==================== pipeline_ctrl
<file path="src/rtl/mspu_ctrl_pkg.sv">
// Shared types and constants for the pipeline control slice.
package mspu_ctrl_pkg;

  // Sequencer states: normal issue, frozen on data memory, squashing after redirect
  typedef enum logic [1:0] {
    RUN      = 2'd0,
    MEM_WAIT = 2'd1,
    FLUSH    = 2'd2
  } ctrl_state_t;

  // addi x0, x0, 0 -- what the stage registers load on a bubble or flush
  localparam logic [31:0] NOP_INSTR = 32'h0000_0013;

endpackage

</file>
<file path="src/rtl/pipeline_ctrl_hazard_detect.sv">
// Load-use hazard compare: a load in EX whose destination is read by the
// instruction in ID cannot be covered by forwarding and needs one bubble.
module hazard_detect (
  input  logic [4:0] rs1_id,
  input  logic [4:0] rs2_id,
  input  logic       rs1_used_id,
  input  logic       rs2_used_id,
  input  logic [4:0] rd_ex,
  input  logic       reg_we_ex,
  input  logic       dmem_re_ex,
  output logic       load_use
);

  logic [4:0] rs_id   [2];
  logic [1:0] rs_used;
  logic [1:0] src_hit;

  assign rs_id[0]   = rs1_id;
  assign rs_id[1]   = rs2_id;
  assign rs_used[0] = rs1_used_id;
  assign rs_used[1] = rs2_used_id;

  // One comparator per source operand
  for (genvar gi = 0; gi < 2; gi++) begin : g_src
    assign src_hit[gi] = rs_used[gi] && (rs_id[gi] == rd_ex);
  end

  // x0 is never a real dependency
  assign load_use = dmem_re_ex && reg_we_ex && (rd_ex != 5'd0) && (|src_hit);

endmodule

</file>
<file path="src/rtl/pipeline_ctrl.sv">
// Central stall/flush sequencer: memory-wait freeze with watchdog, branch
// redirect with IF/ID squash, load-use bubble insertion, perf counters.
module pipeline_ctrl
  import mspu_ctrl_pkg::*;
#(
  parameter int unsigned MEM_TIMEOUT  = 255,
  parameter int unsigned FLUSH_CYCLES = 1
) (
  input  logic        clk,
  input  logic        reset,
  input  logic [4:0]  rs1_id,
  input  logic [4:0]  rs2_id,
  input  logic        rs1_used_id,
  input  logic        rs2_used_id,
  input  logic [4:0]  rd_ex,
  input  logic        reg_we_ex,
  input  logic        dmem_re_ex,
  input  logic        branch_taken_ex,
  input  logic [31:0] branch_target_ex,
  input  logic        dmem_req_ma,
  input  logic        dmem_ready,
  output logic        stall_if,
  output logic        stall_id,
  output logic        stall_ex,
  output logic        stall_ma,
  output logic        bubble_ex,
  output logic        flush_id,
  output logic        pc_load,
  output logic [31:0] pc_next,
  output logic        mem_err,
  output logic [31:0] stall_cycles,
  output logic [31:0] flush_count
);

  localparam logic [15:0] TIMEOUT_VAL = 16'(MEM_TIMEOUT);
  localparam logic [1:0]  FLUSH_VAL   = 2'(FLUSH_CYCLES);

  ctrl_state_t state_reg, state_next;
  logic [15:0] wait_cnt_reg, wait_cnt_next;
  logic [1:0]  flush_cnt_reg, flush_cnt_next;
  logic        mem_err_reg, mem_err_next;
  logic [31:0] stall_cycles_reg;
  logic [31:0] flush_count_reg;

  logic load_use;
  logic mem_wait;
  logic stall_all;
  logic redirect;

  hazard_detect u_hazard (
    .rs1_id      (rs1_id),
    .rs2_id      (rs2_id),
    .rs1_used_id (rs1_used_id),
    .rs2_used_id (rs2_used_id),
    .rd_ex       (rd_ex),
    .reg_we_ex   (reg_we_ex),
    .dmem_re_ex  (dmem_re_ex),
    .load_use    (load_use)
  );

  assign mem_wait = dmem_req_ma && !dmem_ready;

  // Next-state and zero-latency control outputs; priority is mem wait > redirect > load-use
  always_comb begin
    state_next     = state_reg;
    wait_cnt_next  = wait_cnt_reg;
    flush_cnt_next = flush_cnt_reg;
    mem_err_next   = mem_err_reg;
    stall_all      = 1'b0;
    redirect       = 1'b0;
    stall_if       = 1'b0;
    stall_id       = 1'b0;
    bubble_ex      = 1'b0;
    flush_id       = 1'b0;
    unique case (state_reg)
      RUN: begin
        if (mem_wait) begin
          stall_all     = 1'b1;
          state_next    = MEM_WAIT;
          wait_cnt_next = 16'd1;
        end else if (branch_taken_ex) begin
          // ID instruction is wrong-path, so any load-use on it is moot
          redirect       = 1'b1;
          flush_id       = 1'b1;
          bubble_ex      = 1'b1;
          state_next     = FLUSH;
          flush_cnt_next = FLUSH_VAL;
        end else if (load_use) begin
          stall_if  = 1'b1;
          stall_id  = 1'b1;
          bubble_ex = 1'b1;
        end
      end
      MEM_WAIT: begin
        if (dmem_ready) begin
          state_next    = RUN;
          wait_cnt_next = 16'd0;
        end else if (wait_cnt_reg >= TIMEOUT_VAL) begin
          // Watchdog: let the pipeline move on and leave a sticky error
          mem_err_next  = 1'b1;
          state_next    = RUN;
          wait_cnt_next = 16'd0;
        end else begin
          stall_all     = 1'b1;
          wait_cnt_next = wait_cnt_reg + 16'd1;
        end
      end
      FLUSH: begin
        if (mem_wait) begin
          // Frozen IF/ID already holds a NOP, so the remaining squash is dropped
          stall_all      = 1'b1;
          state_next     = MEM_WAIT;
          wait_cnt_next  = 16'd1;
          flush_cnt_next = 2'd0;
        end else begin
          flush_id       = 1'b1;
          flush_cnt_next = flush_cnt_reg - 2'd1;
          if (flush_cnt_reg <= 2'd1) begin
            state_next = RUN;
          end
        end
      end
      default: begin
        state_next = RUN;
      end
    endcase
    if (stall_all) begin
      stall_if = 1'b1;
      stall_id = 1'b1;
    end
  end

  assign stall_ex     = stall_all;
  assign stall_ma     = stall_all;
  assign pc_load      = redirect;
  assign pc_next      = redirect ? branch_target_ex : 32'd0;
  assign mem_err      = mem_err_reg;
  assign stall_cycles = stall_cycles_reg;
  assign flush_count  = flush_count_reg;

  // State, wait/flush counters, sticky error and performance counters
  always_ff @(posedge clk or posedge reset) begin
    if (reset) begin
      state_reg        <= RUN;
      wait_cnt_reg     <= 16'd0;
      flush_cnt_reg    <= 2'd0;
      mem_err_reg      <= 1'b0;
      stall_cycles_reg <= 32'd0;
      flush_count_reg  <= 32'd0;
    end else begin
      state_reg     <= state_next;
      wait_cnt_reg  <= wait_cnt_next;
      flush_cnt_reg <= flush_cnt_next;
      mem_err_reg   <= mem_err_next;
      if (stall_if) begin
        stall_cycles_reg <= stall_cycles_reg + 32'd1;
      end
      if (redirect) begin
        flush_count_reg <= flush_count_reg + 32'd1;
      end
    end
  end

endmodule

</file>
<file path="config.mk">
export PLATFORM = sky130hd
export DESIGN_NAME = pipeline_ctrl
export DESIGN_NICKNAME = d
export VERILOG_FILES = /design/src/rtl/mspu_ctrl_pkg.sv /design/src/rtl/pipeline_ctrl_hazard_detect.sv /design/src/rtl/pipeline_ctrl.sv
export SDC_FILE = /design/constraint.sdc
export NUM_CORES = 1
export LEC_CHECK = 0
export CORE_UTILIZATION = 45
export DETAILED_ROUTE_END_ITERATION = 8
export GPL_TIMING_DRIVEN = 1
export PLACE_DENSITY = 0.88
export RECOVER_POWER = 50
export SETUP_SLACK_MARGIN = 0.05
export SYNTH_ARGS = -nofsm -noshare
export SYNTH_HDL_FRONTEND = slang
export SYNTH_SLANG_ARGS = --single-unit
export TNS_END_PERCENT = 1
</file>
<file path="constraint.sdc">
create_clock -name clk -period 3.4 [get_ports clk]
set_input_delay 0.51 -clock clk [delete_from_list [all_inputs] [get_ports clk]]
set_output_delay 0.51 -clock clk [all_outputs]
set_load 0.05 [all_outputs]
</file>
==================== serial_tx_4
--- src/rtl/serial_tx_pkg.sv ---
// Shared types and line levels for the serial transmitter.
// The optional parity slot is enabled with SERIAL_TX_PARITY_EN.
package serial_tx_pkg;

  typedef enum logic [2:0] {
    IDLE,
    START,
    DATA,
    PARITY,
    STOP
  } tx_state_t;

  localparam logic IDLE_LEVEL  = 1'b1;
  localparam logic START_LEVEL = 1'b0;
  localparam logic STOP_LEVEL  = 1'b1;

endpackage

--- src/rtl/shift_reg_load_en.sv ---
// Parallel-load shift register with shift enable and direction.
// Load wins over shift; reset clears it.
module shift_reg_load_en #(
  parameter int DATA_W    = 4,
  parameter bit LSB_FIRST = 1'b1
) (
  input  logic              i_clk,
  input  logic              i_rst_n,
  input  logic              i_load,
  input  logic              i_shift,
  input  logic [DATA_W-1:0] i_d,
  output logic [DATA_W-1:0] o_q
);

  logic [DATA_W-1:0] r_q;

  always_ff @(posedge i_clk) begin
    if (!i_rst_n) begin
      r_q <= '0;
    end else if (i_load) begin
      r_q <= i_d;
    end else if (i_shift) begin
      if (LSB_FIRST) r_q <= r_q >> 1;
      else           r_q <= r_q << 1;
    end
  end

  assign o_q = r_q;

endmodule

--- src/rtl/serial_tx_4.sv ---
// Framed parallel-in serial-out transmitter with valid/ready intake.
// Define SERIAL_TX_PARITY_EN to add an even-parity bit before STOP.
module serial_tx_4
  import serial_tx_pkg::*;
#(
  parameter int DATA_W    = 4,
  parameter bit LSB_FIRST = 1'b1
) (
  input  logic              i_clk,
  input  logic              i_rst_n,
  input  logic              i_valid,
  input  logic [DATA_W-1:0] i_d,
  output logic              o_ready,
  output logic              o_ser,
  output logic              o_busy,
  output logic              o_done
);

  localparam int CNT_W = (DATA_W > 1) ? $clog2(DATA_W) : 1;

  tx_state_t r_state;
  tx_state_t w_next;
  logic [CNT_W-1:0] r_cnt;
  logic [DATA_W-1:0] w_q;
  logic w_accept;
  logic w_last;
  logic w_shift;

  assign w_accept = i_valid && (r_state == IDLE);
  assign w_last   = (r_cnt == CNT_W'(DATA_W - 1));
  assign w_shift  = (r_state == DATA);

  shift_reg_load_en #(
    .DATA_W    (DATA_W),
    .LSB_FIRST (LSB_FIRST)
  ) u_sreg (
    .i_clk   (i_clk),
    .i_rst_n (i_rst_n),
    .i_load  (w_accept),
    .i_shift (w_shift),
    .i_d     (i_d),
    .o_q     (w_q)
  );

`ifdef SERIAL_TX_PARITY_EN
  logic r_par;

  always_ff @(posedge i_clk) begin
    if (!i_rst_n)      r_par <= 1'b0;
    else if (w_accept) r_par <= ^i_d;
  end
`endif

  always_ff @(posedge i_clk) begin
    if (!i_rst_n) begin
      r_state <= IDLE;
      r_cnt   <= '0;
    end else begin
      r_state <= w_next;
      if (r_state == DATA && !w_last) r_cnt <= r_cnt + CNT_W'(1);
      else                            r_cnt <= '0;
    end
  end

  always_comb begin
    w_next  = r_state;
    o_ser   = IDLE_LEVEL;
    o_ready = 1'b0;
    o_busy  = 1'b0;
    o_done  = 1'b0;
    unique case (r_state)
      IDLE: begin
        o_ready = 1'b1;
        if (i_valid) w_next = START;
      end
      START: begin
        o_ser  = START_LEVEL;
        o_busy = 1'b1;
        w_next = DATA;
      end
      DATA: begin
        o_ser  = LSB_FIRST ? w_q[0] : w_q[DATA_W-1];
        o_busy = 1'b1;
`ifdef SERIAL_TX_PARITY_EN
        if (w_last) w_next = PARITY;
`else
        if (w_last) w_next = STOP;
`endif
      end
      PARITY: begin
`ifdef SERIAL_TX_PARITY_EN
        o_ser  = r_par;
        o_busy = 1'b1;
        w_next = STOP;
`else
        w_next = IDLE;
`endif
      end
      STOP: begin
        o_ser  = STOP_LEVEL;
        o_busy = 1'b1;
        o_done = 1'b1;
        w_next = IDLE;
      end
      default: w_next = IDLE;
    endcase
  end

endmodule

--- config.mk ---
export PLATFORM = sky130hd
export DESIGN_NAME = serial_tx_4
export DESIGN_NICKNAME = d
export VERILOG_FILES = /design/src/rtl/serial_tx_pkg.sv /design/src/rtl/shift_reg_load_en.sv /design/src/rtl/serial_tx_4.sv
export SDC_FILE = /design/constraint.sdc
export NUM_CORES = 1
export LEC_CHECK = 0
export CAP_MARGIN = 10
export CORE_AREA = 5 5 42 44
export DETAILED_ROUTE_END_ITERATION = 8
export DIE_AREA = 0 0 47 49
export GPL_TIMING_DRIVEN = 1
export RECOVER_POWER = 100
export SYNTH_ARGS = -nofsm -noshare
export SYNTH_HDL_FRONTEND = slang
export SYNTH_HIERARCHICAL = 1
export SYNTH_SLANG_ARGS = --single-unit
--- constraint.sdc ---
create_clock -name i_clk -period 2.15 [get_ports i_clk]
set_clock_uncertainty 0.2 [all_clocks]
set_input_delay 0.645 -clock i_clk [delete_from_list [all_inputs] [get_ports i_clk]]
set_output_delay 0.645 -clock i_clk [all_outputs]
set_load 0.05 [all_outputs]
==================== pipe_ctrl
[src/rtl/pipe_ctrl.sv]
// ----------------------------------------------------------------------------
// pipe_ctrl
//   Pipeline controller for the in-order core. Owns the fetch PC, the
//   per-stage valid bits, stall and bubble generation, branch-redirect flush
//   and load-use hazard detection. Drives the load-enable and bubble controls
//   of every inter-stage register.
//
//   Stage 0 = IF, 1 = ID, ..., STAGES-1 = WB.
//
// Ports
//   clk, rst            clock, asynchronous active-high reset
//   stall_req_i         per-stage hold request
//   redirect_valid_i    redirect request from stage REDIR_STAGE
//   redirect_pc_i       redirect target
//   id_re*/id_raddr*    ID-stage register read enables / addresses
//   ex_we_i, ex_is_load_i, ex_waddr_i   EX-stage write info
//   pc_o, ce_o          registered fetch address / fetch enable
//   stage_valid_o       registered valid bit per stage
//   stage_en_o          bit 0: PC update, bit k: register feeding stage k loads
//   stage_bubble_o      bit k: register feeding stage k loads a bubble
//   hazard_o            load-use hazard (combinational)
//   stall_cnt_o         saturating count of stalled cycles
// ----------------------------------------------------------------------------
module pipe_ctrl #(
   parameter int                STAGES      = 5,
   parameter int                ADDR_W      = 32,
   parameter int                REG_AW      = 5,
   parameter logic [ADDR_W-1:0] RESET_PC    = ADDR_W'(32'h1c000000),
   parameter int                PC_STEP     = 4,
   parameter int                REDIR_STAGE = 2,
   parameter int                CNT_W       = 32
) (
   input  logic              clk,
   input  logic              rst,
   input  logic [STAGES-1:0] stall_req_i,
   input  logic              redirect_valid_i,
   input  logic [ADDR_W-1:0] redirect_pc_i,
   input  logic              id_re1_i,
   input  logic              id_re2_i,
   input  logic [REG_AW-1:0] id_raddr1_i,
   input  logic [REG_AW-1:0] id_raddr2_i,
   input  logic              ex_we_i,
   input  logic              ex_is_load_i,
   input  logic [REG_AW-1:0] ex_waddr_i,
   output logic [ADDR_W-1:0] pc_o,
   output logic              ce_o,
   output logic [STAGES-1:0] stage_valid_o,
   output logic [STAGES-1:0] stage_en_o,
   output logic [STAGES-1:0] stage_bubble_o,
   output logic              hazard_o,
   output logic [CNT_W-1:0]  stall_cnt_o
);

   function automatic logic [CNT_W-1:0] sat_inc(input logic [CNT_W-1:0] v);
      return (&v) ? v : v + 1'b1;
   endfunction

   logic [ADDR_W-1:0] pc_q, pc_d;
   logic              ce_q, ce_d;
   logic [STAGES-1:1] valid_q, valid_d;
   logic [CNT_W-1:0]  cnt_q, cnt_d;

   logic [STAGES-1:0] valid_all;
   logic [STAGES-1:0] stall_eff;
   logic [STAGES-1:0] en;
   logic [STAGES-1:0] bubble;
   logic              hazard;
   logic              blocking;
   logic              redir_acc;
   logic              any_stall;

   // Stage 0 is valid exactly when fetch is enabled.
   assign valid_all = {valid_q, ce_q};

   assign hazard = ex_is_load_i & ex_we_i & (ex_waddr_i != '0) &
                   valid_all[1] & valid_all[2] &
                   ((id_re1_i & (id_raddr1_i == ex_waddr_i)) |
                    (id_re2_i & (id_raddr2_i == ex_waddr_i)));

   always_comb begin
      int s;
      stall_eff    = stall_req_i;
      stall_eff[1] = stall_req_i[1] | hazard;
      any_stall    = |stall_eff;

      // A stall at or beyond the redirecting stage holds that stage, so its
      // redirect cannot be taken this cycle.
      blocking = 1'b0;
      s        = -1;
      for (int k = 0; k < STAGES; k++) begin
         if (stall_eff[k]) begin
            s = k;
            if (k >= REDIR_STAGE) blocking = 1'b1;
         end
      end
      redir_acc = redirect_valid_i & ~blocking;

      en     = '1;
      bubble = '0;
      if (redir_acc) begin
         for (int k = 1; k < STAGES; k++)
            bubble[k] = (k <= REDIR_STAGE);
      end else if (any_stall) begin
         // Everything up to the highest stalled stage holds; the stage just
         // behind it takes a bubble so nothing is duplicated downstream.
         for (int k = 0; k < STAGES; k++) begin
            en[k]     = (k > s);
            bubble[k] = (k == s + 1);
         end
      end
   end

   always_comb begin
      ce_d    = 1'b1;
      pc_d    = pc_q;
      valid_d = valid_q;
      cnt_d   = cnt_q;
      if (ce_q && en[0])
         pc_d = redir_acc ? redirect_pc_i : pc_q + ADDR_W'(PC_STEP);
      for (int k = 1; k < STAGES; k++) begin
         if (en[k]) valid_d[k] = bubble[k] ? 1'b0 : valid_all[k-1];
      end
      if (ce_q && any_stall) cnt_d = sat_inc(cnt_q);
   end

   always_ff @(posedge clk or posedge rst) begin
      if (rst) begin
         pc_q    <= RESET_PC;
         ce_q    <= 1'b0;
         valid_q <= '0;
         cnt_q   <= '0;
      end else begin
         pc_q    <= pc_d;
         ce_q    <= ce_d;
         valid_q <= valid_d;
         cnt_q   <= cnt_d;
      end
   end

   assign pc_o           = pc_q;
   assign ce_o           = ce_q;
   assign stage_valid_o  = valid_all;
   assign stage_en_o     = en;
   assign stage_bubble_o = bubble;
   assign hazard_o       = hazard;
   assign stall_cnt_o    = cnt_q;

endmodule

[config.mk]
export PLATFORM = sky130hd
export DESIGN_NAME = pipe_ctrl
export DESIGN_NICKNAME = d
export VERILOG_FILES = /design/src/rtl/pipe_ctrl.sv
export SDC_FILE = /design/constraint.sdc
export NUM_CORES = 1
export LEC_CHECK = 0
export CAP_MARGIN = 20
export CORE_MARGIN = 3
export CORE_UTILIZATION = 36
export DETAILED_ROUTE_END_ITERATION = 10
export PLACE_DENSITY_LB_ADDON = 0.05
export SYNTH_ARGS = -nofsm -noshare
export SYNTH_HDL_FRONTEND = slang
export SYNTH_SLANG_ARGS = --single-unit
[constraint.sdc]
create_clock -name clk -period 6.6 [get_ports clk]
set_clock_uncertainty 0.2 [all_clocks]
set_input_delay 1.65 -clock clk [delete_from_list [all_inputs] [get_ports clk]]
set_output_delay 1.65 -clock clk [all_outputs]
set_load 0.02 [all_outputs]
**pipeline_ctrl: M4 wires**

The bar under the picture is 20 um long. Supply wires on this layer in grey.
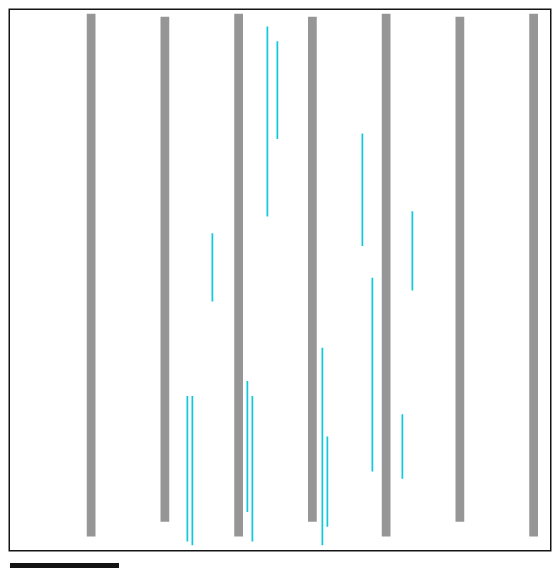
nets with wire on the layer = 11
share of all routed wire = 2.8%
wire length on this layer = 303 um
main direction = vertical
longest straight run = 36.0 um
total vias in the final route: 3738
Routed WL: 10.8 mm

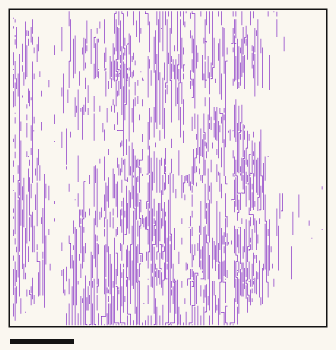
**Above:** pipeline_ctrl (metal 2).
The bar under the picture is 20 um long.
main direction = vertical
share of all routed wire = 53%
longest straight run = 42.0 um
nets with wire on the layer = 586

==> PnR_summary.wiki, pipeline_ctrl <==
== Run summary ==
{| class="wikitable"
! Metric !! Value
|-
| Nets || 647
|-
| Most used logic cell in the final layout || sky130_fd_sc_hd__clkdlybuf4s50_1
|-
| Count of maximum capacitance violations || 1
|-
| Clock buffers created by TritonCTS || 9
|-
| Mapped Nets || 482
|-
| Flops out of synthesis || 85
|-
| Main logic family after synthesis || simple AND/OR/NAND/NOR gates
|-
| First-pass GRT wire length || 18.0 mm
|-
| Routability-driven placement congestion ratio || 0.865
|-
| Yosys Chip Area || 4270 um2
|-
| Non-clock buffer count || 165
|-
| Ranking of synthesized cells by instance count || 85 x sky130_fd_sc_hd__dfrtp_1, 47 x sky130_fd_sc_hd__nor2_1, 45 x sky130_fd_sc_hd__xor2_1, 36 x sky130_fd_sc_hd__and2_1, 34 x sky130_fd_sc_hd__xnor2_1
|-
| Count of routing violations after the opening detailed-route iteration || 110
|-
| Area fraction in compound gates || 2.93%
|-
| Quantity of I/O buffers inserted on ports || 159
|-
| Crit path depth || 4
|-
| Pwr dens || 515 nW/um2
|-
| Worst-path cell chain || nor4_1 > o211ai_1 > o32ai_2 > clkdlybuf4s50_1
|-
| Synth Area in Adders || 1.17%
|-
| Clock network fraction of design power || 26.4%
|-
| Reg2Reg Capture Point || stall_cycles[9]
|-
| Worst setup path category || reg -> out
|-
| Worst slew margin relative to its limit || -13.7%
|-
| Failing checks || capacitance limit, slew limit
|-
| Sw Ratio || 37.7%
|-
| TritonCTS clock tree || yes
|-
| Area growth from synthesis to layout || 54.1%
|-
| Cts-stage hold buffer count || 0
|-
| Mean Syn Cell Area || 10.1 um2
|-
| Final Max Tran Viols || 43
|-
| Outcome || complete, but fails checks
|-
| Global Route met3 Usage || 5.62%
|-
| Met1 usage || 26.8%
|-
| Launching point of the worst reg2reg path || wait_cnt_reg[13]
|-
| Slack of the critical path || 0.132 ns
|-
| CP Data Arrival Time || 2.76 ns
|-
| Area of the core || 9200 um2
|-
| HPWL after detailed placement || 8.20 mm
|-
| Post-synth ARST share || 100%
|}
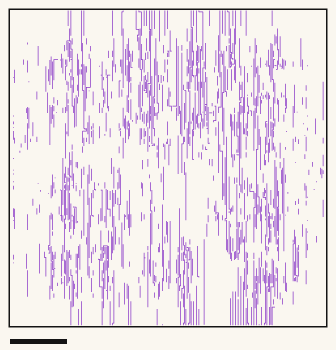
**Above:** pipe_ctrl (metal 2).
The bar under the picture is 20 um long.
longest straight run = 32.6 um
share of all routed wire = 44%
wire length on this layer = 5320 um

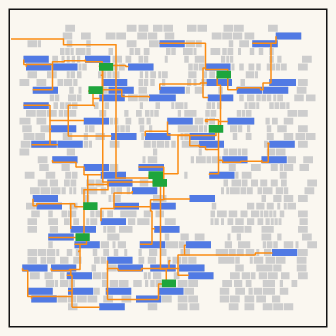
**Above:** pipe_ctrl (routed clock nets over the placement).
blue -> flip-flops  # count 69
orange -> clock wires  # length 1070 um
green -> clock-net drivers  # count 9
flops lie = spread over the die
routed clock nets = 10

==> PnR_summary.wiki, pipe_ctrl <==
== Run summary ==
{| class="wikitable"
! Metric !! Value
|-
| Num Clock Sinks || 69
|-
| Total number of placement rows || 37
|-
| Tally of clock buffers in the finished layout || 14
|-
| Clock buffers created by TritonCTS || 9
|-
| Global Route met3 Usage || 4.86%
|-
| Group drawing the most power || registers
|-
| Worst setup path endpoint || stage_bubble_o[2]
|-
| Clock period minus final worst setup slack || 6.41 ns
|-
| CP delay by family, top || buffers and inverters
|-
| Area of the core || 10600 um2
|-
| P_int || 0.859 mW
|-
| Count of routing violations after the opening detailed-route iteration || 272
|-
| Area fraction in and, or, nand and nor cells || 23.5%
|-
| Buffer share of cell area || 26.3%
|-
| Outcome || finished, final reports clean
|-
| Sw Ratio || 35.5%
|-
| Launching point of the worst reg2reg path || pc_o[6]
|-
| Num tapcells || 136
|-
| Static power due to leakage || 2.40 nW
|-
| Combinational gates || 343
|-
| Maximum fanout count along the critical path || 4
|-
| Worst hold path stage count || 1
|-
| Area of the die || 12400 um2
|-
| Proportion of cell area spent on the clock network || 2.81%
|-
| Mean Syn Cell Area || 8.89 um2
|-
| Final sum of negative setup slack || 0 ns
|}
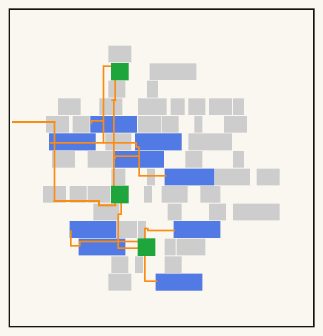
**Above:** serial_tx_4 (routed clock nets over the placement).
blue -> flip-flops  # count 9
green -> clock-net drivers  # count 3
orange -> clock wires  # length 136 um
routed clock nets = 4
clock-net power: 0.130 mW
clock network fraction of design power: 30.7%
worst skew pair latency: 0.26 ns

==> PnR_summary.wiki, serial_tx_4 <==
== Run summary ==
{| class="wikitable"
! Metric !! Value
|-
| Area of the core || 1400 um2
|-
| Num tapcells || 16
|-
| Combinational gates || 29
|-
| Number of flip-flops and latches || 9
|-
| Flops out of synthesis || 9
|-
| Yosys Chip Area || 452 um2
|-
| Worst r2r path cells || 5
|-
| Most repeated cell in the gate-level netlist after synthesis || sky130_fd_sc_hd__dfxtp_1
|-
| Main logic family after synthesis || simple AND/OR/NAND/NOR gates
|-
| Worst-path cell chain || nor2b_1 > o21ai_1 > buf_12
|-
| Maximum fanout count along the critical path || 9
|-
| Mean Syn Cell Area || 11.3 um2
|-
| Capture endpoint of the worst hold path || r_cnt[0]
|-
| Sequential cell area || 183 um2
|-
| Sw Pwr || 0.117 mW
|-
| Area fraction in compound gates || 13.3%
|-
| Clock buffers created by TritonCTS || 3
|-
| Area growth from synthesis to layout || 39.9%
|-
| Diode insertion count for antenna repair || 0
|-
| # placed instances || 69
|-
| Outcome || finished, final reports clean
|-
| Detailed-routing iteration count for the pre-antenna-repair pass || 4
|-
| Highest Clock Rate || 485 MHz
|-
| Number of inserted filler cells in the final layout || 156
|-
| CP Data Arrival Time || 1.22 ns
|-
| Post-synth ARST share || 0%
|-
| Mapped Nets || 48
|-
| Number of warnings issued by yosys || 6
|-
| Avg WL per Cell || 10.8 um
|-
| Crit path depth || 3
|-
| Met2 routed WL || 361 um
|-
| Register share after synthesis || 39.9%
|-
| Routed vias/inst || 4.75
|}

==> gallery <==
Routing congestion map.
(a)
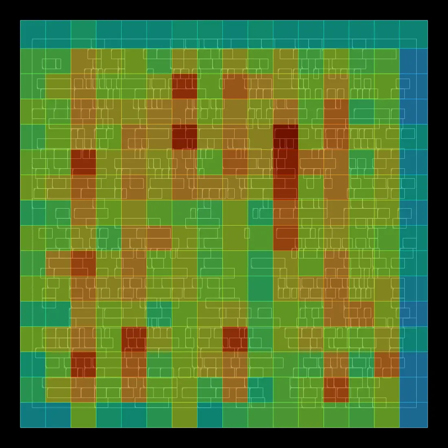
(b)
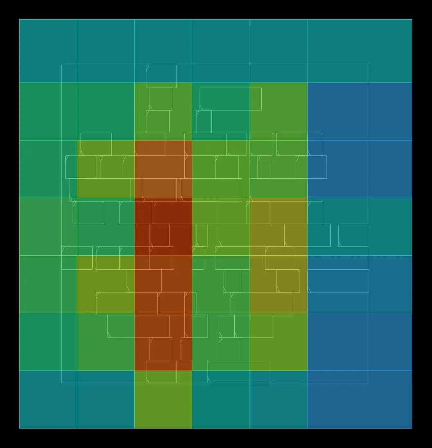
(c)
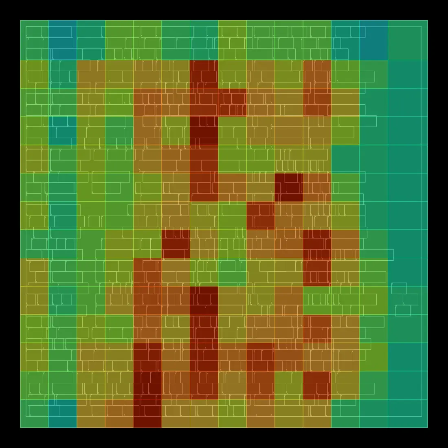
pipe_ctrl -> (a)
serial_tx_4 -> (b)
pipeline_ctrl -> (c)
- least wire per cell: (b)
- highest track usage: (c)


==================== mem_line_serializer_flat
**mem_line_serializer_flat: M4 wires**

The bar under the picture is 50 um long. Supply wires on this layer in grey.
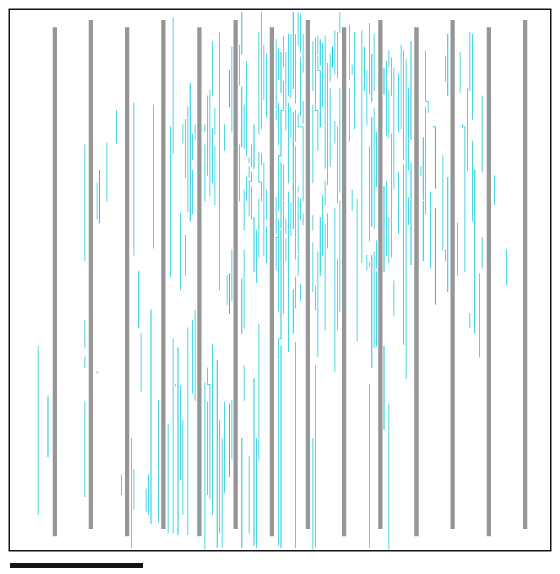

<file path="config.mk">
export PLATFORM = sky130hd
export DESIGN_NAME = mem_line_serializer_flat
export DESIGN_NICKNAME = d
export VERILOG_FILES = /design/src/rtl/mem_bus_pkg.sv /design/src/rtl/mem_line_serializer_if.sv /design/src/rtl/mem_line_serializer_beat_counter.sv /design/src/rtl/mem_line_serializer.sv /design/src/flat_wrapper.sv
export SDC_FILE = /design/constraint.sdc
export NUM_CORES = 1
export LEC_CHECK = 0
export CAP_MARGIN = 20
export CORE_MARGIN = 3
export CORE_UTILIZATION = 46
export DETAILED_ROUTE_END_ITERATION = 16
export GPL_TIMING_DRIVEN = 0
export PLACE_DENSITY = 0.82
export SLEW_MARGIN = 20
export SYNTH_ARGS = -nofsm -noshare
export SYNTH_HDL_FRONTEND = slang
export SYNTH_SLANG_ARGS = --single-unit
</file>
<file path="constraint.sdc">
create_clock -name clk -period 2.2 [get_ports clk]
set_clock_uncertainty 0.2 [all_clocks]
set_input_delay 0.44 -clock clk [delete_from_list [all_inputs] [get_ports clk]]
set_output_delay 0.44 -clock clk [all_outputs]
set_load 0.005 [all_outputs]
</file>
<file path="src/rtl/mem_bus_pkg.sv">
// Shared opcodes, serializer state encoding and line/beat sizing helpers
// for the memory line serializer.
package mem_bus_pkg;

  localparam logic [3:0] MEM_LD_LINE = 4'd4;
  localparam logic [3:0] MEM_ST_LINE = 4'd7;

  localparam int DEF_ADDR_W    = 32;
  localparam int DEF_LG_CL_LEN = 4;
  localparam int DEF_BEAT_W    = 32;
  localparam int DEF_TAG_W     = 2;

  typedef enum logic [1:0] {
    IDLE  = 2'd0,
    ISSUE = 2'd1,
    DRAIN = 2'd2,
    RESP  = 2'd3
  } ser_state_t;

  function automatic int cl_bits(input int lg_cl_len);
    return 8 << lg_cl_len;
  endfunction

  function automatic int num_beats(input int lg_cl_len, input int beat_w);
    return cl_bits(lg_cl_len) / beat_w;
  endfunction

  // One extra bit so a counter can sit at NBEATS without wrapping.
  function automatic int beat_cnt_w(input int nbeats);
    return $clog2(nbeats) + 1;
  endfunction

endpackage

</file>
<file path="src/rtl/mem_line_serializer_if.sv">
// Line-side port (arbiter <-> serializer) and beat-side bus (serializer <-> memory).
// The master modport is the requesting side in both interfaces.
interface mem_line_if #(
  parameter int ADDR_W  = mem_bus_pkg::DEF_ADDR_W,
  parameter int CL_BITS = mem_bus_pkg::cl_bits(mem_bus_pkg::DEF_LG_CL_LEN),
  parameter int TAG_W   = mem_bus_pkg::DEF_TAG_W
);
  logic               mem_req_valid;
  logic [ADDR_W-1:0]  mem_req_addr;
  logic [CL_BITS-1:0] mem_req_store_data;
  logic [TAG_W-1:0]   mem_req_tag;
  logic [3:0]         mem_req_opcode;
  logic               mem_rsp_valid;
  logic [CL_BITS-1:0] mem_rsp_load_data;
  logic [TAG_W-1:0]   mem_rsp_tag;

  modport master (
    output mem_req_valid, mem_req_addr, mem_req_store_data, mem_req_tag, mem_req_opcode,
    input  mem_rsp_valid, mem_rsp_load_data, mem_rsp_tag
  );

  modport slave (
    input  mem_req_valid, mem_req_addr, mem_req_store_data, mem_req_tag, mem_req_opcode,
    output mem_rsp_valid, mem_rsp_load_data, mem_rsp_tag
  );
endinterface

interface mem_bus_if #(
  parameter int ADDR_W = mem_bus_pkg::DEF_ADDR_W,
  parameter int BEAT_W = mem_bus_pkg::DEF_BEAT_W
);
  logic              bus_req_valid;
  logic              bus_req_ready;
  logic              bus_req_we;
  logic [ADDR_W-1:0] bus_req_addr;
  logic [BEAT_W-1:0] bus_req_wdata;
  logic              bus_rsp_valid;
  logic [BEAT_W-1:0] bus_rsp_rdata;

  modport master (
    output bus_req_valid, bus_req_we, bus_req_addr, bus_req_wdata,
    input  bus_req_ready, bus_rsp_valid, bus_rsp_rdata
  );

  modport slave (
    input  bus_req_valid, bus_req_we, bus_req_addr, bus_req_wdata,
    output bus_req_ready, bus_rsp_valid, bus_rsp_rdata
  );
endinterface

</file>
<file path="src/rtl/mem_line_serializer_beat_counter.sv">
// Saturating beat up-counter with synchronous clear; last_o flags N-1, done_o flags N.
module mem_beat_counter #(
  parameter int N = 4,
  parameter int W = $clog2(N) + 1
) (
  input  logic         clk,
  input  logic         reset,
  input  logic         clr_i,
  input  logic         inc_i,
  output logic [W-1:0] cnt_o,
  output logic         last_o,
  output logic         done_o
);

  logic [W-1:0] cnt_q;
  logic [W-1:0] cnt_d;

  assign done_o = (cnt_q == W'(N));
  assign last_o = (cnt_q == W'(N - 1));
  assign cnt_o  = cnt_q;

  always_comb begin
    cnt_d = cnt_q;
    if (clr_i) begin
      cnt_d = '0;
    end else if (inc_i && !done_o) begin
      cnt_d = cnt_q + W'(1);
    end
  end

  always_ff @(posedge clk) begin
    if (reset) begin
      cnt_q <= '0;
    end else begin
      cnt_q <= cnt_d;
    end
  end

endmodule

</file>
<file path="src/rtl/mem_line_serializer.sv">
// Splits one cache-line request into NBEATS bus beats and reassembles a single line response.
// Define MEM_SER_PERF_EN to add saturating perf counters (perf_ld_lines, perf_st_lines, perf_busy_cycles).
module mem_line_serializer
  import mem_bus_pkg::*;
#(
  parameter int ADDR_W    = DEF_ADDR_W,
  parameter int LG_CL_LEN = DEF_LG_CL_LEN,
  parameter int BEAT_W    = DEF_BEAT_W,
  parameter int TAG_W     = DEF_TAG_W
) (
  input  logic      clk,
  input  logic      reset,
  mem_line_if.slave mem,
  mem_bus_if.master bus
`ifdef MEM_SER_PERF_EN
  ,
  output logic [63:0] perf_ld_lines,
  output logic [63:0] perf_st_lines,
  output logic [63:0] perf_busy_cycles
`endif
);

  localparam int CL_BITS    = cl_bits(LG_CL_LEN);
  localparam int NBEATS     = num_beats(LG_CL_LEN, BEAT_W);
  localparam int CNT_W      = beat_cnt_w(NBEATS);
  localparam int BEAT_SHIFT = $clog2(BEAT_W / 8);
  localparam logic [ADDR_W-1:0] LINE_MASK = ~ADDR_W'((1 << LG_CL_LEN) - 1);

  ser_state_t         state_q;
  logic [ADDR_W-1:0]  base_q;
  logic [3:0]         opcode_q;
  logic [TAG_W-1:0]   tag_q;
  logic [CL_BITS-1:0] store_q;
  logic [CL_BITS-1:0] rsp_data_q;
  logic               rsp_valid_q;

  logic [BEAT_W-1:0]  store_beat [NBEATS];
  logic [CL_BITS-1:0] line_w;

  logic             capture, op_ok, is_ld, is_st;
  logic             iss_inc, iss_last, iss_done, last_accept;
  logic             rsp_inc, rsp_last, rsp_done, rsp_full;
  logic [CNT_W-1:0] iss_cnt, rsp_cnt;

  assign capture     = (state_q == IDLE) && mem.mem_req_valid;
  assign op_ok       = (mem.mem_req_opcode == MEM_LD_LINE) || (mem.mem_req_opcode == MEM_ST_LINE);
  assign is_ld       = (opcode_q == MEM_LD_LINE);
  assign is_st       = (opcode_q == MEM_ST_LINE);
  assign iss_inc     = (state_q == ISSUE) && bus.bus_req_ready && !iss_done;
  assign last_accept = iss_inc && iss_last;
  // Responses may overlap issue, so both ISSUE and DRAIN collect beats.
  assign rsp_inc     = ((state_q == ISSUE) || (state_q == DRAIN)) && bus.bus_rsp_valid && !rsp_done;
  assign rsp_full    = rsp_done || (rsp_inc && rsp_last);

  mem_beat_counter #(.N(NBEATS), .W(CNT_W)) u_iss_cnt (
    .clk    (clk),
    .reset  (reset),
    .clr_i  (capture),
    .inc_i  (iss_inc),
    .cnt_o  (iss_cnt),
    .last_o (iss_last),
    .done_o (iss_done)
  );

  mem_beat_counter #(.N(NBEATS), .W(CNT_W)) u_rsp_cnt (
    .clk    (clk),
    .reset  (reset),
    .clr_i  (capture),
    .inc_i  (rsp_inc),
    .cnt_o  (rsp_cnt),
    .last_o (rsp_last),
    .done_o (rsp_done)
  );

  for (genvar gi = 0; gi < NBEATS; gi++) begin : g_beat
    logic [BEAT_W-1:0] beat_q;

    assign store_beat[gi]                = store_q[gi*BEAT_W +: BEAT_W];
    assign line_w[gi*BEAT_W +: BEAT_W]   = beat_q;

    always_ff @(posedge clk) begin
      if (reset || capture) begin
        beat_q <= '0;
      end else if (rsp_inc && is_ld && (rsp_cnt == CNT_W'(gi))) begin
        beat_q <= bus.bus_rsp_rdata;
      end
    end
  end

  // Address and data derive only from registers, so they stay put while the bus stalls.
  assign bus.bus_req_valid = (state_q == ISSUE);
  assign bus.bus_req_we    = (state_q == ISSUE) && is_st;
  assign bus.bus_req_addr  = base_q + (ADDR_W'(iss_cnt) << BEAT_SHIFT);
  assign bus.bus_req_wdata = iss_done ? '0 : store_beat[iss_cnt[CNT_W-2:0]];

  assign mem.mem_rsp_valid     = rsp_valid_q;
  assign mem.mem_rsp_tag       = tag_q;
  assign mem.mem_rsp_load_data = (state_q == RESP) ? (is_ld ? line_w : '0) : rsp_data_q;

  always_ff @(posedge clk) begin
    if (reset) begin
      state_q     <= IDLE;
      base_q      <= '0;
      opcode_q    <= '0;
      tag_q       <= '0;
      store_q     <= '0;
      rsp_data_q  <= '0;
      rsp_valid_q <= 1'b0;
    end else begin
      rsp_valid_q <= 1'b0;
      case (state_q)
        IDLE: begin
          if (mem.mem_req_valid) begin
            base_q   <= mem.mem_req_addr & LINE_MASK;
            opcode_q <= mem.mem_req_opcode;
            tag_q    <= mem.mem_req_tag;
            store_q  <= mem.mem_req_store_data;
            if (op_ok) begin
              state_q <= ISSUE;
            end else begin
              state_q     <= RESP;
              rsp_valid_q <= 1'b1;
            end
          end
        end
        ISSUE: begin
          if (last_accept) begin
            if (rsp_full) begin
              state_q     <= RESP;
              rsp_valid_q <= 1'b1;
            end else begin
              state_q <= DRAIN;
            end
          end
        end
        DRAIN: begin
          if (rsp_full) begin
            state_q     <= RESP;
            rsp_valid_q <= 1'b1;
          end
        end
        RESP: begin
          if (is_ld) begin
            rsp_data_q <= line_w;
          end
          state_q <= IDLE;
        end
        default: state_q <= IDLE;
      endcase
    end
  end

`ifdef MEM_SER_PERF_EN
  logic [63:0] perf_ld_q, perf_st_q, perf_busy_q;

  always_ff @(posedge clk) begin
    if (reset) begin
      perf_ld_q   <= '0;
      perf_st_q   <= '0;
      perf_busy_q <= '0;
    end else begin
      if ((state_q == RESP) && is_ld && !(&perf_ld_q)) begin
        perf_ld_q <= perf_ld_q + 64'd1;
      end
      if ((state_q == RESP) && is_st && !(&perf_st_q)) begin
        perf_st_q <= perf_st_q + 64'd1;
      end
      if ((state_q != IDLE) && !(&perf_busy_q)) begin
        perf_busy_q <= perf_busy_q + 64'd1;
      end
    end
  end

  assign perf_ld_lines    = perf_ld_q;
  assign perf_st_lines    = perf_st_q;
  assign perf_busy_cycles = perf_busy_q;
`endif

endmodule

</file>
<file path="src/flat_wrapper.sv">
// flat-port wrapper written by rule: the top's interface ports become plain ports
module mem_line_serializer_flat import mem_bus_pkg::*;
#(
  parameter int ADDR_W    = DEF_ADDR_W,
  parameter int LG_CL_LEN = DEF_LG_CL_LEN,
  parameter int BEAT_W    = DEF_BEAT_W,
  parameter int TAG_W     = DEF_TAG_W
)
  (clk, reset, mem_mem_req_valid, mem_mem_req_addr, mem_mem_req_store_data, mem_mem_req_tag, mem_mem_req_opcode, mem_mem_rsp_valid, mem_mem_rsp_load_data, mem_mem_rsp_tag, bus_bus_req_valid, bus_bus_req_we, bus_bus_req_addr, bus_bus_req_wdata, bus_bus_req_ready, bus_bus_rsp_valid, bus_bus_rsp_rdata);
  mem_line_if #(.ADDR_W(ADDR_W), .CL_BITS(128), .TAG_W(TAG_W)) mem_i ();
  mem_bus_if #(.ADDR_W(ADDR_W), .BEAT_W(BEAT_W)) bus_i ();
  input  logic clk;
  input  logic reset;
  input wire logic [$bits(mem_i.mem_req_valid)-1:0] mem_mem_req_valid;
  input wire logic [$bits(mem_i.mem_req_addr)-1:0] mem_mem_req_addr;
  input wire logic [$bits(mem_i.mem_req_store_data)-1:0] mem_mem_req_store_data;
  input wire logic [$bits(mem_i.mem_req_tag)-1:0] mem_mem_req_tag;
  input wire logic [$bits(mem_i.mem_req_opcode)-1:0] mem_mem_req_opcode;
  output wire logic [$bits(mem_i.mem_rsp_valid)-1:0] mem_mem_rsp_valid;
  output wire logic [$bits(mem_i.mem_rsp_load_data)-1:0] mem_mem_rsp_load_data;
  output wire logic [$bits(mem_i.mem_rsp_tag)-1:0] mem_mem_rsp_tag;
  output wire logic [$bits(bus_i.bus_req_valid)-1:0] bus_bus_req_valid;
  output wire logic [$bits(bus_i.bus_req_we)-1:0] bus_bus_req_we;
  output wire logic [$bits(bus_i.bus_req_addr)-1:0] bus_bus_req_addr;
  output wire logic [$bits(bus_i.bus_req_wdata)-1:0] bus_bus_req_wdata;
  input wire logic [$bits(bus_i.bus_req_ready)-1:0] bus_bus_req_ready;
  input wire logic [$bits(bus_i.bus_rsp_valid)-1:0] bus_bus_rsp_valid;
  input wire logic [$bits(bus_i.bus_rsp_rdata)-1:0] bus_bus_rsp_rdata;
  assign mem_i.mem_req_valid = mem_mem_req_valid;
  assign mem_i.mem_req_addr = mem_mem_req_addr;
  assign mem_i.mem_req_store_data = mem_mem_req_store_data;
  assign mem_i.mem_req_tag = mem_mem_req_tag;
  assign mem_i.mem_req_opcode = mem_mem_req_opcode;
  assign mem_mem_rsp_valid = mem_i.mem_rsp_valid;
  assign mem_mem_rsp_load_data = mem_i.mem_rsp_load_data;
  assign mem_mem_rsp_tag = mem_i.mem_rsp_tag;
  assign bus_bus_req_valid = bus_i.bus_req_valid;
  assign bus_bus_req_we = bus_i.bus_req_we;
  assign bus_bus_req_addr = bus_i.bus_req_addr;
  assign bus_bus_req_wdata = bus_i.bus_req_wdata;
  assign bus_i.bus_req_ready = bus_bus_req_ready;
  assign bus_i.bus_rsp_valid = bus_bus_rsp_valid;
  assign bus_i.bus_rsp_rdata = bus_bus_rsp_rdata;
  mem_line_serializer #(.ADDR_W(ADDR_W), .LG_CL_LEN(LG_CL_LEN), .BEAT_W(BEAT_W), .TAG_W(TAG_W)) u_core (.clk(clk), .reset(reset), .mem(mem_i), .bus(bus_i));
endmodule
</file>
==================== unified_mem_arbiter
[config.mk]
export PLATFORM = sky130hd
export DESIGN_NAME = unified_mem_arbiter
export DESIGN_NICKNAME = d
export VERILOG_FILES = /design/src/rtl/riscv_mem_defs.sv /design/src/rtl/mem_arb_prio.sv /design/src/rtl/unified_mem_arbiter.sv
export SDC_FILE = /design/constraint.sdc
export NUM_CORES = 1
export LEC_CHECK = 0
export CORE_MARGIN = 2
export CORE_UTILIZATION = 45
export DETAILED_ROUTE_END_ITERATION = 7
export GPL_ROUTABILITY_DRIVEN = 0
export PLACE_DENSITY = 0.85
export SKIP_CTS_REPAIR_TIMING = 1
export SLEW_MARGIN = 20
export SYNTH_ARGS = -nofsm -noshare
export SYNTH_HDL_FRONTEND = slang
export SYNTH_HIERARCHICAL = 1
export SYNTH_SLANG_ARGS = --single-unit
[constraint.sdc]
create_clock -name clk -period 3.8 [get_ports clk]
set_input_delay 1.14 -clock clk [delete_from_list [all_inputs] [get_ports clk]]
set_output_delay 1.14 -clock clk [all_outputs]
set_load 0.02 [all_outputs]
[src/rtl/riscv_mem_defs.sv]
`default_nettype none
// +----------------------------------------------------------------------------+
// | Package : riscv_mem_defs                                                   |
// | Purpose : Shared definitions for the unified memory arbiter: FSM state     |
// |           codes, transaction owner codes and a counter-width helper.       |
// | Ports   : none (package)                                                   |
// | Rev     : 1.0  initial release                                             |
// +----------------------------------------------------------------------------+
package riscv_mem_defs;

    // Arbiter FSM states
    typedef enum logic [1:0] {
        ST_IDLE = 2'd0,
        ST_REQ  = 2'd1,
        ST_RESP = 2'd2
    } arb_state_t;

    // Which requester owns the in-flight bus transaction
    typedef enum logic [1:0] {
        OWN_NONE = 2'd0,
        OWN_IF   = 2'd1,
        OWN_LS   = 2'd2
    } arb_owner_t;

    // Bits needed to count 0..max_cnt (at least one bit)
    function automatic int unsigned starve_cnt_w(input int unsigned max_cnt);
        return (max_cnt < 1) ? 1 : $clog2(max_cnt + 1);
    endfunction

endpackage
`default_nettype wire

[src/rtl/mem_arb_prio.sv]
`default_nettype none
// +----------------------------------------------------------------------------+
// | Module  : mem_arb_prio                                                     |
// | Purpose : Combinational LS-over-IF priority select with an anti-starvation |
// |           counter that forces an IF grant after STARVE_MAX consecutive LS  |
// |           grants taken while IF was waiting.                               |
// | Ports   : clk, rstn        clock / async active-low reset                  |
// |           arb_en           arbitration window (arbiter idle)               |
// |           if_req, ls_req   requests                                        |
// |           gnt_if, gnt_ls   one-hot grants, valid only while arb_en         |
// | Rev     : 1.0  initial release                                             |
// +----------------------------------------------------------------------------+
module mem_arb_prio
    import riscv_mem_defs::*;
#(
    parameter int STARVE_MAX = 4
) (
    input  logic clk,
    input  logic rstn,
    input  logic arb_en,
    input  logic if_req,
    input  logic ls_req,
    output logic gnt_if,
    output logic gnt_ls
);

    localparam int unsigned          c_cnt_w      = starve_cnt_w(STARVE_MAX);
    localparam logic [c_cnt_w-1:0]   c_starve_max = c_cnt_w'(STARVE_MAX);

    logic [c_cnt_w-1:0] r_starve_cnt;
    logic               w_force_if;

    assign w_force_if = (r_starve_cnt == c_starve_max);

    // LS normally wins; a starved IF request overrides it
    assign gnt_ls = arb_en && ls_req && !(if_req && w_force_if);
    assign gnt_if = arb_en && if_req && !gnt_ls;

    // Counter only moves in the arbitration window. When it sits at the
    // limit with IF waiting, IF wins, so saturation falls out naturally.
    always_ff @(posedge clk or negedge rstn) begin
        if (!rstn) begin
            r_starve_cnt <= '0;
        end else if (arb_en) begin
            if (gnt_if || !if_req) begin
                r_starve_cnt <= '0;
            end else if (gnt_ls && !w_force_if) begin
                r_starve_cnt <= r_starve_cnt + 1'b1;
            end
        end
    end

endmodule
`default_nettype wire

[src/rtl/unified_mem_arbiter.sv]
`default_nettype none
// +----------------------------------------------------------------------------+
// | Module  : unified_mem_arbiter                                              |
// | Purpose : Shares one single-ported memory bus between instruction fetch    |
// |           (IF) and load/store (LS). One transaction in flight at a time;   |
// |           responses are routed back to the owner of that transaction.      |
// | Ports   : clk, rstn                       clock / async active-low reset   |
// |           if_req/addr, if_gnt             fetch request / accept pulse     |
// |           if_rvalid/rdata                 fetch response                   |
// |           ls_req/we/addr/wdata/be, ls_gnt load/store request / accept      |
// |           ls_rvalid/rdata                 LS response (rdata 0 on store)   |
// |           bus_valid/ready/we/addr/wdata/be  bus request channel            |
// |           bus_rvalid/rdata                bus response channel             |
// |           if_busy, ls_busy                stall indications                |
// | Rev     : 1.0  initial release                                             |
// +----------------------------------------------------------------------------+
module unified_mem_arbiter
    import riscv_mem_defs::*;
#(
    parameter int ADDR_W     = 32,
    parameter int DATA_W     = 32,
    parameter int STARVE_MAX = 4
) (
    input  logic                clk,
    input  logic                rstn,
    input  logic                if_req,
    input  logic [ADDR_W-1:0]   if_addr,
    output logic                if_gnt,
    output logic                if_rvalid,
    output logic [DATA_W-1:0]   if_rdata,
    input  logic                ls_req,
    input  logic                ls_we,
    input  logic [ADDR_W-1:0]   ls_addr,
    input  logic [DATA_W-1:0]   ls_wdata,
    input  logic [DATA_W/8-1:0] ls_be,
    output logic                ls_gnt,
    output logic                ls_rvalid,
    output logic [DATA_W-1:0]   ls_rdata,
    output logic                bus_valid,
    input  logic                bus_ready,
    output logic                bus_we,
    output logic [ADDR_W-1:0]   bus_addr,
    output logic [DATA_W-1:0]   bus_wdata,
    output logic [DATA_W/8-1:0] bus_be,
    input  logic                bus_rvalid,
    input  logic [DATA_W-1:0]   bus_rdata,
    output logic                if_busy,
    output logic                ls_busy
);

    arb_state_t r_state;
    arb_owner_t r_owner;
    logic       w_arb_en;
    logic       w_gnt_if;
    logic       w_gnt_ls;

    // Grants are combinational; gating with rstn keeps them low while the
    // arbiter is held in reset even though the FSM already reads IDLE.
    assign w_arb_en = rstn && (r_state == ST_IDLE);

    mem_arb_prio #(
        .STARVE_MAX (STARVE_MAX)
    ) u_prio (
        .clk    (clk),
        .rstn   (rstn),
        .arb_en (w_arb_en),
        .if_req (if_req),
        .ls_req (ls_req),
        .gnt_if (w_gnt_if),
        .gnt_ls (w_gnt_ls)
    );

    assign if_gnt  = w_gnt_if;
    assign ls_gnt  = w_gnt_ls;

    // Owner returns to NONE when the response is delivered, so a non-NONE
    // owner means that requester has a transaction in flight.
    assign if_busy = rstn && (if_req || (r_owner == OWN_IF));
    assign ls_busy = rstn && (ls_req || (r_owner == OWN_LS));

    always_ff @(posedge clk or negedge rstn) begin
        if (!rstn) begin
            r_state   <= ST_IDLE;
            r_owner   <= OWN_NONE;
            bus_valid <= 1'b0;
            bus_we    <= 1'b0;
            bus_addr  <= '0;
            bus_wdata <= '0;
            bus_be    <= '0;
            if_rvalid <= 1'b0;
            if_rdata  <= '0;
            ls_rvalid <= 1'b0;
            ls_rdata  <= '0;
        end else begin
            if_rvalid <= 1'b0;
            ls_rvalid <= 1'b0;
            case (r_state)
                ST_IDLE: begin
                    if (w_gnt_if || w_gnt_ls) begin
                        r_state   <= ST_REQ;
                        r_owner   <= w_gnt_if ? OWN_IF : OWN_LS;
                        bus_valid <= 1'b1;
                        bus_we    <= w_gnt_ls && ls_we;
                        bus_addr  <= w_gnt_if ? if_addr : ls_addr;
                        bus_wdata <= w_gnt_ls ? ls_wdata : '0;
                        bus_be    <= (w_gnt_ls && ls_we) ? ls_be : '1;
                    end
                end
                ST_REQ: begin
                    // Bus fields stay untouched until the bus accepts
                    if (bus_ready) begin
                        bus_valid <= 1'b0;
                        r_state   <= ST_RESP;
                    end
                end
                ST_RESP: begin
                    if (bus_rvalid) begin
                        r_state <= ST_IDLE;
                        r_owner <= OWN_NONE;
                        if (r_owner == OWN_IF) begin
                            if_rvalid <= 1'b1;
                            if_rdata  <= bus_rdata;
                        end else if (r_owner == OWN_LS) begin
                            ls_rvalid <= 1'b1;
                            // bus_we still holds the accepted request's type
                            ls_rdata  <= bus_we ? '0 : bus_rdata;
                        end
                    end
                end
                default: begin
                    r_state <= ST_IDLE;
                end
            endcase
        end
    end

endmodule
`default_nettype wire

==================== tx_iq_sample_buffer
## config.mk

```make
export PLATFORM = sky130hd
export DESIGN_NAME = tx_iq_sample_buffer
export DESIGN_NICKNAME = d
export VERILOG_FILES = /design/src/rtl/tx_iq_sample_buffer.sv
export SDC_FILE = /design/constraint.sdc
export NUM_CORES = 1
export LEC_CHECK = 0
export ABC_CLOCK_PERIOD_IN_PS = 11000
export CAP_MARGIN = 25
export CORE_UTILIZATION = 40
export DETAILED_ROUTE_END_ITERATION = 7
export PLACE_DENSITY = 0.55
export SLEW_MARGIN = 15
export SYNTH_ARGS = -nofsm -noshare
export SYNTH_HDL_FRONTEND = slang
export SYNTH_SLANG_ARGS = --single-unit
```

## constraint.sdc

```tcl
create_clock -name clk -period 11 [get_ports clk]
set_clock_uncertainty 0.05 [all_clocks]
set_input_delay 1.65 -clock clk [delete_from_list [all_inputs] [get_ports clk]]
set_output_delay 1.65 -clock clk [all_outputs]
set_load 0.1 [all_outputs]
```

## src/rtl/tx_iq_sample_buffer.sv

```systemverilog
// Elastic first-word-fall-through FIFO for signed I/Q pairs feeding the DAC link.
// Define IQ_PEAK_EN to add the peak_mag magnitude tracker cleared by clr_ovf.
module tx_iq_sample_buffer #(
   parameter int DATA_W = 16,
   parameter int DEPTH  = 16,
   parameter int ADDR_W = 4
) (
   input  logic              clk,
   input  logic              reset,
   input  logic              in_valid,
   input  logic [DATA_W-1:0] real_in,
   input  logic [DATA_W-1:0] imag_in,
   output logic              in_ready,
   output logic              out_valid,
   output logic [DATA_W-1:0] real_out,
   output logic [DATA_W-1:0] imag_out,
   input  logic              out_ready,
   output logic [ADDR_W:0]   level,
   output logic              overflow,
`ifdef IQ_PEAK_EN
   output logic [DATA_W-1:0] peak_mag,
`endif
   input  logic              clr_ovf
);

   localparam logic [ADDR_W:0] PTR_ONE = (ADDR_W+1)'(1);

   logic [ADDR_W:0]   wr_ptr;
   logic [ADDR_W:0]   rd_ptr;
   logic [DATA_W-1:0] mem_re [DEPTH];
   logic [DATA_W-1:0] mem_im [DEPTH];
   logic              full;
   logic              empty;
   logic              wr_en;
   logic              rd_en;

   // Extra pointer MSB separates full (laps differ) from empty (identical).
   assign empty = (wr_ptr == rd_ptr);
   assign full  = (wr_ptr[ADDR_W] != rd_ptr[ADDR_W]) &&
                  (wr_ptr[ADDR_W-1:0] == rd_ptr[ADDR_W-1:0]);

   assign in_ready  = !full;
   assign out_valid = !empty;
   assign wr_en     = in_valid && !full;
   assign rd_en     = !empty && out_ready;

   assign real_out = mem_re[rd_ptr[ADDR_W-1:0]];
   assign imag_out = mem_im[rd_ptr[ADDR_W-1:0]];

   always_ff @(posedge clk) begin
      if (wr_en) begin
         mem_re[wr_ptr[ADDR_W-1:0]] <= real_in;
         mem_im[wr_ptr[ADDR_W-1:0]] <= imag_in;
      end
   end

   always_ff @(posedge clk or negedge reset) begin
      if (!reset) begin
         wr_ptr <= '0;
         rd_ptr <= '0;
         level  <= '0;
      end else begin
         if (wr_en)
            wr_ptr <= wr_ptr + PTR_ONE;
         if (rd_en)
            rd_ptr <= rd_ptr + PTR_ONE;
         if (wr_en && !rd_en)
            level <= level + PTR_ONE;
         else if (rd_en && !wr_en)
            level <= level - PTR_ONE;
      end
   end

   // A drop in the same cycle as a clear keeps the flag set.
   always_ff @(posedge clk or negedge reset) begin
      if (!reset)
         overflow <= 1'b0;
      else if (in_valid && full)
         overflow <= 1'b1;
      else if (clr_ovf)
         overflow <= 1'b0;
   end

`ifdef IQ_PEAK_EN
   localparam logic [DATA_W-1:0] MOST_NEG = {1'b1, {(DATA_W-1){1'b0}}};
   localparam logic [DATA_W-1:0] MOST_POS = {1'b0, {(DATA_W-1){1'b1}}};

   function automatic logic [DATA_W-1:0] mag(input logic [DATA_W-1:0] x);
      logic [DATA_W-1:0] neg;
      neg = -x;
      if (!x[DATA_W-1])
         mag = x;
      else if (x == MOST_NEG)
         mag = MOST_POS;
      else
         mag = neg;
   endfunction

   logic [DATA_W-1:0] mag_re;
   logic [DATA_W-1:0] mag_im;
   logic [DATA_W-1:0] mag_new;

   assign mag_re  = mag(real_in);
   assign mag_im  = mag(imag_in);
   assign mag_new = (mag_re > mag_im) ? mag_re : mag_im;

   always_ff @(posedge clk or negedge reset) begin
      if (!reset)
         peak_mag <= '0;
      else if (wr_en)
         peak_mag <= (clr_ovf || mag_new > peak_mag) ? mag_new : peak_mag;
      else if (clr_ovf)
         peak_mag <= '0;
   end
`endif

endmodule

```


## Gallery

The metal 1 layer.
shot_01.png
The bar under the picture is 50 um long. Supply wires on this layer in grey.
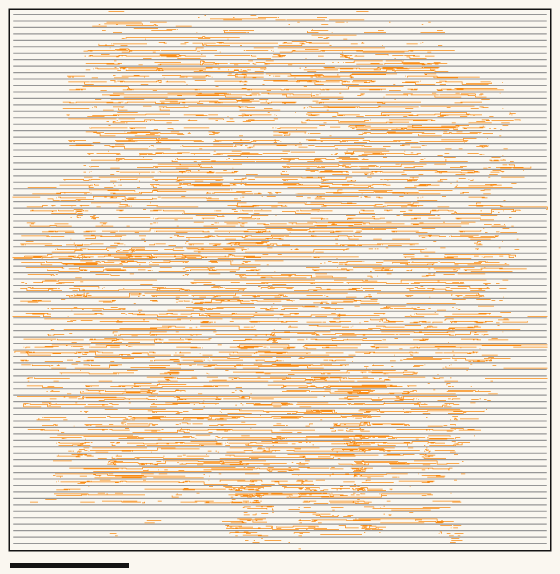
shot_02.png
The bar under the picture is 50 um long. Supply wires on this layer in grey.
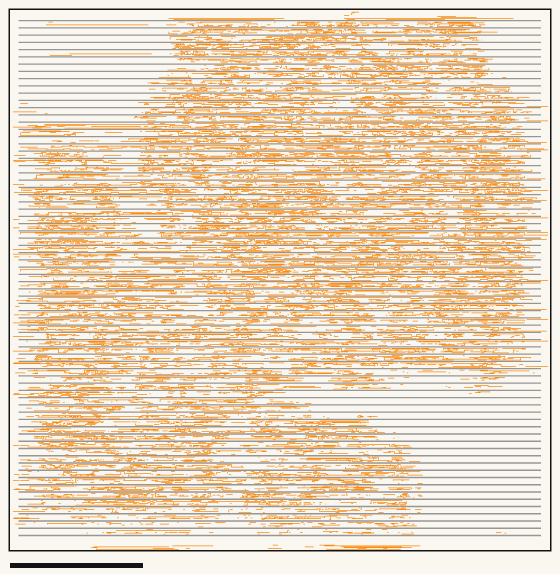
shot_03.png
The bar under the picture is 20 um long. Supply wires on this layer in grey.
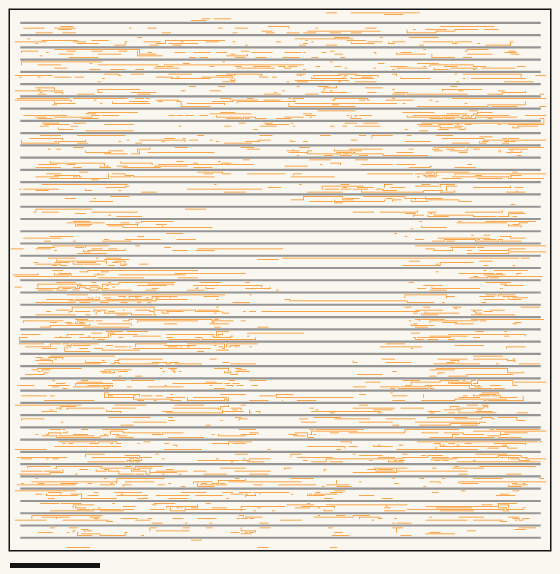
Of these, largest die: shot_01.png
Of these, smallest die: shot_03.png
| picture | from |
|---|---|
| shot_02.png | mem_line_serializer_flat |
| shot_01.png | tx_iq_sample_buffer |
| shot_03.png | unified_mem_arbiter |

Key to shot_01.png:
wire length on this layer = 19300 um
main direction = horizontal
share of all routed wire = 45%
nets with wire on the layer = 1003

**unified_mem_arbiter: metal 2**

The bar under the picture is 20 um long.
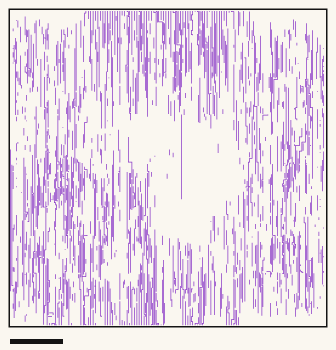
main direction = vertical
wire length on this layer = 8190 um
longest straight run = 53.9 um
share of all routed wire = 50%
Routed WL: 16.4 mm
total vias in the final route: 4539

==> PnR_summary.wiki, unified_mem_arbiter <==
== Run summary ==
{| class="wikitable"
! Metric !! Value
|-
| Outcome || finished, final reports clean
|-
| Count of different cell masters after synthesis || 32
|-
| Worst setup path category || in -> out
|-
| Clock buffers created by TritonCTS || 17
|-
| Unrepaired setup endpoints after global routing || no
|-
| Starting Density || 45.8%
|-
| Number of warnings issued by yosys || 6
|-
| Highest Clock Rate || 271 MHz
|-
| Clock network fraction of design power || 21.6%
|-
| Number of ports placed on the die boundary || 279
|-
| Most repeated cell in the gate-level netlist after synthesis || sky130_fd_sc_hd__dfrtp_1
|-
| Crit path depth || 4
|-
| Mapped Nets || 554
|-
| Buffer share of cell area || 30.2%
|-
| Post-route DRC || 0
|-
| # placed instances || 854
|-
| Capture endpoint of the worst hold path || bus_valid
|}
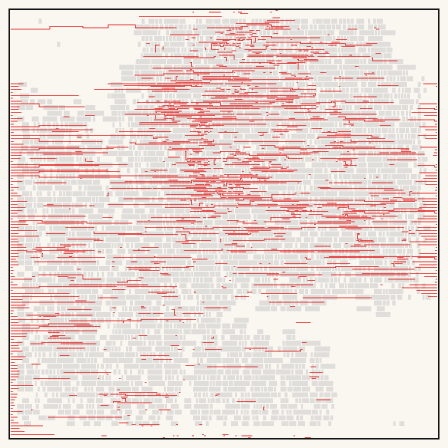
**Above:** mem_line_serializer_flat (the metal 3 layer).
main direction = horizontal
wire length on this layer = 9060 um
longest straight run = 69.9 um
share of all routed wire = 11%
nets with wire on the layer = 690
Global Route met3 Usage: 7.65%
total vias in the final route: 20413
Routed WL: 79.4 mm

Notes on 'M4 wires' of mem_line_serializer_flat above:
longest straight run = 120 um
share of all routed wire = 8.7%
nets with wire on the layer = 211
wire length on this layer = 6900 um

==> PnR_summary.wiki, mem_line_serializer_flat <==
== Run summary ==
{| class="wikitable"
! Metric !! Value
|-
| Outcome || complete, but fails checks
|-
| Failing checks || setup timing
|-
| Worst setup path category || reg -> out
|-
| Hold path startpoint || reset
|-
| Number of warning messages in the logs || 40
|-
| Detailed-routing iteration count for the pre-antenna-repair pass || 9
|-
| Peak supply drop || 0.000719 V
|-
| Leading area contributor after synthesis || sky130_fd_sc_hd__dfxtp_1
|-
| Post-placement worst setup slack || -1.32 ns
|-
| Nets || 3173
|-
| Sw Pwr || 6.37 mW
|-
| Critical Path Start Type || register
|-
| Non-clock buffer count || 755
|-
| Endpoint required time on the critical path || 1.56 ns
|-
| Worst skew pair latency || 0.57 ns
|-
| Yosys Chip Area || 17800 um2
|-
| Met1 usage || 35.3%
|-
| Reg2Reg Capture Point || u_core.state_q[1]
|-
| Area of the core || 37800 um2
|-
| Dominant kind of cell || logic gates
|-
| Sort of element at the end of the critical path || primary output
|-
| Share of Yosys cell area claimed by the top area cell type || 48.1%
|-
| Logic inverters || 140
|-
| Num tapcells || 511
|-
| Mean Syn Cell Area || 7.65 um2
|-
| P_int || 14.9 mW
|-
| Starting Density || 47.0%
|-
| Count of maximum capacitance violations || 0
|-
| Number of standard cells after synthesis || 2324
|-
| Final Setup Violations || 227
|-
| Tightest Hold Check Type || in -> reg
|-
| Worst r2r path cells || 6
|-
| Register share after synthesis || 48.1%
|-
| Flops out of synthesis || 427
|-
| Area of the die || 41000 um2
|-
| Met2 routed WL || 37.1 mm
|-
| Clock network fraction of design power || 36.3%
|-
| Quantity of I/O buffers inserted on ports || 392
|-
| Cell Count, Final, Fillers Out || 3506
|-
| Crit path depth || 9
|-
| Proportion of cell area spent on the clock network || 5.29%
|-
| Number of ports placed on the die boundary || 400
|-
| Slack of the critical path || -0.830 ns
|-
| Top area cells in the synthesized netlist || sky130_fd_sc_hd__dfxtp_1 48%, sky130_fd_sc_hd__nand2_1 18%, sky130_fd_sc_hd__a21oi_1 12%, sky130_fd_sc_hd__mux4_2 4.1%, sky130_fd_sc_hd__o21ai_0 3.7%
|-
| Top layer used by detailed routing || met5
|}
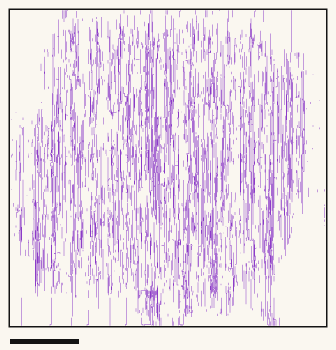
**Above:** tx_iq_sample_buffer (metal 2).
The bar under the picture is 50 um long.
main direction = vertical
nets with wire on the layer = 918
share of all routed wire = 49%
wire length on this layer = 21.4 mm

==> PnR_summary.wiki, tx_iq_sample_buffer <==
== Run summary ==
{| class="wikitable"
! Metric !! Value
|-
| Outcome || finished, final reports clean
|-
| Count of maximum capacitance violations || 0
|-
| Cell count in the Yosys report || 901
|-
| Yosys Chip Area || 20400 um2
|-
| Quantity of I/O buffers inserted on ports || 76
|-
| Top layer used by detailed routing || met4
|-
| Worst skew pair latency || 0.59 ns
|-
| Power in combinational cells || 2.79 mW
|-
| Cell Count, Final, Fillers Out || 1718
|-
| Slack of the critical path || 5.02 ns
|-
| Pwr dens || 303 nW/um2
|-
| Final Setup Violations || 0
|-
| Area fraction in compound gates || 2.81%
|-
| Clock period minus final worst setup slack || 5.98 ns
|-
| Number of standard cells after synthesis || 901
|-
| P_int || 4.38 mW
|-
| Cell type of the slowest stage on the worst timing path || sky130_fd_sc_hd__clkdlybuf4s50_1
|-
| Sequential share of power || 36.4%
|-
| Clock buffers created by TritonCTS || 54
|-
| CP delay by family, top || buffers and inverters
|-
| Number of ports placed on the die boundary || 77
|-
| Worst setup path category || reg -> out
|-
| Crit path depth || 5
|-
| Syn Std Cell Area || 20400 um2
|}

==================== ttc_apb_sequencer
**ttc_apb_sequencer: the metal 3 layer**

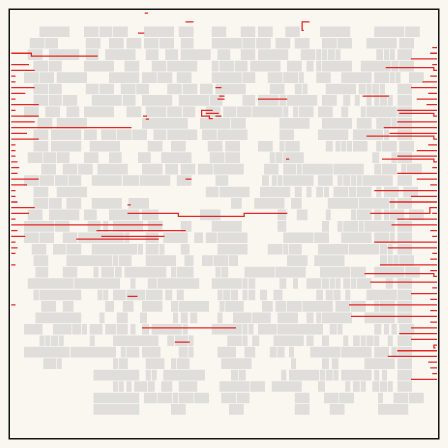

==> config.mk <==
export PLATFORM = sky130hd
export DESIGN_NAME = ttc_apb_sequencer
export DESIGN_NICKNAME = d
export VERILOG_FILES = /design/src/rtl/ttc_apb_sequencer.sv
export SDC_FILE = /design/constraint.sdc
export NUM_CORES = 1
export LEC_CHECK = 0
export CORE_MARGIN = 3
export CORE_UTILIZATION = 43
export DETAILED_ROUTE_END_ITERATION = 8
export MAX_ROUTING_LAYER = met4
export PLACE_DENSITY_LB_ADDON = 0.15
export SLEW_MARGIN = 10
export SYNTH_ARGS = -nofsm -noshare
export SYNTH_HDL_FRONTEND = slang
export SYNTH_SLANG_ARGS = --single-unit
==> constraint.sdc <==
create_clock -name pclk14 -period 2.25 [get_ports pclk14]
set_input_delay 0.225 -clock pclk14 [delete_from_list [all_inputs] [get_ports pclk14]]
set_output_delay 0.225 -clock pclk14 [all_outputs]
set_load 0.02 [all_outputs]
==> src/rtl/ttc_apb_sequencer.sv <==
// APB master fronting the triple timer counter. Arbitrates between a host
// configuration requester and an interrupt servicer that reads each timer's
// clear-on-read interrupt register, one APB transfer at a time.
module ttc_apb_sequencer #(
    parameter logic [7:0]  IRQ_BASE    = 8'h54,
    parameter logic [7:0]  IRQ_STRIDE  = 8'h04,
    parameter int unsigned IRQ_HOLDOFF = 2
) (
    input  logic        pclk14,
    input  logic        p_reset14,
    input  logic        cfg_req14,
    input  logic        cfg_write14,
    input  logic [7:0]  cfg_addr14,
    input  logic [31:0] cfg_wdata14,
    output logic        cfg_ack14,
    output logic [31:0] cfg_rdata14,
    input  logic [3:1]  ttc_interrupt14,
    output logic        irq_valid14,
    output logic [1:0]  irq_id14,
    output logic [5:0]  irq_status14,
    output logic        psel14,
    output logic        penable14,
    output logic        pwrite14,
    output logic [7:0]  paddr14,
    output logic [31:0] pwdata14,
    input  logic [31:0] prdata14,
    output logic        busy14
);

    typedef enum logic [1:0] {
        IDLE   = 2'd0,
        SETUP  = 2'd1,
        ACCESS = 2'd2,
        DONE   = 2'd3
    } state_t;

    localparam logic [3:0] HOLDOFF_LOAD = 4'(IRQ_HOLDOFF);

    state_t     state;
    logic       src_irq;
    logic [1:0] src_id;
    logic [3:0] holdoff_cnt [1:3];
    logic [3:1] eligible;

    logic       grant;
    logic       grant_irq;
    logic [1:0] grant_id;
    logic [7:0] irq_addr;

    // A timer may be serviced only while its line is high and its holdoff has expired
    always_comb begin
        eligible = '0;
        for (int unsigned i = 1; i <= 3; i++) begin
            eligible[i] = ttc_interrupt14[i] && (holdoff_cnt[i] == 4'd0);
        end
    end

    // Fixed priority: timer 1, timer 2, timer 3, then the config requester
    always_comb begin
        grant     = 1'b0;
        grant_irq = 1'b0;
        grant_id  = 2'd0;
        if (eligible[1]) begin
            grant     = 1'b1;
            grant_irq = 1'b1;
            grant_id  = 2'd1;
        end else if (eligible[2]) begin
            grant     = 1'b1;
            grant_irq = 1'b1;
            grant_id  = 2'd2;
        end else if (eligible[3]) begin
            grant     = 1'b1;
            grant_irq = 1'b1;
            grant_id  = 2'd3;
        end else if (cfg_req14) begin
            grant     = 1'b1;
        end
    end

    // Interrupt register address of the timer being granted
    always_comb begin
        case (grant_id)
            2'd1:    irq_addr = IRQ_BASE;
            2'd2:    irq_addr = IRQ_BASE + IRQ_STRIDE;
            default: irq_addr = IRQ_BASE + 8'(IRQ_STRIDE << 1);
        endcase
    end

    // Transfer FSM; every output is registered and set on entry to its state
    always_ff @(posedge pclk14) begin
        if (p_reset14) begin
            state        <= IDLE;
            src_irq      <= 1'b0;
            src_id       <= 2'd0;
            psel14       <= 1'b0;
            penable14    <= 1'b0;
            pwrite14     <= 1'b0;
            paddr14      <= '0;
            pwdata14     <= '0;
            cfg_ack14    <= 1'b0;
            cfg_rdata14  <= '0;
            irq_valid14  <= 1'b0;
            irq_id14     <= 2'd0;
            irq_status14 <= '0;
            busy14       <= 1'b0;
        end else begin
            cfg_ack14   <= 1'b0;
            irq_valid14 <= 1'b0;
            case (state)
                IDLE: begin
                    if (grant) begin
                        state     <= SETUP;
                        src_irq   <= grant_irq;
                        src_id    <= grant_id;
                        psel14    <= 1'b1;
                        penable14 <= 1'b0;
                        busy14    <= 1'b1;
                        if (grant_irq) begin
                            paddr14  <= irq_addr;
                            pwrite14 <= 1'b0;
                            pwdata14 <= '0;
                        end else begin
                            paddr14  <= cfg_addr14;
                            pwrite14 <= cfg_write14;
                            pwdata14 <= cfg_wdata14;
                        end
                    end
                end
                SETUP: begin
                    state     <= ACCESS;
                    penable14 <= 1'b1;
                end
                ACCESS: begin
                    // No wait states: prdata14 is valid at the end of ACCESS
                    state     <= DONE;
                    psel14    <= 1'b0;
                    penable14 <= 1'b0;
                    if (src_irq) begin
                        irq_valid14  <= 1'b1;
                        irq_id14     <= src_id;
                        irq_status14 <= prdata14[5:0];
                    end else begin
                        cfg_ack14 <= 1'b1;
                        if (!pwrite14) begin
                            cfg_rdata14 <= prdata14;
                        end
                    end
                end
                DONE: begin
                    // cfg_req14 is deliberately not looked at here
                    state  <= IDLE;
                    busy14 <= 1'b0;
                end
                default: begin
                    state  <= IDLE;
                    busy14 <= 1'b0;
                end
            endcase
        end
    end

    // Holdoff counters: loaded as a serviced timer leaves DONE, then count down to 0
    always_ff @(posedge pclk14) begin
        if (p_reset14) begin
            for (int unsigned i = 1; i <= 3; i++) begin
                holdoff_cnt[i] <= '0;
            end
        end else begin
            for (int unsigned i = 1; i <= 3; i++) begin
                if (state == DONE && src_irq && src_id == 2'(i)) begin
                    holdoff_cnt[i] <= HOLDOFF_LOAD;
                end else if (holdoff_cnt[i] != 4'd0) begin
                    holdoff_cnt[i] <= holdoff_cnt[i] - 4'd1;
                end
            end
        end
    end

endmodule

==================== hamming_weight_arbiter
File: config.mk
export PLATFORM = sky130hd
export DESIGN_NAME = hamming_weight_arbiter
export DESIGN_NICKNAME = d
export VERILOG_FILES = /design/src/rtl/hw_arb_pkg.sv /design/src/rtl/slice_popcount.sv /design/src/rtl/hamming_weight_arbiter.sv
export SDC_FILE = /design/constraint.sdc
export NUM_CORES = 1
export LEC_CHECK = 0
export CORE_MARGIN = 8
export CORE_UTILIZATION = 49
export CTS_BUF_LIST = sky130_fd_sc_hd__clkbuf_16
export CTS_CLUSTER_SIZE = 10
export DETAILED_ROUTE_END_ITERATION = 12
export PLACE_DENSITY = 0.81
export SLEW_MARGIN = 0
export SYNTH_ARGS = -nofsm -noshare
export SYNTH_HDL_FRONTEND = slang
export SYNTH_SLANG_ARGS = --single-unit
File: constraint.sdc
create_clock -name clk -period 5.81 [get_ports clk]
set_input_delay 0.581 -clock clk [delete_from_list [all_inputs] [get_ports clk]]
set_output_delay 0.581 -clock clk [all_outputs]
set_load 0.1 [all_outputs]
File: src/rtl/hw_arb_pkg.sv
// Shared types and constants for the two-requester Hamming-weight engine.
// Imported by the top and by the popcount slice.
package hw_arb_pkg;

    typedef enum logic [1:0] {
        IDLE  = 2'd0,
        ACCUM = 2'd1,
        DONE  = 2'd2
    } state_t;

    localparam logic REQ0 = 1'b0;
    localparam logic REQ1 = 1'b1;

    // Elaboration-time ceil(log2(value)); returns 0 for value <= 1.
    function automatic int hw_clog2(input int value);
        int result;
        result = 0;
        while ((1 << result) < value) begin
            result = result + 1;
        end
        return result;
    endfunction

endpackage

File: src/rtl/slice_popcount.sv
// Combinational population count of one SLICE_WIDTH-bit slice.
// The sum restarts from zero on every evaluation; it holds no state.
module slice_popcount
    import hw_arb_pkg::*;
#(
    parameter int SLICE_WIDTH = 4,
    parameter int COUNT_WIDTH = hw_clog2(SLICE_WIDTH + 1)
) (
    input  logic [SLICE_WIDTH-1:0] slice,
    output logic [COUNT_WIDTH-1:0] count
);

    always_comb begin
        // NOTE: blocking '=' here because each loop step reads the value just
        // written; the zero default also keeps the block free of latches.
        count = '0;
        for (int i = 0; i < SLICE_WIDTH; i++) begin
            count = count + COUNT_WIDTH'(slice[i]);
        end
    end

endmodule

File: src/rtl/hamming_weight_arbiter.sv
// Round-robin shared Hamming-weight engine: one popcount slice stepped across
// the granted word, one slice per cycle, result returned over valid/ready.
module hamming_weight_arbiter
    import hw_arb_pkg::*;
#(
    parameter int DATA_WIDTH   = 32,
    parameter int SLICE_WIDTH  = 4,
    parameter int WEIGHT_WIDTH = 6
) (
    input  logic                    clk,
    input  logic                    reset,
    input  logic                    req0_valid,
    input  logic [DATA_WIDTH-1:0]   req0_data,
    output logic                    req0_ready,
    input  logic                    req1_valid,
    input  logic [DATA_WIDTH-1:0]   req1_data,
    output logic                    req1_ready,
    output logic                    res_valid,
    input  logic                    res_ready,
    output logic [WEIGHT_WIDTH-1:0] res_weight,
    output logic                    res_parity,
    output logic                    res_id
);

    localparam int NUM_SLICES  = DATA_WIDTH / SLICE_WIDTH;
    localparam int K_WIDTH     = (NUM_SLICES > 1) ? hw_clog2(NUM_SLICES) : 1;
    localparam int COUNT_WIDTH = hw_clog2(SLICE_WIDTH + 1);
    localparam logic [K_WIDTH-1:0] K_LAST = K_WIDTH'(NUM_SLICES - 1);

    state_t                  state;
    state_t                  state_next;
    logic [DATA_WIDTH-1:0]   word;
    logic                    id;
    logic                    last_grant;
    logic [WEIGHT_WIDTH-1:0] acc;
    logic [K_WIDTH-1:0]      k;
    logic                    any_valid;
    logic                    grant_id;
    logic                    accept;
    logic [SLICE_WIDTH-1:0]  slice;
    logic [COUNT_WIDTH-1:0]  slice_count;

    // On a tie the requester not served last wins.
    always_comb begin
        any_valid = req0_valid | req1_valid;
        if (req0_valid && req1_valid) begin
            grant_id = ~last_grant;
        end else if (req1_valid) begin
            grant_id = REQ1;
        end else begin
            grant_id = REQ0;
        end
    end

    always_ff @(posedge clk or posedge reset) begin
        // NOTE: non-blocking '<=' for every register so all state updates
        // see the pre-edge values regardless of statement order.
        if (reset) begin
            state <= IDLE;
        end else begin
            state <= state_next;
        end
    end

    always_comb begin
        // NOTE: every output of this block gets a default first, so no path
        // through the case statement can infer a latch.
        state_next = state;
        req0_ready = 1'b0;
        req1_ready = 1'b0;
        res_valid  = 1'b0;
        accept     = 1'b0;
        unique case (state)
            IDLE: begin
                // Gated by reset so the handshake stays closed while held.
                if (!reset && any_valid) begin
                    req0_ready = (grant_id == REQ0);
                    req1_ready = (grant_id == REQ1);
                    accept     = 1'b1;
                    state_next = ACCUM;
                end
            end
            ACCUM: begin
                if (k == K_LAST) begin
                    state_next = DONE;
                end
            end
            DONE: begin
                res_valid = 1'b1;
                if (res_ready) begin
                    state_next = IDLE;
                end
            end
            default: state_next = IDLE;
        endcase
    end

    assign res_weight = (state == DONE) ? acc : '0;
    assign res_parity = (state == DONE) ? acc[0] : 1'b0;
    assign res_id     = (state == DONE) ? id : REQ0;

    assign slice = word[k*SLICE_WIDTH +: SLICE_WIDTH];

    slice_popcount #(
        .SLICE_WIDTH (SLICE_WIDTH),
        .COUNT_WIDTH (COUNT_WIDTH)
    ) u_slice_popcount (
        .slice (slice),
        .count (slice_count)
    );

    always_ff @(posedge clk or posedge reset) begin
        if (reset) begin
            id         <= REQ0;
            last_grant <= REQ1;
            acc        <= '0;
            k          <= '0;
        end else if (accept) begin
            id         <= grant_id;
            last_grant <= grant_id;
            acc        <= '0;
            k          <= '0;
        end else if (state == ACCUM) begin
            acc <= acc + WEIGHT_WIDTH'(slice_count);
            if (k != K_LAST) begin
                k <= k + 1'b1;
            end
        end
    end

    // NOTE: the word register carries data only and is always written on
    // accept before use, so it needs no reset.
    always_ff @(posedge clk) begin
        if (accept) begin
            word <= (grant_id == REQ1) ? req1_data : req0_data;
        end
    end

endmodule

==================== morra_raccolta_mosse_flat
<file path="src/rtl/morra_raccolta_mosse_if.sv">
// Move-collection handshake bundle for the morra input stage.
// master = players (offer moves), slave = collector.
interface morra_raccolta_mosse_if;
  logic       p1_valid;
  logic [1:0] p1_mossa;
  logic       p1_ready;
  logic       p2_valid;
  logic [1:0] p2_mossa;
  logic       p2_ready;

  modport master (
    output p1_valid, p1_mossa,
    output p2_valid, p2_mossa,
    input  p1_ready, p2_ready
  );

  modport slave (
    input  p1_valid, p1_mossa,
    input  p2_valid, p2_mossa,
    output p1_ready, p2_ready
  );
endinterface

</file>
<file path="src/rtl/morra_raccolta_mosse.sv">
// Morra move collector: pairs two player moves and emits them once.
// Optional second-move timeout enabled by defining MORRA_TIMEOUT_EN.
module morra_raccolta_mosse #(
  parameter int TIMEOUT_CYC = 1000,
  parameter int CNT_W       = 10
) (
  input  logic                 clk,
  input  logic                 rst_n,
  input  logic                 start,
  input  logic [3:0]           cfg_manche,
  input  logic [1:0]           partita,
  morra_raccolta_mosse_if.slave bus,
  output logic [1:0]           primo,
  output logic [1:0]           secondo,
  output logic                 inizia,
  output logic                 attivo
);

  if ((2 ** CNT_W) <= TIMEOUT_CYC) begin : g_cfg_err
    $error("CNT_W too narrow for TIMEOUT_CYC");
  end

  typedef enum logic [2:0] {
    IDLE, INIT, RACCOLTA, EMETTI, FINE
  } stato_t;

  stato_t     stato;
  logic [1:0] slot1;
  logic [1:0] slot2;
  logic [1:0] s1_n;
  logic [1:0] s2_n;
  logic       go_init;
  logic       go_fine;
  logic       scaduto;

  assign go_init = start && (stato != INIT);
  assign go_fine = (partita != 2'b00) &&
                   ((stato == RACCOLTA) || (stato == EMETTI));

  // Slot contents after this cycle's acceptances (00 means empty).
  always_comb begin
    s1_n = slot1;
    s2_n = slot2;
    if (slot1 == 2'b00 && bus.p1_valid && bus.p1_mossa != 2'b00)
      s1_n = bus.p1_mossa;
    if (slot2 == 2'b00 && bus.p2_valid && bus.p2_mossa != 2'b00)
      s2_n = bus.p2_mossa;
  end

`ifdef MORRA_TIMEOUT_EN
  logic [CNT_W-1:0] cnt;
  logic             in_attesa;

  assign in_attesa = (stato == RACCOLTA) &&
                     ((slot1 != 2'b00) ^ (slot2 != 2'b00));
  assign scaduto   = in_attesa &&
                     (cnt == CNT_W'(TIMEOUT_CYC - 1));

  // Counts cycles spent waiting with exactly one slot held.
  always_ff @(posedge clk) begin
    if (!rst_n || go_init || go_fine || !in_attesa)
      cnt <= '0;
    else
      cnt <= cnt + 1'b1;
  end
`else
  assign scaduto = 1'b0;
`endif

  // Collection FSM with registered outputs.
  always_ff @(posedge clk) begin
    if (!rst_n) begin
      stato        <= IDLE;
      slot1        <= 2'b00;
      slot2        <= 2'b00;
      primo        <= 2'b00;
      secondo      <= 2'b00;
      inizia       <= 1'b0;
      attivo       <= 1'b0;
      bus.p1_ready <= 1'b0;
      bus.p2_ready <= 1'b0;
    end else if (go_init) begin
      stato        <= INIT;
      slot1        <= 2'b00;
      slot2        <= 2'b00;
      primo        <= cfg_manche[3:2];
      secondo      <= cfg_manche[1:0];
      inizia       <= 1'b1;
      attivo       <= 1'b0;
      bus.p1_ready <= 1'b0;
      bus.p2_ready <= 1'b0;
    end else if (go_fine) begin
      stato        <= FINE;
      slot1        <= 2'b00;
      slot2        <= 2'b00;
      primo        <= 2'b00;
      secondo      <= 2'b00;
      inizia       <= 1'b0;
      attivo       <= 1'b0;
      bus.p1_ready <= 1'b0;
      bus.p2_ready <= 1'b0;
    end else begin
      unique case (stato)
        IDLE, FINE: begin
          primo        <= 2'b00;
          secondo      <= 2'b00;
          inizia       <= 1'b0;
          attivo       <= 1'b0;
          bus.p1_ready <= 1'b0;
          bus.p2_ready <= 1'b0;
        end
        INIT, EMETTI: begin
          stato        <= RACCOLTA;
          slot1        <= 2'b00;
          slot2        <= 2'b00;
          primo        <= 2'b00;
          secondo      <= 2'b00;
          inizia       <= 1'b0;
          attivo       <= 1'b1;
          bus.p1_ready <= 1'b1;
          bus.p2_ready <= 1'b1;
        end
        RACCOLTA: begin
          inizia <= 1'b0;
          attivo <= 1'b1;
          if ((s1_n != 2'b00 && s2_n != 2'b00) || scaduto) begin
            stato        <= EMETTI;
            slot1        <= 2'b00;
            slot2        <= 2'b00;
            primo        <= s1_n;
            secondo      <= s2_n;
            bus.p1_ready <= 1'b0;
            bus.p2_ready <= 1'b0;
          end else begin
            slot1        <= s1_n;
            slot2        <= s2_n;
            primo        <= 2'b00;
            secondo      <= 2'b00;
            bus.p1_ready <= (s1_n == 2'b00);
            bus.p2_ready <= (s2_n == 2'b00);
          end
        end
        default: begin
          stato        <= IDLE;
          slot1        <= 2'b00;
          slot2        <= 2'b00;
          primo        <= 2'b00;
          secondo      <= 2'b00;
          inizia       <= 1'b0;
          attivo       <= 1'b0;
          bus.p1_ready <= 1'b0;
          bus.p2_ready <= 1'b0;
        end
      endcase
    end
  end

endmodule
</file>
<file path="src/flat_wrapper.sv">
// flat-port wrapper written by rule: the top's interface ports become plain ports
module morra_raccolta_mosse_flat 
#(
  parameter int TIMEOUT_CYC = 1000,
  parameter int CNT_W       = 10
)
  (clk, rst_n, start, cfg_manche, partita, primo, secondo, inizia, attivo, bus_p1_valid, bus_p1_mossa, bus_p2_valid, bus_p2_mossa, bus_p1_ready, bus_p2_ready);
  morra_raccolta_mosse_if bus_i ();
  input  logic clk;
  input  logic rst_n;
  input  logic start;
  input  logic [3:0] cfg_manche;
  input  logic [1:0] partita;
  output logic [1:0] primo;
  output logic [1:0] secondo;
  output logic inizia;
  output logic attivo;
  input wire logic [$bits(bus_i.p1_valid)-1:0] bus_p1_valid;
  input wire logic [$bits(bus_i.p1_mossa)-1:0] bus_p1_mossa;
  input wire logic [$bits(bus_i.p2_valid)-1:0] bus_p2_valid;
  input wire logic [$bits(bus_i.p2_mossa)-1:0] bus_p2_mossa;
  output wire logic [$bits(bus_i.p1_ready)-1:0] bus_p1_ready;
  output wire logic [$bits(bus_i.p2_ready)-1:0] bus_p2_ready;
  assign bus_i.p1_valid = bus_p1_valid;
  assign bus_i.p1_mossa = bus_p1_mossa;
  assign bus_i.p2_valid = bus_p2_valid;
  assign bus_i.p2_mossa = bus_p2_mossa;
  assign bus_p1_ready = bus_i.p1_ready;
  assign bus_p2_ready = bus_i.p2_ready;
  morra_raccolta_mosse #(.TIMEOUT_CYC(TIMEOUT_CYC), .CNT_W(CNT_W)) u_core (.clk(clk), .rst_n(rst_n), .start(start), .cfg_manche(cfg_manche), .partita(partita), .bus(bus_i), .primo(primo), .secondo(secondo), .inizia(inizia), .attivo(attivo));
endmodule
</file>
<file path="config.mk">
export PLATFORM = sky130hd
export DESIGN_NAME = morra_raccolta_mosse_flat
export DESIGN_NICKNAME = d
export VERILOG_FILES = /design/src/rtl/morra_raccolta_mosse_if.sv /design/src/rtl/morra_raccolta_mosse.sv /design/src/flat_wrapper.sv
export SDC_FILE = /design/constraint.sdc
export NUM_CORES = 1
export LEC_CHECK = 0
export CAP_MARGIN = 20
export CORE_AREA = 5 5 46 48
export DETAILED_ROUTE_END_ITERATION = 7
export DIE_AREA = 0 0 51 53
export MAX_ROUTING_LAYER = met4
export PLACE_DENSITY = 0.81
export RECOVER_POWER = 100
export SLEW_MARGIN = 15
export SYNTH_ARGS = -nofsm -noshare
export SYNTH_HDL_FRONTEND = slang
export SYNTH_SLANG_ARGS = --single-unit
</file>
<file path="constraint.sdc">
create_clock -name clk -period 1.7 [get_ports clk]
set_input_delay 0.34 -clock clk [delete_from_list [all_inputs] [get_ports clk]]
set_output_delay 0.34 -clock clk [all_outputs]
set_load 0.005 [all_outputs]
</file>
==================== out_bank_ring_ctrl
$ cat src/rtl/out_bank_ring_ctrl.sv
// Output buffer bank ring controller.
// Watches the engine's AXIS output stream. When a packet ends and the next
// bank in the ring has been released by the PS, it issues one write
// descriptor for that bank. It then tracks the DMA write status and raises a
// completion interrupt once the last outstanding write has finished.
//
// Descriptor handshake (m_od_*): m_od_valid rises the cycle after an issue.
// While it is high, addr/len/tag stay stable. The transfer happens on a cycle
// where m_od_valid and m_od_ready are both high, and m_od_valid drops on the
// following cycle. No new descriptor is issued while one is pending.
module out_bank_ring_ctrl #(
   parameter int N_BANKS = 4,
   parameter int ADDR_W  = 32,
   parameter int DATA_W  = 32,
   parameter int LEN_W   = 32,
   parameter int TAG_W   = 8
) (
   input  logic              clk,
   input  logic              rstn,
   input  logic              reg_wr_en,
   input  logic [ADDR_W-1:0] reg_wr_addr,
   input  logic [DATA_W-1:0] reg_wr_data,
   input  logic              reg_rd_en,
   input  logic [ADDR_W-1:0] reg_rd_addr,
   output logic              reg_rd_ack,
   output logic [DATA_W-1:0] reg_rd_data,
   input  logic              o_valid,
   input  logic              o_ready,
   input  logic              o_last,
   input  logic [LEN_W-1:0]  o_bpt,
   output logic [ADDR_W-1:0] m_od_addr,
   output logic [LEN_W-1:0]  m_od_len,
   output logic [TAG_W-1:0]  m_od_tag,
   output logic              m_od_valid,
   input  logic              m_od_ready,
   input  logic [TAG_W-1:0]  os_tag,
   input  logic [3:0]        os_error,
   input  logic              os_valid,
   output logic              irq_done
);

   localparam int IDX_W = $clog2(N_BANKS);
   localparam int CNT_W = 16;
   localparam int PG_W  = ADDR_W - 4;
   localparam logic [4:0]       NB       = 5'(N_BANKS);
   localparam logic [TAG_W:0]   NB_TAG   = (TAG_W+1)'(N_BANKS);
   localparam logic [IDX_W-1:0] LAST_IDX = IDX_W'(N_BANKS - 1);

   // state registers
   logic [ADDR_W-1:0]  ocm_base_q [N_BANKS];
   logic [ADDR_W-1:0]  ocm_base_d [N_BANKS];
   logic [N_BANKS-1:0] done_read_q, done_read_d;
   logic [N_BANKS-1:0] done_write_q, done_write_d;
   logic [IDX_W-1:0]   cur_idx_q, cur_idx_d;
   logic               got_o_last_q, got_o_last_d;
   logic [CNT_W-1:0]   outstanding_q, outstanding_d;
   logic               m_od_valid_q, m_od_valid_d;
   logic [ADDR_W-1:0]  m_od_addr_q, m_od_addr_d;
   logic [LEN_W-1:0]   m_od_len_q, m_od_len_d;
   logic [TAG_W-1:0]   m_od_tag_q, m_od_tag_d;
   logic               o_done_q, o_done_d;
   logic               err_q, err_d;
   logic [TAG_W-1:0]   err_tag_q, err_tag_d;
   logic [3:0]         err_code_q, err_code_d;
   logic               irq_q, irq_d;
   logic               rd_ack_q;
   logic [DATA_W-1:0]  rd_data_q, rd_mux;

   // decoded control terms
   logic [PG_W-1:0]    wr_page, rd_page;
   logic [3:0]         wr_sub, rd_sub;
   logic               wr_sub_ok, rd_sub_ok;
   logic               wr_ctrl, wr_base, wr_dr, start;
   logic [IDX_W-1:0]   next_idx;
   logic               issue, st_good, st_bad, beat_last;

   assign wr_page   = reg_wr_addr[ADDR_W-1:4];
   assign rd_page   = reg_rd_addr[ADDR_W-1:4];
   assign wr_sub    = reg_wr_addr[3:0];
   assign rd_sub    = reg_rd_addr[3:0];
   assign wr_sub_ok = ({1'b0, wr_sub} < NB);
   assign rd_sub_ok = ({1'b0, rd_sub} < NB);
   assign wr_ctrl   = reg_wr_en && (reg_wr_addr == '0);
   assign wr_base   = reg_wr_en && (wr_page == PG_W'(1)) && wr_sub_ok;
   assign wr_dr     = reg_wr_en && (wr_page == PG_W'(2)) && wr_sub_ok;
   assign start     = wr_ctrl && reg_wr_data[0];

   assign next_idx  = (cur_idx_q == LAST_IDX) ? '0 : cur_idx_q + 1'b1;
   // start takes priority over a same-cycle issue so the ring restarts cleanly
   assign issue     = o_valid && got_o_last_q && done_read_q[next_idx] &&
                      !m_od_valid_q && !start;
   assign st_good   = os_valid && (os_error == 4'd0) && ({1'b0, os_tag} < NB_TAG);
   assign st_bad    = os_valid && !st_good;
   assign beat_last = o_valid && o_ready && o_last;

   assign m_od_valid  = m_od_valid_q;
   assign m_od_addr   = m_od_addr_q;
   assign m_od_len    = m_od_len_q;
   assign m_od_tag    = m_od_tag_q;
   assign irq_done    = irq_q;
   assign reg_rd_ack  = rd_ack_q;
   assign reg_rd_data = rd_data_q;

   // next-state logic for ring, descriptor, status tracking and PS writes
   always_comb begin
      ocm_base_d    = ocm_base_q;
      done_read_d   = done_read_q;
      done_write_d  = done_write_q;
      cur_idx_d     = cur_idx_q;
      got_o_last_d  = got_o_last_q;
      outstanding_d = outstanding_q;
      m_od_valid_d  = m_od_valid_q;
      m_od_addr_d   = m_od_addr_q;
      m_od_len_d    = m_od_len_q;
      m_od_tag_d    = m_od_tag_q;
      o_done_d      = o_done_q;
      err_d         = err_q;
      err_tag_d     = err_tag_q;
      err_code_d    = err_code_q;

      if (m_od_valid_q && m_od_ready) m_od_valid_d = 1'b0;

      if (issue) begin
         m_od_valid_d           = 1'b1;
         m_od_addr_d            = ocm_base_q[next_idx];
         m_od_len_d             = o_bpt;
         m_od_tag_d             = TAG_W'(next_idx);
         cur_idx_d              = next_idx;
         done_read_d[next_idx]  = 1'b0;
         done_write_d[next_idx] = 1'b0;
         got_o_last_d           = 1'b0;
      end
      // a last beat in the issue cycle belongs to the packet just described
      if (beat_last) got_o_last_d = 1'b1;

      if (st_good) begin
         for (int i = 0; i < N_BANKS; i++) begin
            if (os_tag == TAG_W'(i)) done_write_d[i] = 1'b1;
         end
      end
      if (st_bad) begin
         err_d = 1'b1;
         if (!err_q) begin
            err_tag_d  = os_tag;
            err_code_d = os_error;
         end
      end

      if (issue && !os_valid) outstanding_d = outstanding_q + 1'b1;
      else if (!issue && os_valid && (outstanding_q != '0)) outstanding_d = outstanding_q - 1'b1;

      if (os_valid && got_o_last_q && !issue && (outstanding_q == CNT_W'(1))) o_done_d = 1'b1;
      if (o_valid) o_done_d = 1'b0;

      // PS writes are applied after the hardware clear so the PS value wins
      for (int i = 0; i < N_BANKS; i++) begin
         if (wr_base && (wr_sub == 4'(i))) ocm_base_d[i] = ADDR_W'(reg_wr_data);
         if (wr_dr && (wr_sub == 4'(i)))   done_read_d[i] = reg_wr_data[0];
      end

      if (start) begin
         cur_idx_d     = LAST_IDX;
         got_o_last_d  = 1'b1;
         outstanding_d = '0;
         m_od_valid_d  = 1'b0;
         o_done_d      = 1'b0;
         err_d         = 1'b0;
         done_read_d   = '1;
         done_write_d  = '0;
      end

      irq_d = o_done_d && !o_done_q;
   end

   // register read mux; unmapped or out-of-range addresses read as zero
   always_comb begin
      rd_mux = '0;
      if (reg_rd_addr == ADDR_W'(1))
         rd_mux = DATA_W'({4'(cur_idx_q), 6'd0, err_q, o_done_q});
      else if (reg_rd_addr == ADDR_W'(2))
         rd_mux = DATA_W'({err_tag_q, err_code_q});
      else if ((rd_page == PG_W'(1)) && rd_sub_ok)
         rd_mux = DATA_W'(ocm_base_q[rd_sub[IDX_W-1:0]]);
      else if ((rd_page == PG_W'(2)) && rd_sub_ok)
         rd_mux = DATA_W'(done_read_q[rd_sub[IDX_W-1:0]]);
      else if ((rd_page == PG_W'(3)) && rd_sub_ok)
         rd_mux = DATA_W'(done_write_q[rd_sub[IDX_W-1:0]]);
   end

   // state update with synchronous active-low reset
   always_ff @(posedge clk) begin
      if (!rstn) begin
         for (int i = 0; i < N_BANKS; i++) ocm_base_q[i] <= '0;
         done_read_q   <= '1;
         done_write_q  <= '0;
         cur_idx_q     <= LAST_IDX;
         got_o_last_q  <= 1'b1;
         outstanding_q <= '0;
         m_od_valid_q  <= 1'b0;
         m_od_addr_q   <= '0;
         m_od_len_q    <= '0;
         m_od_tag_q    <= '0;
         o_done_q      <= 1'b0;
         err_q         <= 1'b0;
         err_tag_q     <= '0;
         err_code_q    <= '0;
         irq_q         <= 1'b0;
         rd_ack_q      <= 1'b0;
         rd_data_q     <= '0;
      end else begin
         ocm_base_q    <= ocm_base_d;
         done_read_q   <= done_read_d;
         done_write_q  <= done_write_d;
         cur_idx_q     <= cur_idx_d;
         got_o_last_q  <= got_o_last_d;
         outstanding_q <= outstanding_d;
         m_od_valid_q  <= m_od_valid_d;
         m_od_addr_q   <= m_od_addr_d;
         m_od_len_q    <= m_od_len_d;
         m_od_tag_q    <= m_od_tag_d;
         o_done_q      <= o_done_d;
         err_q         <= err_d;
         err_tag_q     <= err_tag_d;
         err_code_q    <= err_code_d;
         irq_q         <= irq_d;
         rd_ack_q      <= reg_rd_en;
         rd_data_q     <= rd_mux;
      end
   end

endmodule
$ cat config.mk
export PLATFORM = sky130hd
export DESIGN_NAME = out_bank_ring_ctrl
export DESIGN_NICKNAME = d
export VERILOG_FILES = /design/src/rtl/out_bank_ring_ctrl.sv
export SDC_FILE = /design/constraint.sdc
export NUM_CORES = 1
export LEC_CHECK = 0
export CAP_MARGIN = 10
export CORE_MARGIN = 2
export CORE_UTILIZATION = 35
export DETAILED_ROUTE_END_ITERATION = 8
export SKIP_CTS_REPAIR_TIMING = 1
export SKIP_LAST_GASP = 1
export SLEW_MARGIN = 20
export SYNTH_ARGS = -nofsm -noshare
export SYNTH_HDL_FRONTEND = slang
export SYNTH_SLANG_ARGS = --single-unit
$ cat constraint.sdc
create_clock -name clk -period 5.57 [get_ports clk]
set_input_delay 1.114 -clock clk [delete_from_list [all_inputs] [get_ports clk]]
set_output_delay 1.114 -clock clk [all_outputs]
set_load 0.005 [all_outputs]
**hamming_weight_arbiter: the metal 1 layer**

The bar under the picture is 20 um long. Supply wires on this layer in grey.
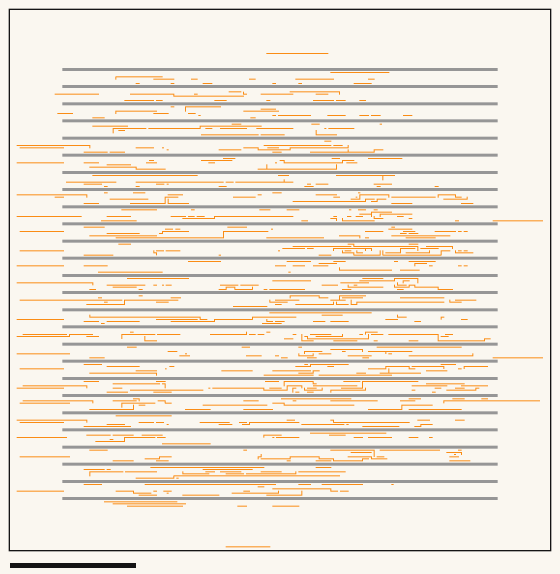
wire length on this layer = 2180 um
longest straight run = 26.2 um
nets with wire on the layer = 284
main direction = horizontal

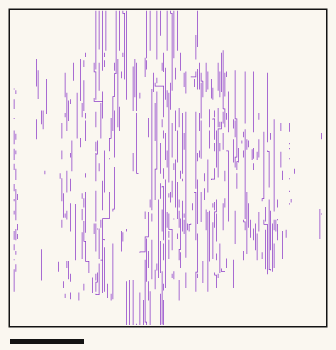
**Above:** hamming_weight_arbiter (metal 2).
The bar under the picture is 20 um long.
wire length on this layer = 2350 um
nets with wire on the layer = 270
longest straight run = 39.4 um
share of all routed wire = 47%
main direction = vertical
total vias in the final route: 1567
met2 track demand over resource in global routing: 23.5%

==> PnR_summary.wiki, hamming_weight_arbiter <==
== Run summary ==
{| class="wikitable"
! Metric !! Value
|-
| Clock-net power || 0.315 mW
|-
| Overall power consumption || 1.41 mW
|-
| Starting Density || 50.6%
|-
| Worst slew margin relative to its limit || 34.5%
|-
| Ratio of cells with drive above 1 in the final layout || 22.7%
|-
| Power attributed to sequential cells || 0.507 mW
|-
| Quantity of I/O buffers inserted on ports || 79
|-
| Worst reg-to-reg setup slack || 2.18 ns
|-
| Hold path startpoint || acc[5]
|-
| Tally of clock buffers in the finished layout || 5
|-
| Flip-flops with a built-in enable || 32
|-
| Synth Area in Adders || 5.38%
|-
| Count of routing violations after the opening detailed-route iteration || 115
|-
| Count of maximum capacitance violations || 0
|-
| Post-placement worst setup slack || 1.89 ns
|-
| Syn Std Cell Area || 2370 um2
|-
| Pin count of the biggest net entering global routing || 39
|-
| CP peak stage delay || 1.12 ns
|-
| Number of ports placed on the die boundary || 80
|-
| Clk_skew || 0.00542 ns
|-
| Post-route DRC || 0
|-
| Outcome || finished, final reports clean
|-
| Crit path depth || 6
|-
| Layer with the highest usage || met2
|}
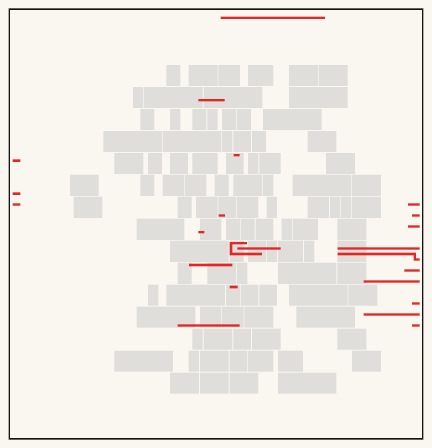
**Above:** morra_raccolta_mosse_flat (the metal 3 layer).
nets with wire on the layer = 20
wire length on this layer = 83.2 um
main direction = horizontal
Global Route met3 Usage: 2.82%
Routed WL: 1.57 mm
total vias in the final route: 640

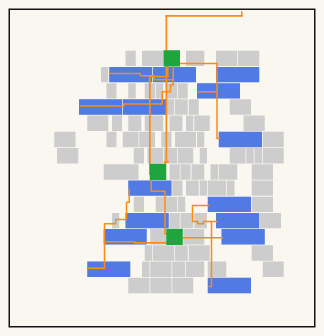
**Above:** morra_raccolta_mosse_flat (routed clock nets over the placement).
blue -> flip-flops  # count 15
green -> clock-net drivers  # count 3
orange -> clock wires  # length 199 um
routed clock nets = 4
worst skew pair latency: 0.28 ns
clock network fraction of design power: 29.2%

==> PnR_summary.wiki, morra_raccolta_mosse_flat <==
== Run summary ==
{| class="wikitable"
! Metric !! Value
|-
| # placed instances || 111
|-
| Unrepaired setup endpoints after global routing || no
|-
| Worst slew margin relative to its limit || 78.2%
|-
| Buffer share of cell area || 25.8%
|-
| First-pass GRT wire length || 2.63 mm
|-
| Worst setup path endpoint || u_core.secondo[1]
|-
| Met1 usage || 15.3%
|-
| Placed cell area || 890 um2
|-
| Quantity of I/O buffers inserted on ports || 22
|-
| Reg2Reg Capture Point || u_core.secondo[1]
|-
| Top cells excl fill/tap || 15 x sky130_fd_sc_hd__dfxtp_1, 14 x sky130_fd_sc_hd__clkdlybuf4s50_1, 8 x sky130_fd_sc_hd__dlygate4sd3_1
|-
| PostCTS Resize Cnt || 0
|-
| Count of different cell masters after synthesis || 23
|-
| Die width || 51 um
|-
| Worst r2r path cells || 4
|-
| Starting Density || 37.9%
|-
| Top layer used by detailed routing || met4
|-
| Tally of clock buffers in the finished layout || 4
|-
| Number of inserted filler cells in the final layout || 150
|-
| Sort of element at the end of the critical path || register
|-
| Cell count in the Yosys report || 70
|-
| Master cell of the clock root buffer || sky130_fd_sc_hd__clkbuf_4
|-
| Num Clock Sinks || 15
|-
| Diode insertion count for antenna repair || 0
|-
| Number of warning messages in the logs || 26
|-
| Total number of placement rows || 15
|-
| Number of antenna violations at the first check in global routing || 0
|-
| Synth Area in Adders || 0%
|-
| Proportion of cell area spent on the clock network || 2.88%
|-
| Slack of the critical path || 0.193 ns
|-
| Tightest Hold Check Type || reg -> reg
|-
| Flops out of synthesis || 15
|-
| Yosys Chip Area || 633 um2
|-
| Highest Clock Rate || 664 MHz
|-
| Area growth from synthesis to layout || 44.3%
|-
| Post-CTS Setup Inserts || 0
|-
| Outcome || finished, final reports clean
|-
| Dominant register cell || sky130_fd_sc_hd__dfxtp_1
|}
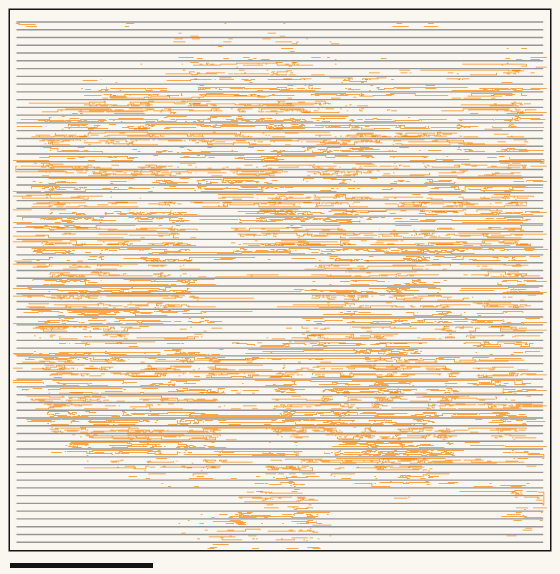
**Above:** out_bank_ring_ctrl (the metal 1 layer).
The bar under the picture is 50 um long. Supply wires on this layer in grey.
main direction = horizontal
wire length on this layer = 16500 um
longest straight run = 65.3 um
nets with wire on the layer = 1546
share of all routed wire = 43%
total vias in the final route: 10769
met1 usage: 27.0%
Routed WL: 38.3 mm

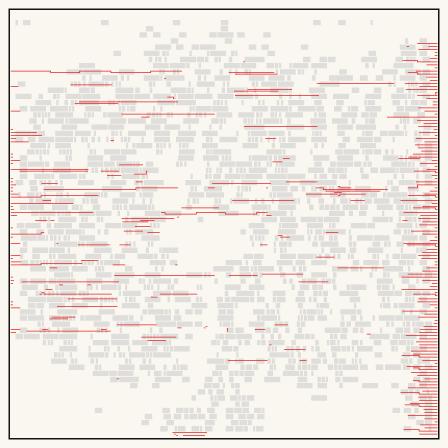
**Above:** out_bank_ring_ctrl (the metal 3 layer).
wire length on this layer = 2550 um
nets with wire on the layer = 226
main direction = horizontal
longest straight run = 44.2 um

==> PnR_summary.wiki, out_bank_ring_ctrl <==
== Run summary ==
{| class="wikitable"
! Metric !! Value
|-
| Number of flip-flops and latches || 270
|-
| Logic inverters || 16
|-
| Pwr dens || 320 nW/um2
|-
| Number of flip-flops in the largest register || 128
|-
| Multi-input logic area || 6100 um2
|-
| P_int || 3.56 mW
|-
| Tally of clock buffers in the finished layout || 45
|-
| Crit path depth || 8
|-
| Tightest Hold Check Type || reg -> reg
|-
| Area of the die || 35800 um2
|-
| Register fraction of the total cell area || 34.5%
|-
| Total global routing track utilization || 20.7%
|-
| Most flop-heavy register || ocm_base_q
|-
| Highest Clock Rate || 281 MHz
|-
| Post-Route Hold Slack || 0.452 ns
|-
| Power in combinational cells || 0.993 mW
|-
| Sw Ratio || 28.9%
|-
| Buf/Inv on CP || 2
|-
| Routed met1 length || 16.5 mm
|-
| Outcome || finished, final reports clean
|-
| Layer with the highest usage || met2
|-
| Met2 track demand over resource in global routing || 35.6%
|-
| Number of antenna violations at the first check in global routing || 2
|-
| Num Clock Sinks || 270
|-
| Multiplexer share of the synthesized area || 13.7%
|-
| Source of the critical timing path || reg_wr_addr[0]
|-
| Non-clock buffer count || 267
|-
| Clock transition at the registers of the reported paths || 0.06 ns
|-
| CP peak stage delay || 0.69 ns
|-
| Worst setup path category || in -> reg
|-
| Max Root-Sink Buffers || 3
|-
| Number of inserted filler cells in the final layout || 3227
|-
| Routability-driven placement congestion ratio || 0.819
|}
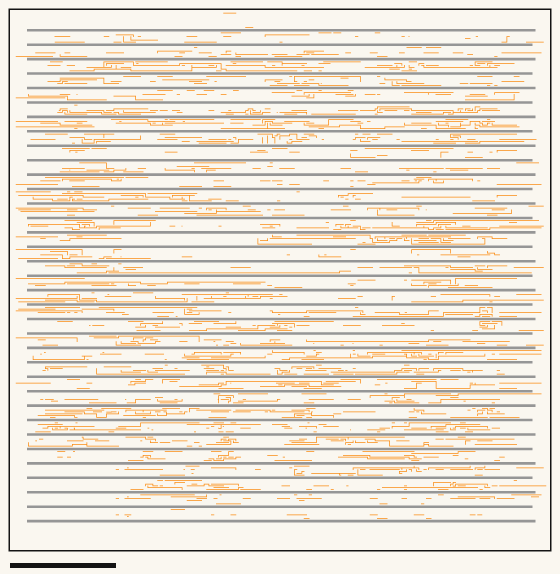
**Above:** ttc_apb_sequencer (the metal 1 layer).
The bar under the picture is 20 um long. Supply wires on this layer in grey.
main direction = horizontal
wire length on this layer = 4510 um

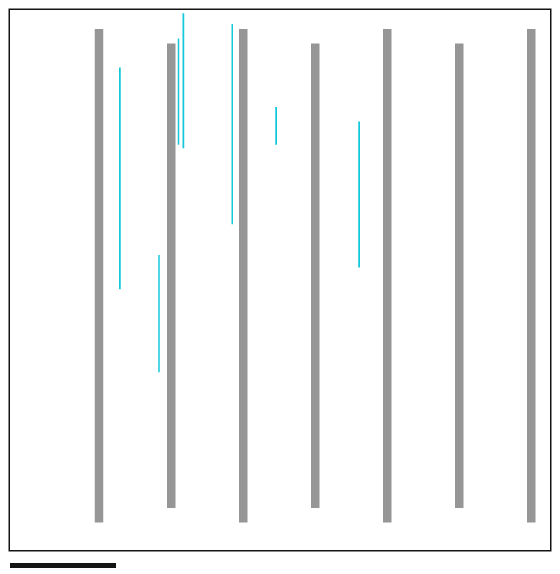
**Above:** ttc_apb_sequencer (M4 wires).
The bar under the picture is 20 um long. Supply wires on this layer in grey.
main direction = vertical
share of all routed wire = 1.8%
wire length on this layer = 180 um
nets with wire on the layer = 6
total vias in the final route: 3434
Routed WL: 10.0 mm

## Picture notes: 'the metal 3 layer' of ttc_apb_sequencer
nets with wire on the layer = 111
main direction = horizontal
share of all routed wire = 7.3%
wire length on this layer = 730 um
longest straight run = 35.6 um

==> PnR_summary.wiki, ttc_apb_sequencer <==
== Run summary ==
{| class="wikitable"
! Metric !! Value
|-
| Outcome || finished, final reports clean
|-
| Clock transition at the registers of the reported paths || 0.10 ns
|-
| Launching point of the worst reg2reg path || state[0]
|-
| Sw Pwr || 2.42 mW
|-
| Mapped Nets || 488
|-
| Cell type of the slowest stage on the worst timing path || sky130_fd_sc_hd__ha_1
|-
| Worst skew pair latency || 0.36 ns
|-
| Syn Std Cell Area || 3940 um2
|-
| Routed vias/inst || 5.12
|-
| Clock period minus final worst setup slack || 1.96 ns
|-
| Worst hold path stage count || 2
|-
| Ranking of synthesized cells by instance count || 91 x sky130_fd_sc_hd__dfxtp_1, 79 x sky130_fd_sc_hd__nand2_1, 44 x sky130_fd_sc_hd__a21oi_1, 37 x sky130_fd_sc_hd__a22o_1, 23 x sky130_fd_sc_hd__nor2_1
|-
| Slack of the critical path || 0.286 ns
|-
| Cell Count, Final, Fillers Out || 671
|-
| Num tapcells || 108
|-
| P_int || 4.28 mW
|-
| Starting Density || 44.8%
|-
| Buffer share of cell area || 28.8%
|-
| Clk_skew || 0.0105 ns
|-
| CP peak stage delay || 0.37 ns
|-
| Static power due to leakage || 2.16 nW
|-
| Non-clock buffer count || 172
|-
| Quantity of I/O buffers inserted on ports || 164
|-
| Group drawing the most power || combinational cells
|-
| Top layer used by detailed routing || met4
|-
| Area of the core || 8810 um2
|-
| HPWL after detailed placement || 7.41 mm
|-
| Post-placement worst setup slack || 0.314 ns
|-
| H-tree Lvls || 3
|-
| Total global routing track utilization || 19.3%
|-
| Number of flip-flops and latches || 103
|-
| CP delay by family, top || AND-OR/OR-AND gates
|-
| Met3 wire len || 729 um
|-
| Most repeated cell in the gate-level netlist after synthesis || sky130_fd_sc_hd__dfxtp_1
|-
| Layer with the highest usage || met2
|}

==> screenshots <==
Routing congestion map.
panel A
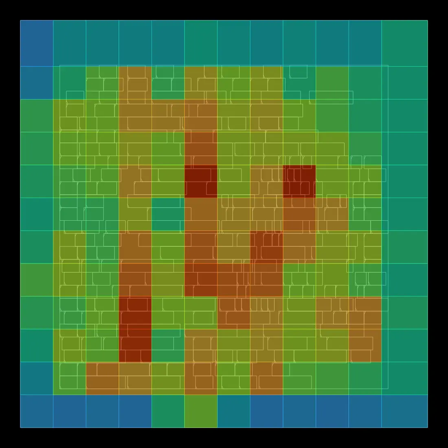
panel B
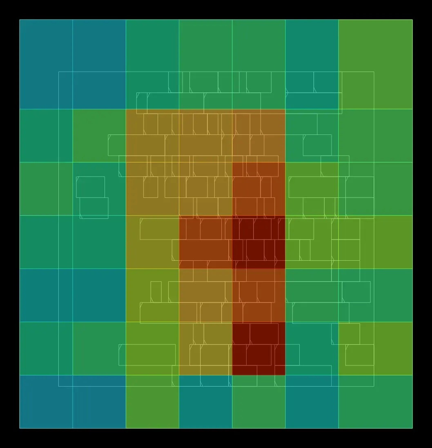
panel C
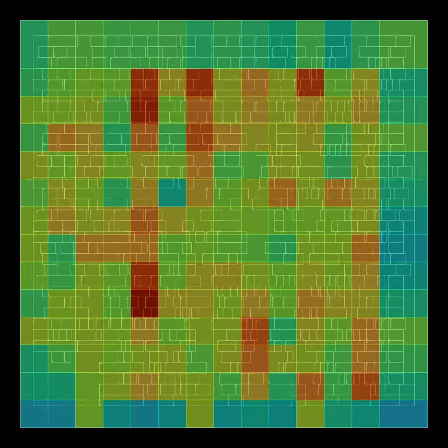
panel D
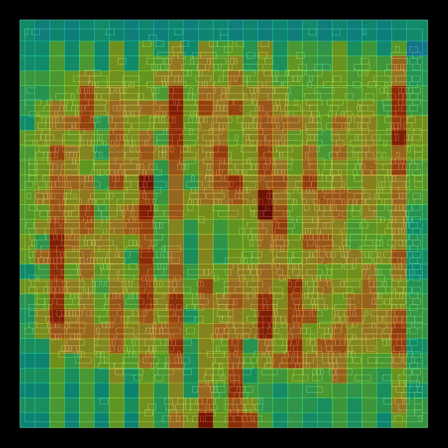
panel A: hamming_weight_arbiter
panel C: ttc_apb_sequencer
panel D: out_bank_ring_ctrl
panel B: morra_raccolta_mosse_flat
Of these, lowest utilization: panel D


==================== int_request_ctrl
**src/rtl/int_request_ctrl.sv**
```systemverilog
// Interrupt front-end: edge-latched pending lines, mask + fixed priority, one-cycle Int pulse, RTI handshake.
// Optional macro INT_SYNC_STAGES_EN adds a two-flop synchronizer on every Irq line ahead of edge detect.
module int_request_ctrl #(
    parameter int N_IRQ  = 4,
    parameter int ID_W   = 3,
    parameter int LOST_W = 8
) (
    input  logic              Clk,
    input  logic              Rst,
    input  logic [N_IRQ-1:0]  Irq,
    input  logic [N_IRQ-1:0]  Mask,
    input  logic              Hold,
    input  logic              RtiDone,
    output logic              Int,
    output logic [ID_W-1:0]   IrqId,
    output logic              InService,
    output logic [N_IRQ-1:0]  Pending,
    output logic [LOST_W-1:0] LostCnt
);

    typedef enum logic {
        IDLE    = 1'b0,
        SERVICE = 1'b1
    } state_t;

    state_t              state_q;
    logic                int_q;
    logic [ID_W-1:0]     id_q;
    logic                insvc_q;

    logic [N_IRQ-1:0]    irq_eff;
    logic [N_IRQ-1:0]    prev_q;
    logic [N_IRQ-1:0]    rise;
    logic [N_IRQ-1:0]    pending_q;
    logic [N_IRQ-1:0]    pending_d;
    logic [N_IRQ-1:0]    cand;
    logic [N_IRQ-1:0]    clr;
    logic [ID_W-1:0]     winner;
    logic                dispatch;
    logic                lost_any;
    logic [LOST_W-1:0]   lost_q;
    logic [LOST_W-1:0]   lost_d;

`ifdef INT_SYNC_STAGES_EN
    logic [N_IRQ-1:0]    sync1_q;
    logic [N_IRQ-1:0]    sync2_q;

    always_ff @(posedge Clk) begin
        if (!Rst) begin
            sync1_q <= '0;
            sync2_q <= '0;
        end else begin
            sync1_q <= Irq;
            sync2_q <= sync1_q;
        end
    end

    assign irq_eff = sync2_q;
`else
    assign irq_eff = Irq;
`endif

    assign rise = irq_eff & ~prev_q;
    assign cand = pending_q & Mask;

    // Descending scan so the lowest set index is the last one written and wins.
    always_comb begin
        winner = '0;
        for (int i = N_IRQ - 1; i >= 0; i--) begin
            if (cand[i]) begin
                winner = ID_W'(i);
            end
        end
    end

    assign dispatch  = (state_q == IDLE) && (|cand) && !Hold;
    assign clr       = dispatch ? (N_IRQ'(1) << winner) : '0;
    assign pending_d = (pending_q & ~clr) | rise;

    // A rise on a line already pending is lost unless that line is being dispatched this cycle.
    assign lost_any  = |(rise & pending_q & ~clr);
    assign lost_d    = (lost_any && (lost_q != {LOST_W{1'b1}})) ? lost_q + LOST_W'(1) : lost_q;

    always_ff @(posedge Clk) begin
        if (!Rst) begin
            prev_q    <= '0;
            pending_q <= '0;
            lost_q    <= '0;
        end else begin
            prev_q    <= irq_eff;
            pending_q <= pending_d;
            lost_q    <= lost_d;
        end
    end

    always_ff @(posedge Clk) begin
        if (!Rst) begin
            state_q <= IDLE;
            int_q   <= 1'b0;
            id_q    <= '0;
            insvc_q <= 1'b0;
        end else begin
            case (state_q)
                IDLE: begin
                    if (dispatch) begin
                        int_q   <= 1'b1;
                        id_q    <= winner;
                        insvc_q <= 1'b1;
                        state_q <= SERVICE;
                    end else begin
                        int_q   <= 1'b0;
                    end
                end
                SERVICE: begin
                    int_q <= 1'b0;
                    if (RtiDone) begin
                        insvc_q <= 1'b0;
                        state_q <= IDLE;
                    end
                end
                default: begin
                    int_q   <= 1'b0;
                    insvc_q <= 1'b0;
                    state_q <= IDLE;
                end
            endcase
        end
    end

    assign Int       = int_q;
    assign IrqId     = id_q;
    assign InService = insvc_q;
    assign Pending   = pending_q;
    assign LostCnt   = lost_q;

endmodule

```
**config.mk**
```make
export PLATFORM = sky130hd
export DESIGN_NAME = int_request_ctrl
export DESIGN_NICKNAME = d
export VERILOG_FILES = /design/src/rtl/int_request_ctrl.sv
export SDC_FILE = /design/constraint.sdc
export NUM_CORES = 1
export LEC_CHECK = 0
export CORE_UTILIZATION = 30
export DETAILED_ROUTE_END_ITERATION = 10
export PLACE_DENSITY_LB_ADDON = 0.25
export RECOVER_POWER = 100
export SKIP_LAST_GASP = 1
export SYNTH_ARGS = -nofsm -noshare
export SYNTH_HDL_FRONTEND = slang
export SYNTH_SLANG_ARGS = --single-unit
```
**constraint.sdc**
```tcl
create_clock -name Clk -period 2.1 [get_ports Clk]
set_clock_uncertainty 0.05 [all_clocks]
set_input_delay 0.21 -clock Clk [delete_from_list [all_inputs] [get_ports Clk]]
set_output_delay 0.21 -clock Clk [all_outputs]
set_load 0.05 [all_outputs]
```
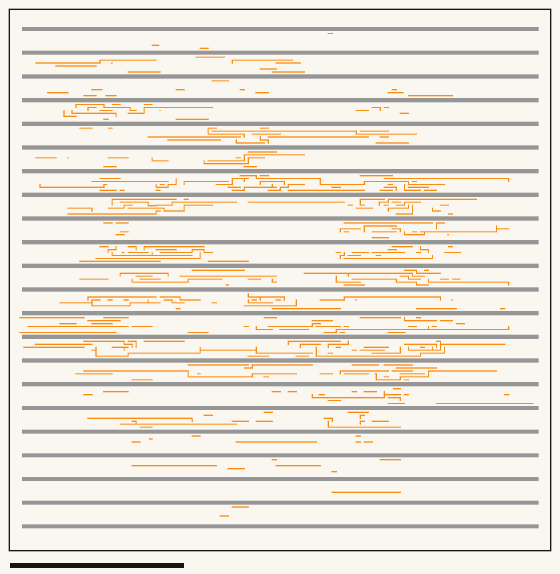
**Above:** int_request_ctrl (the metal 1 layer).
The bar under the picture is 20 um long. Supply wires on this layer in grey.
nets with wire on the layer = 138
wire length on this layer = 1150 um
share of all routed wire = 48%
longest straight run = 19.8 um

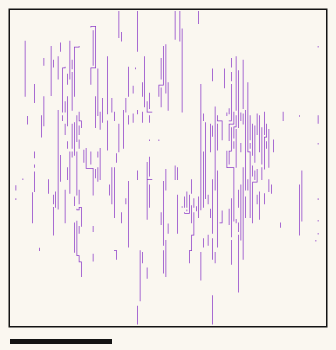
**Above:** int_request_ctrl (metal 2).
The bar under the picture is 20 um long.
nets with wire on the layer = 150
main direction = vertical
wire length on this layer = 1070 um
longest straight run = 24.6 um
met2 track demand over resource in global routing: 21.6%
total vias in the final route: 1004
Routed WL: 2.39 mm

==> PnR_summary.wiki <==
== Run summary ==
{| class="wikitable"
! Metric !! Value
|-
| Outcome || finished, final reports clean
|-
| Logic inverters || 4
|-
| Pin count of the biggest net entering global routing || 16
|-
| Hold path startpoint || Irq[3]
|-
| P_int || 0.574 mW
|-
| Flip-flops with a built-in enable || 0
|-
| Met1 usage || 17.8%
|-
| Tally of clock buffers in the finished layout || 4
|-
| Count of maximum capacitance violations || 0
|-
| Via count of the first global-routing pass || 927
|-
| Layout Cell Area excl Fill || 1420 um2
|-
| Quantity of I/O buffers inserted on ports || 27
|-
| Mapped Nets || 132
|-
| Synth Area in Adders || 1.16%
|-
| Area fraction in and, or, nand and nor cells || 27.8%
|-
| Post-Route Hold Slack || 0.431 ns
|-
| Worst hold path stage count || 2
|}


==> notes/layouts.md <==
Pictures saved along the way, in no particular order.

Metal 2.
picture 1
The bar under the picture is 20 um long.
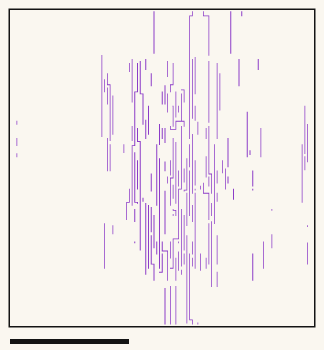
picture 2
The bar under the picture is 50 um long.
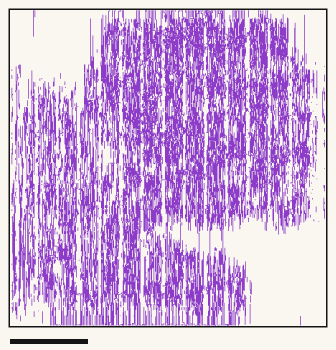
picture 3
The bar under the picture is 50 um long.
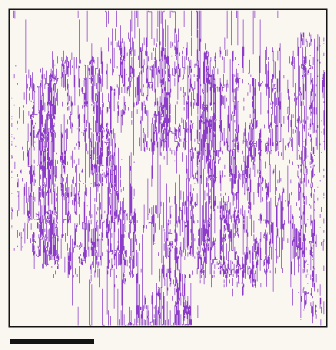
picture 4
The bar under the picture is 20 um long.
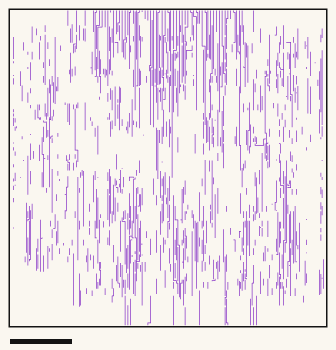
picture 5
The bar under the picture is 10 um long.
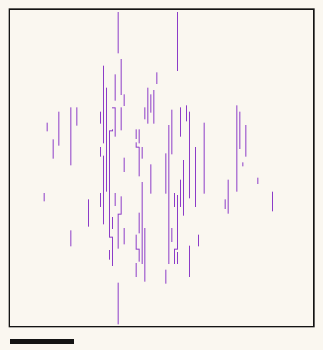
For mem_line_serializer_flat, see picture 2.
For morra_raccolta_mosse_flat, see picture 1.
For ttc_apb_sequencer, see picture 4.
For serial_tx_4, see picture 5.
For out_bank_ring_ctrl, see picture 3.
The one with the smallest die is picture 5.

Key to picture 2:
nets with wire on the layer = 2850
wire length on this layer = 37.1 mm
main direction = vertical
longest straight run = 73.1 um


==> layout pictures side by side <==
M4 wires.
Plate I
The bar under the picture is 50 um long. Supply wires on this layer in grey.
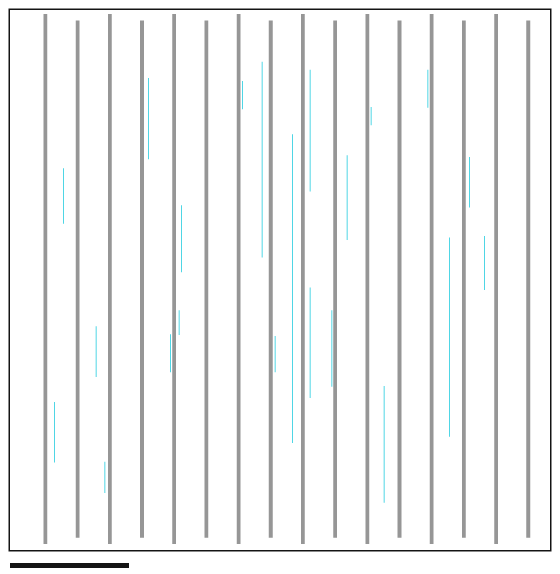
Plate II
The bar under the picture is 20 um long. Supply wires on this layer in grey.
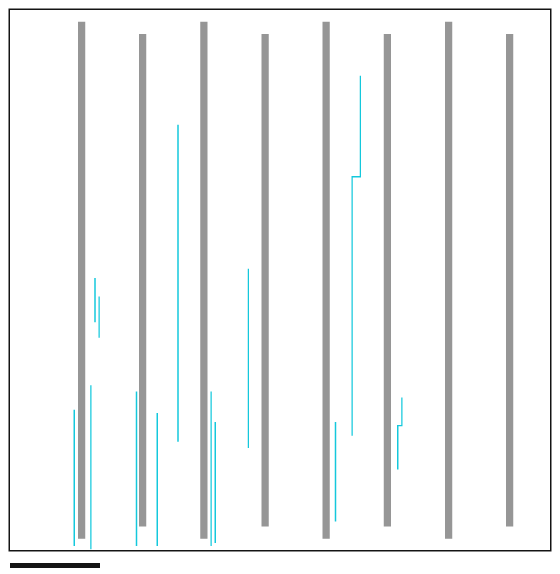
Plate III
The bar under the picture is 50 um long. Supply wires on this layer in grey.
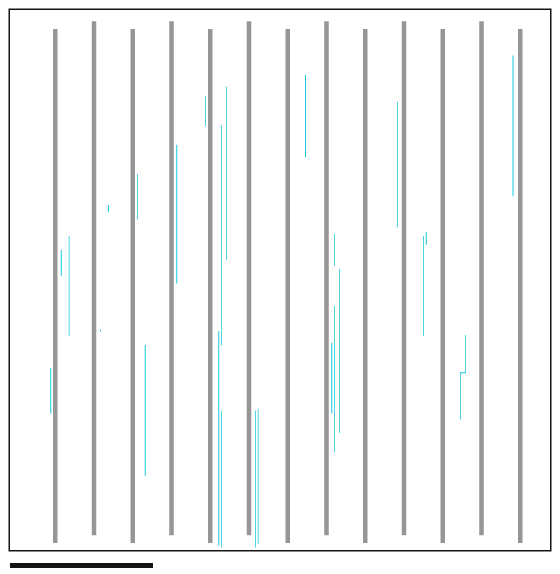
Plate II is unified_mem_arbiter.
Plate III is out_bank_ring_ctrl.
Plate I is tx_iq_sample_buffer.
Of these, largest die: Plate I

Power is estimated from default activity; no workload was simulated.
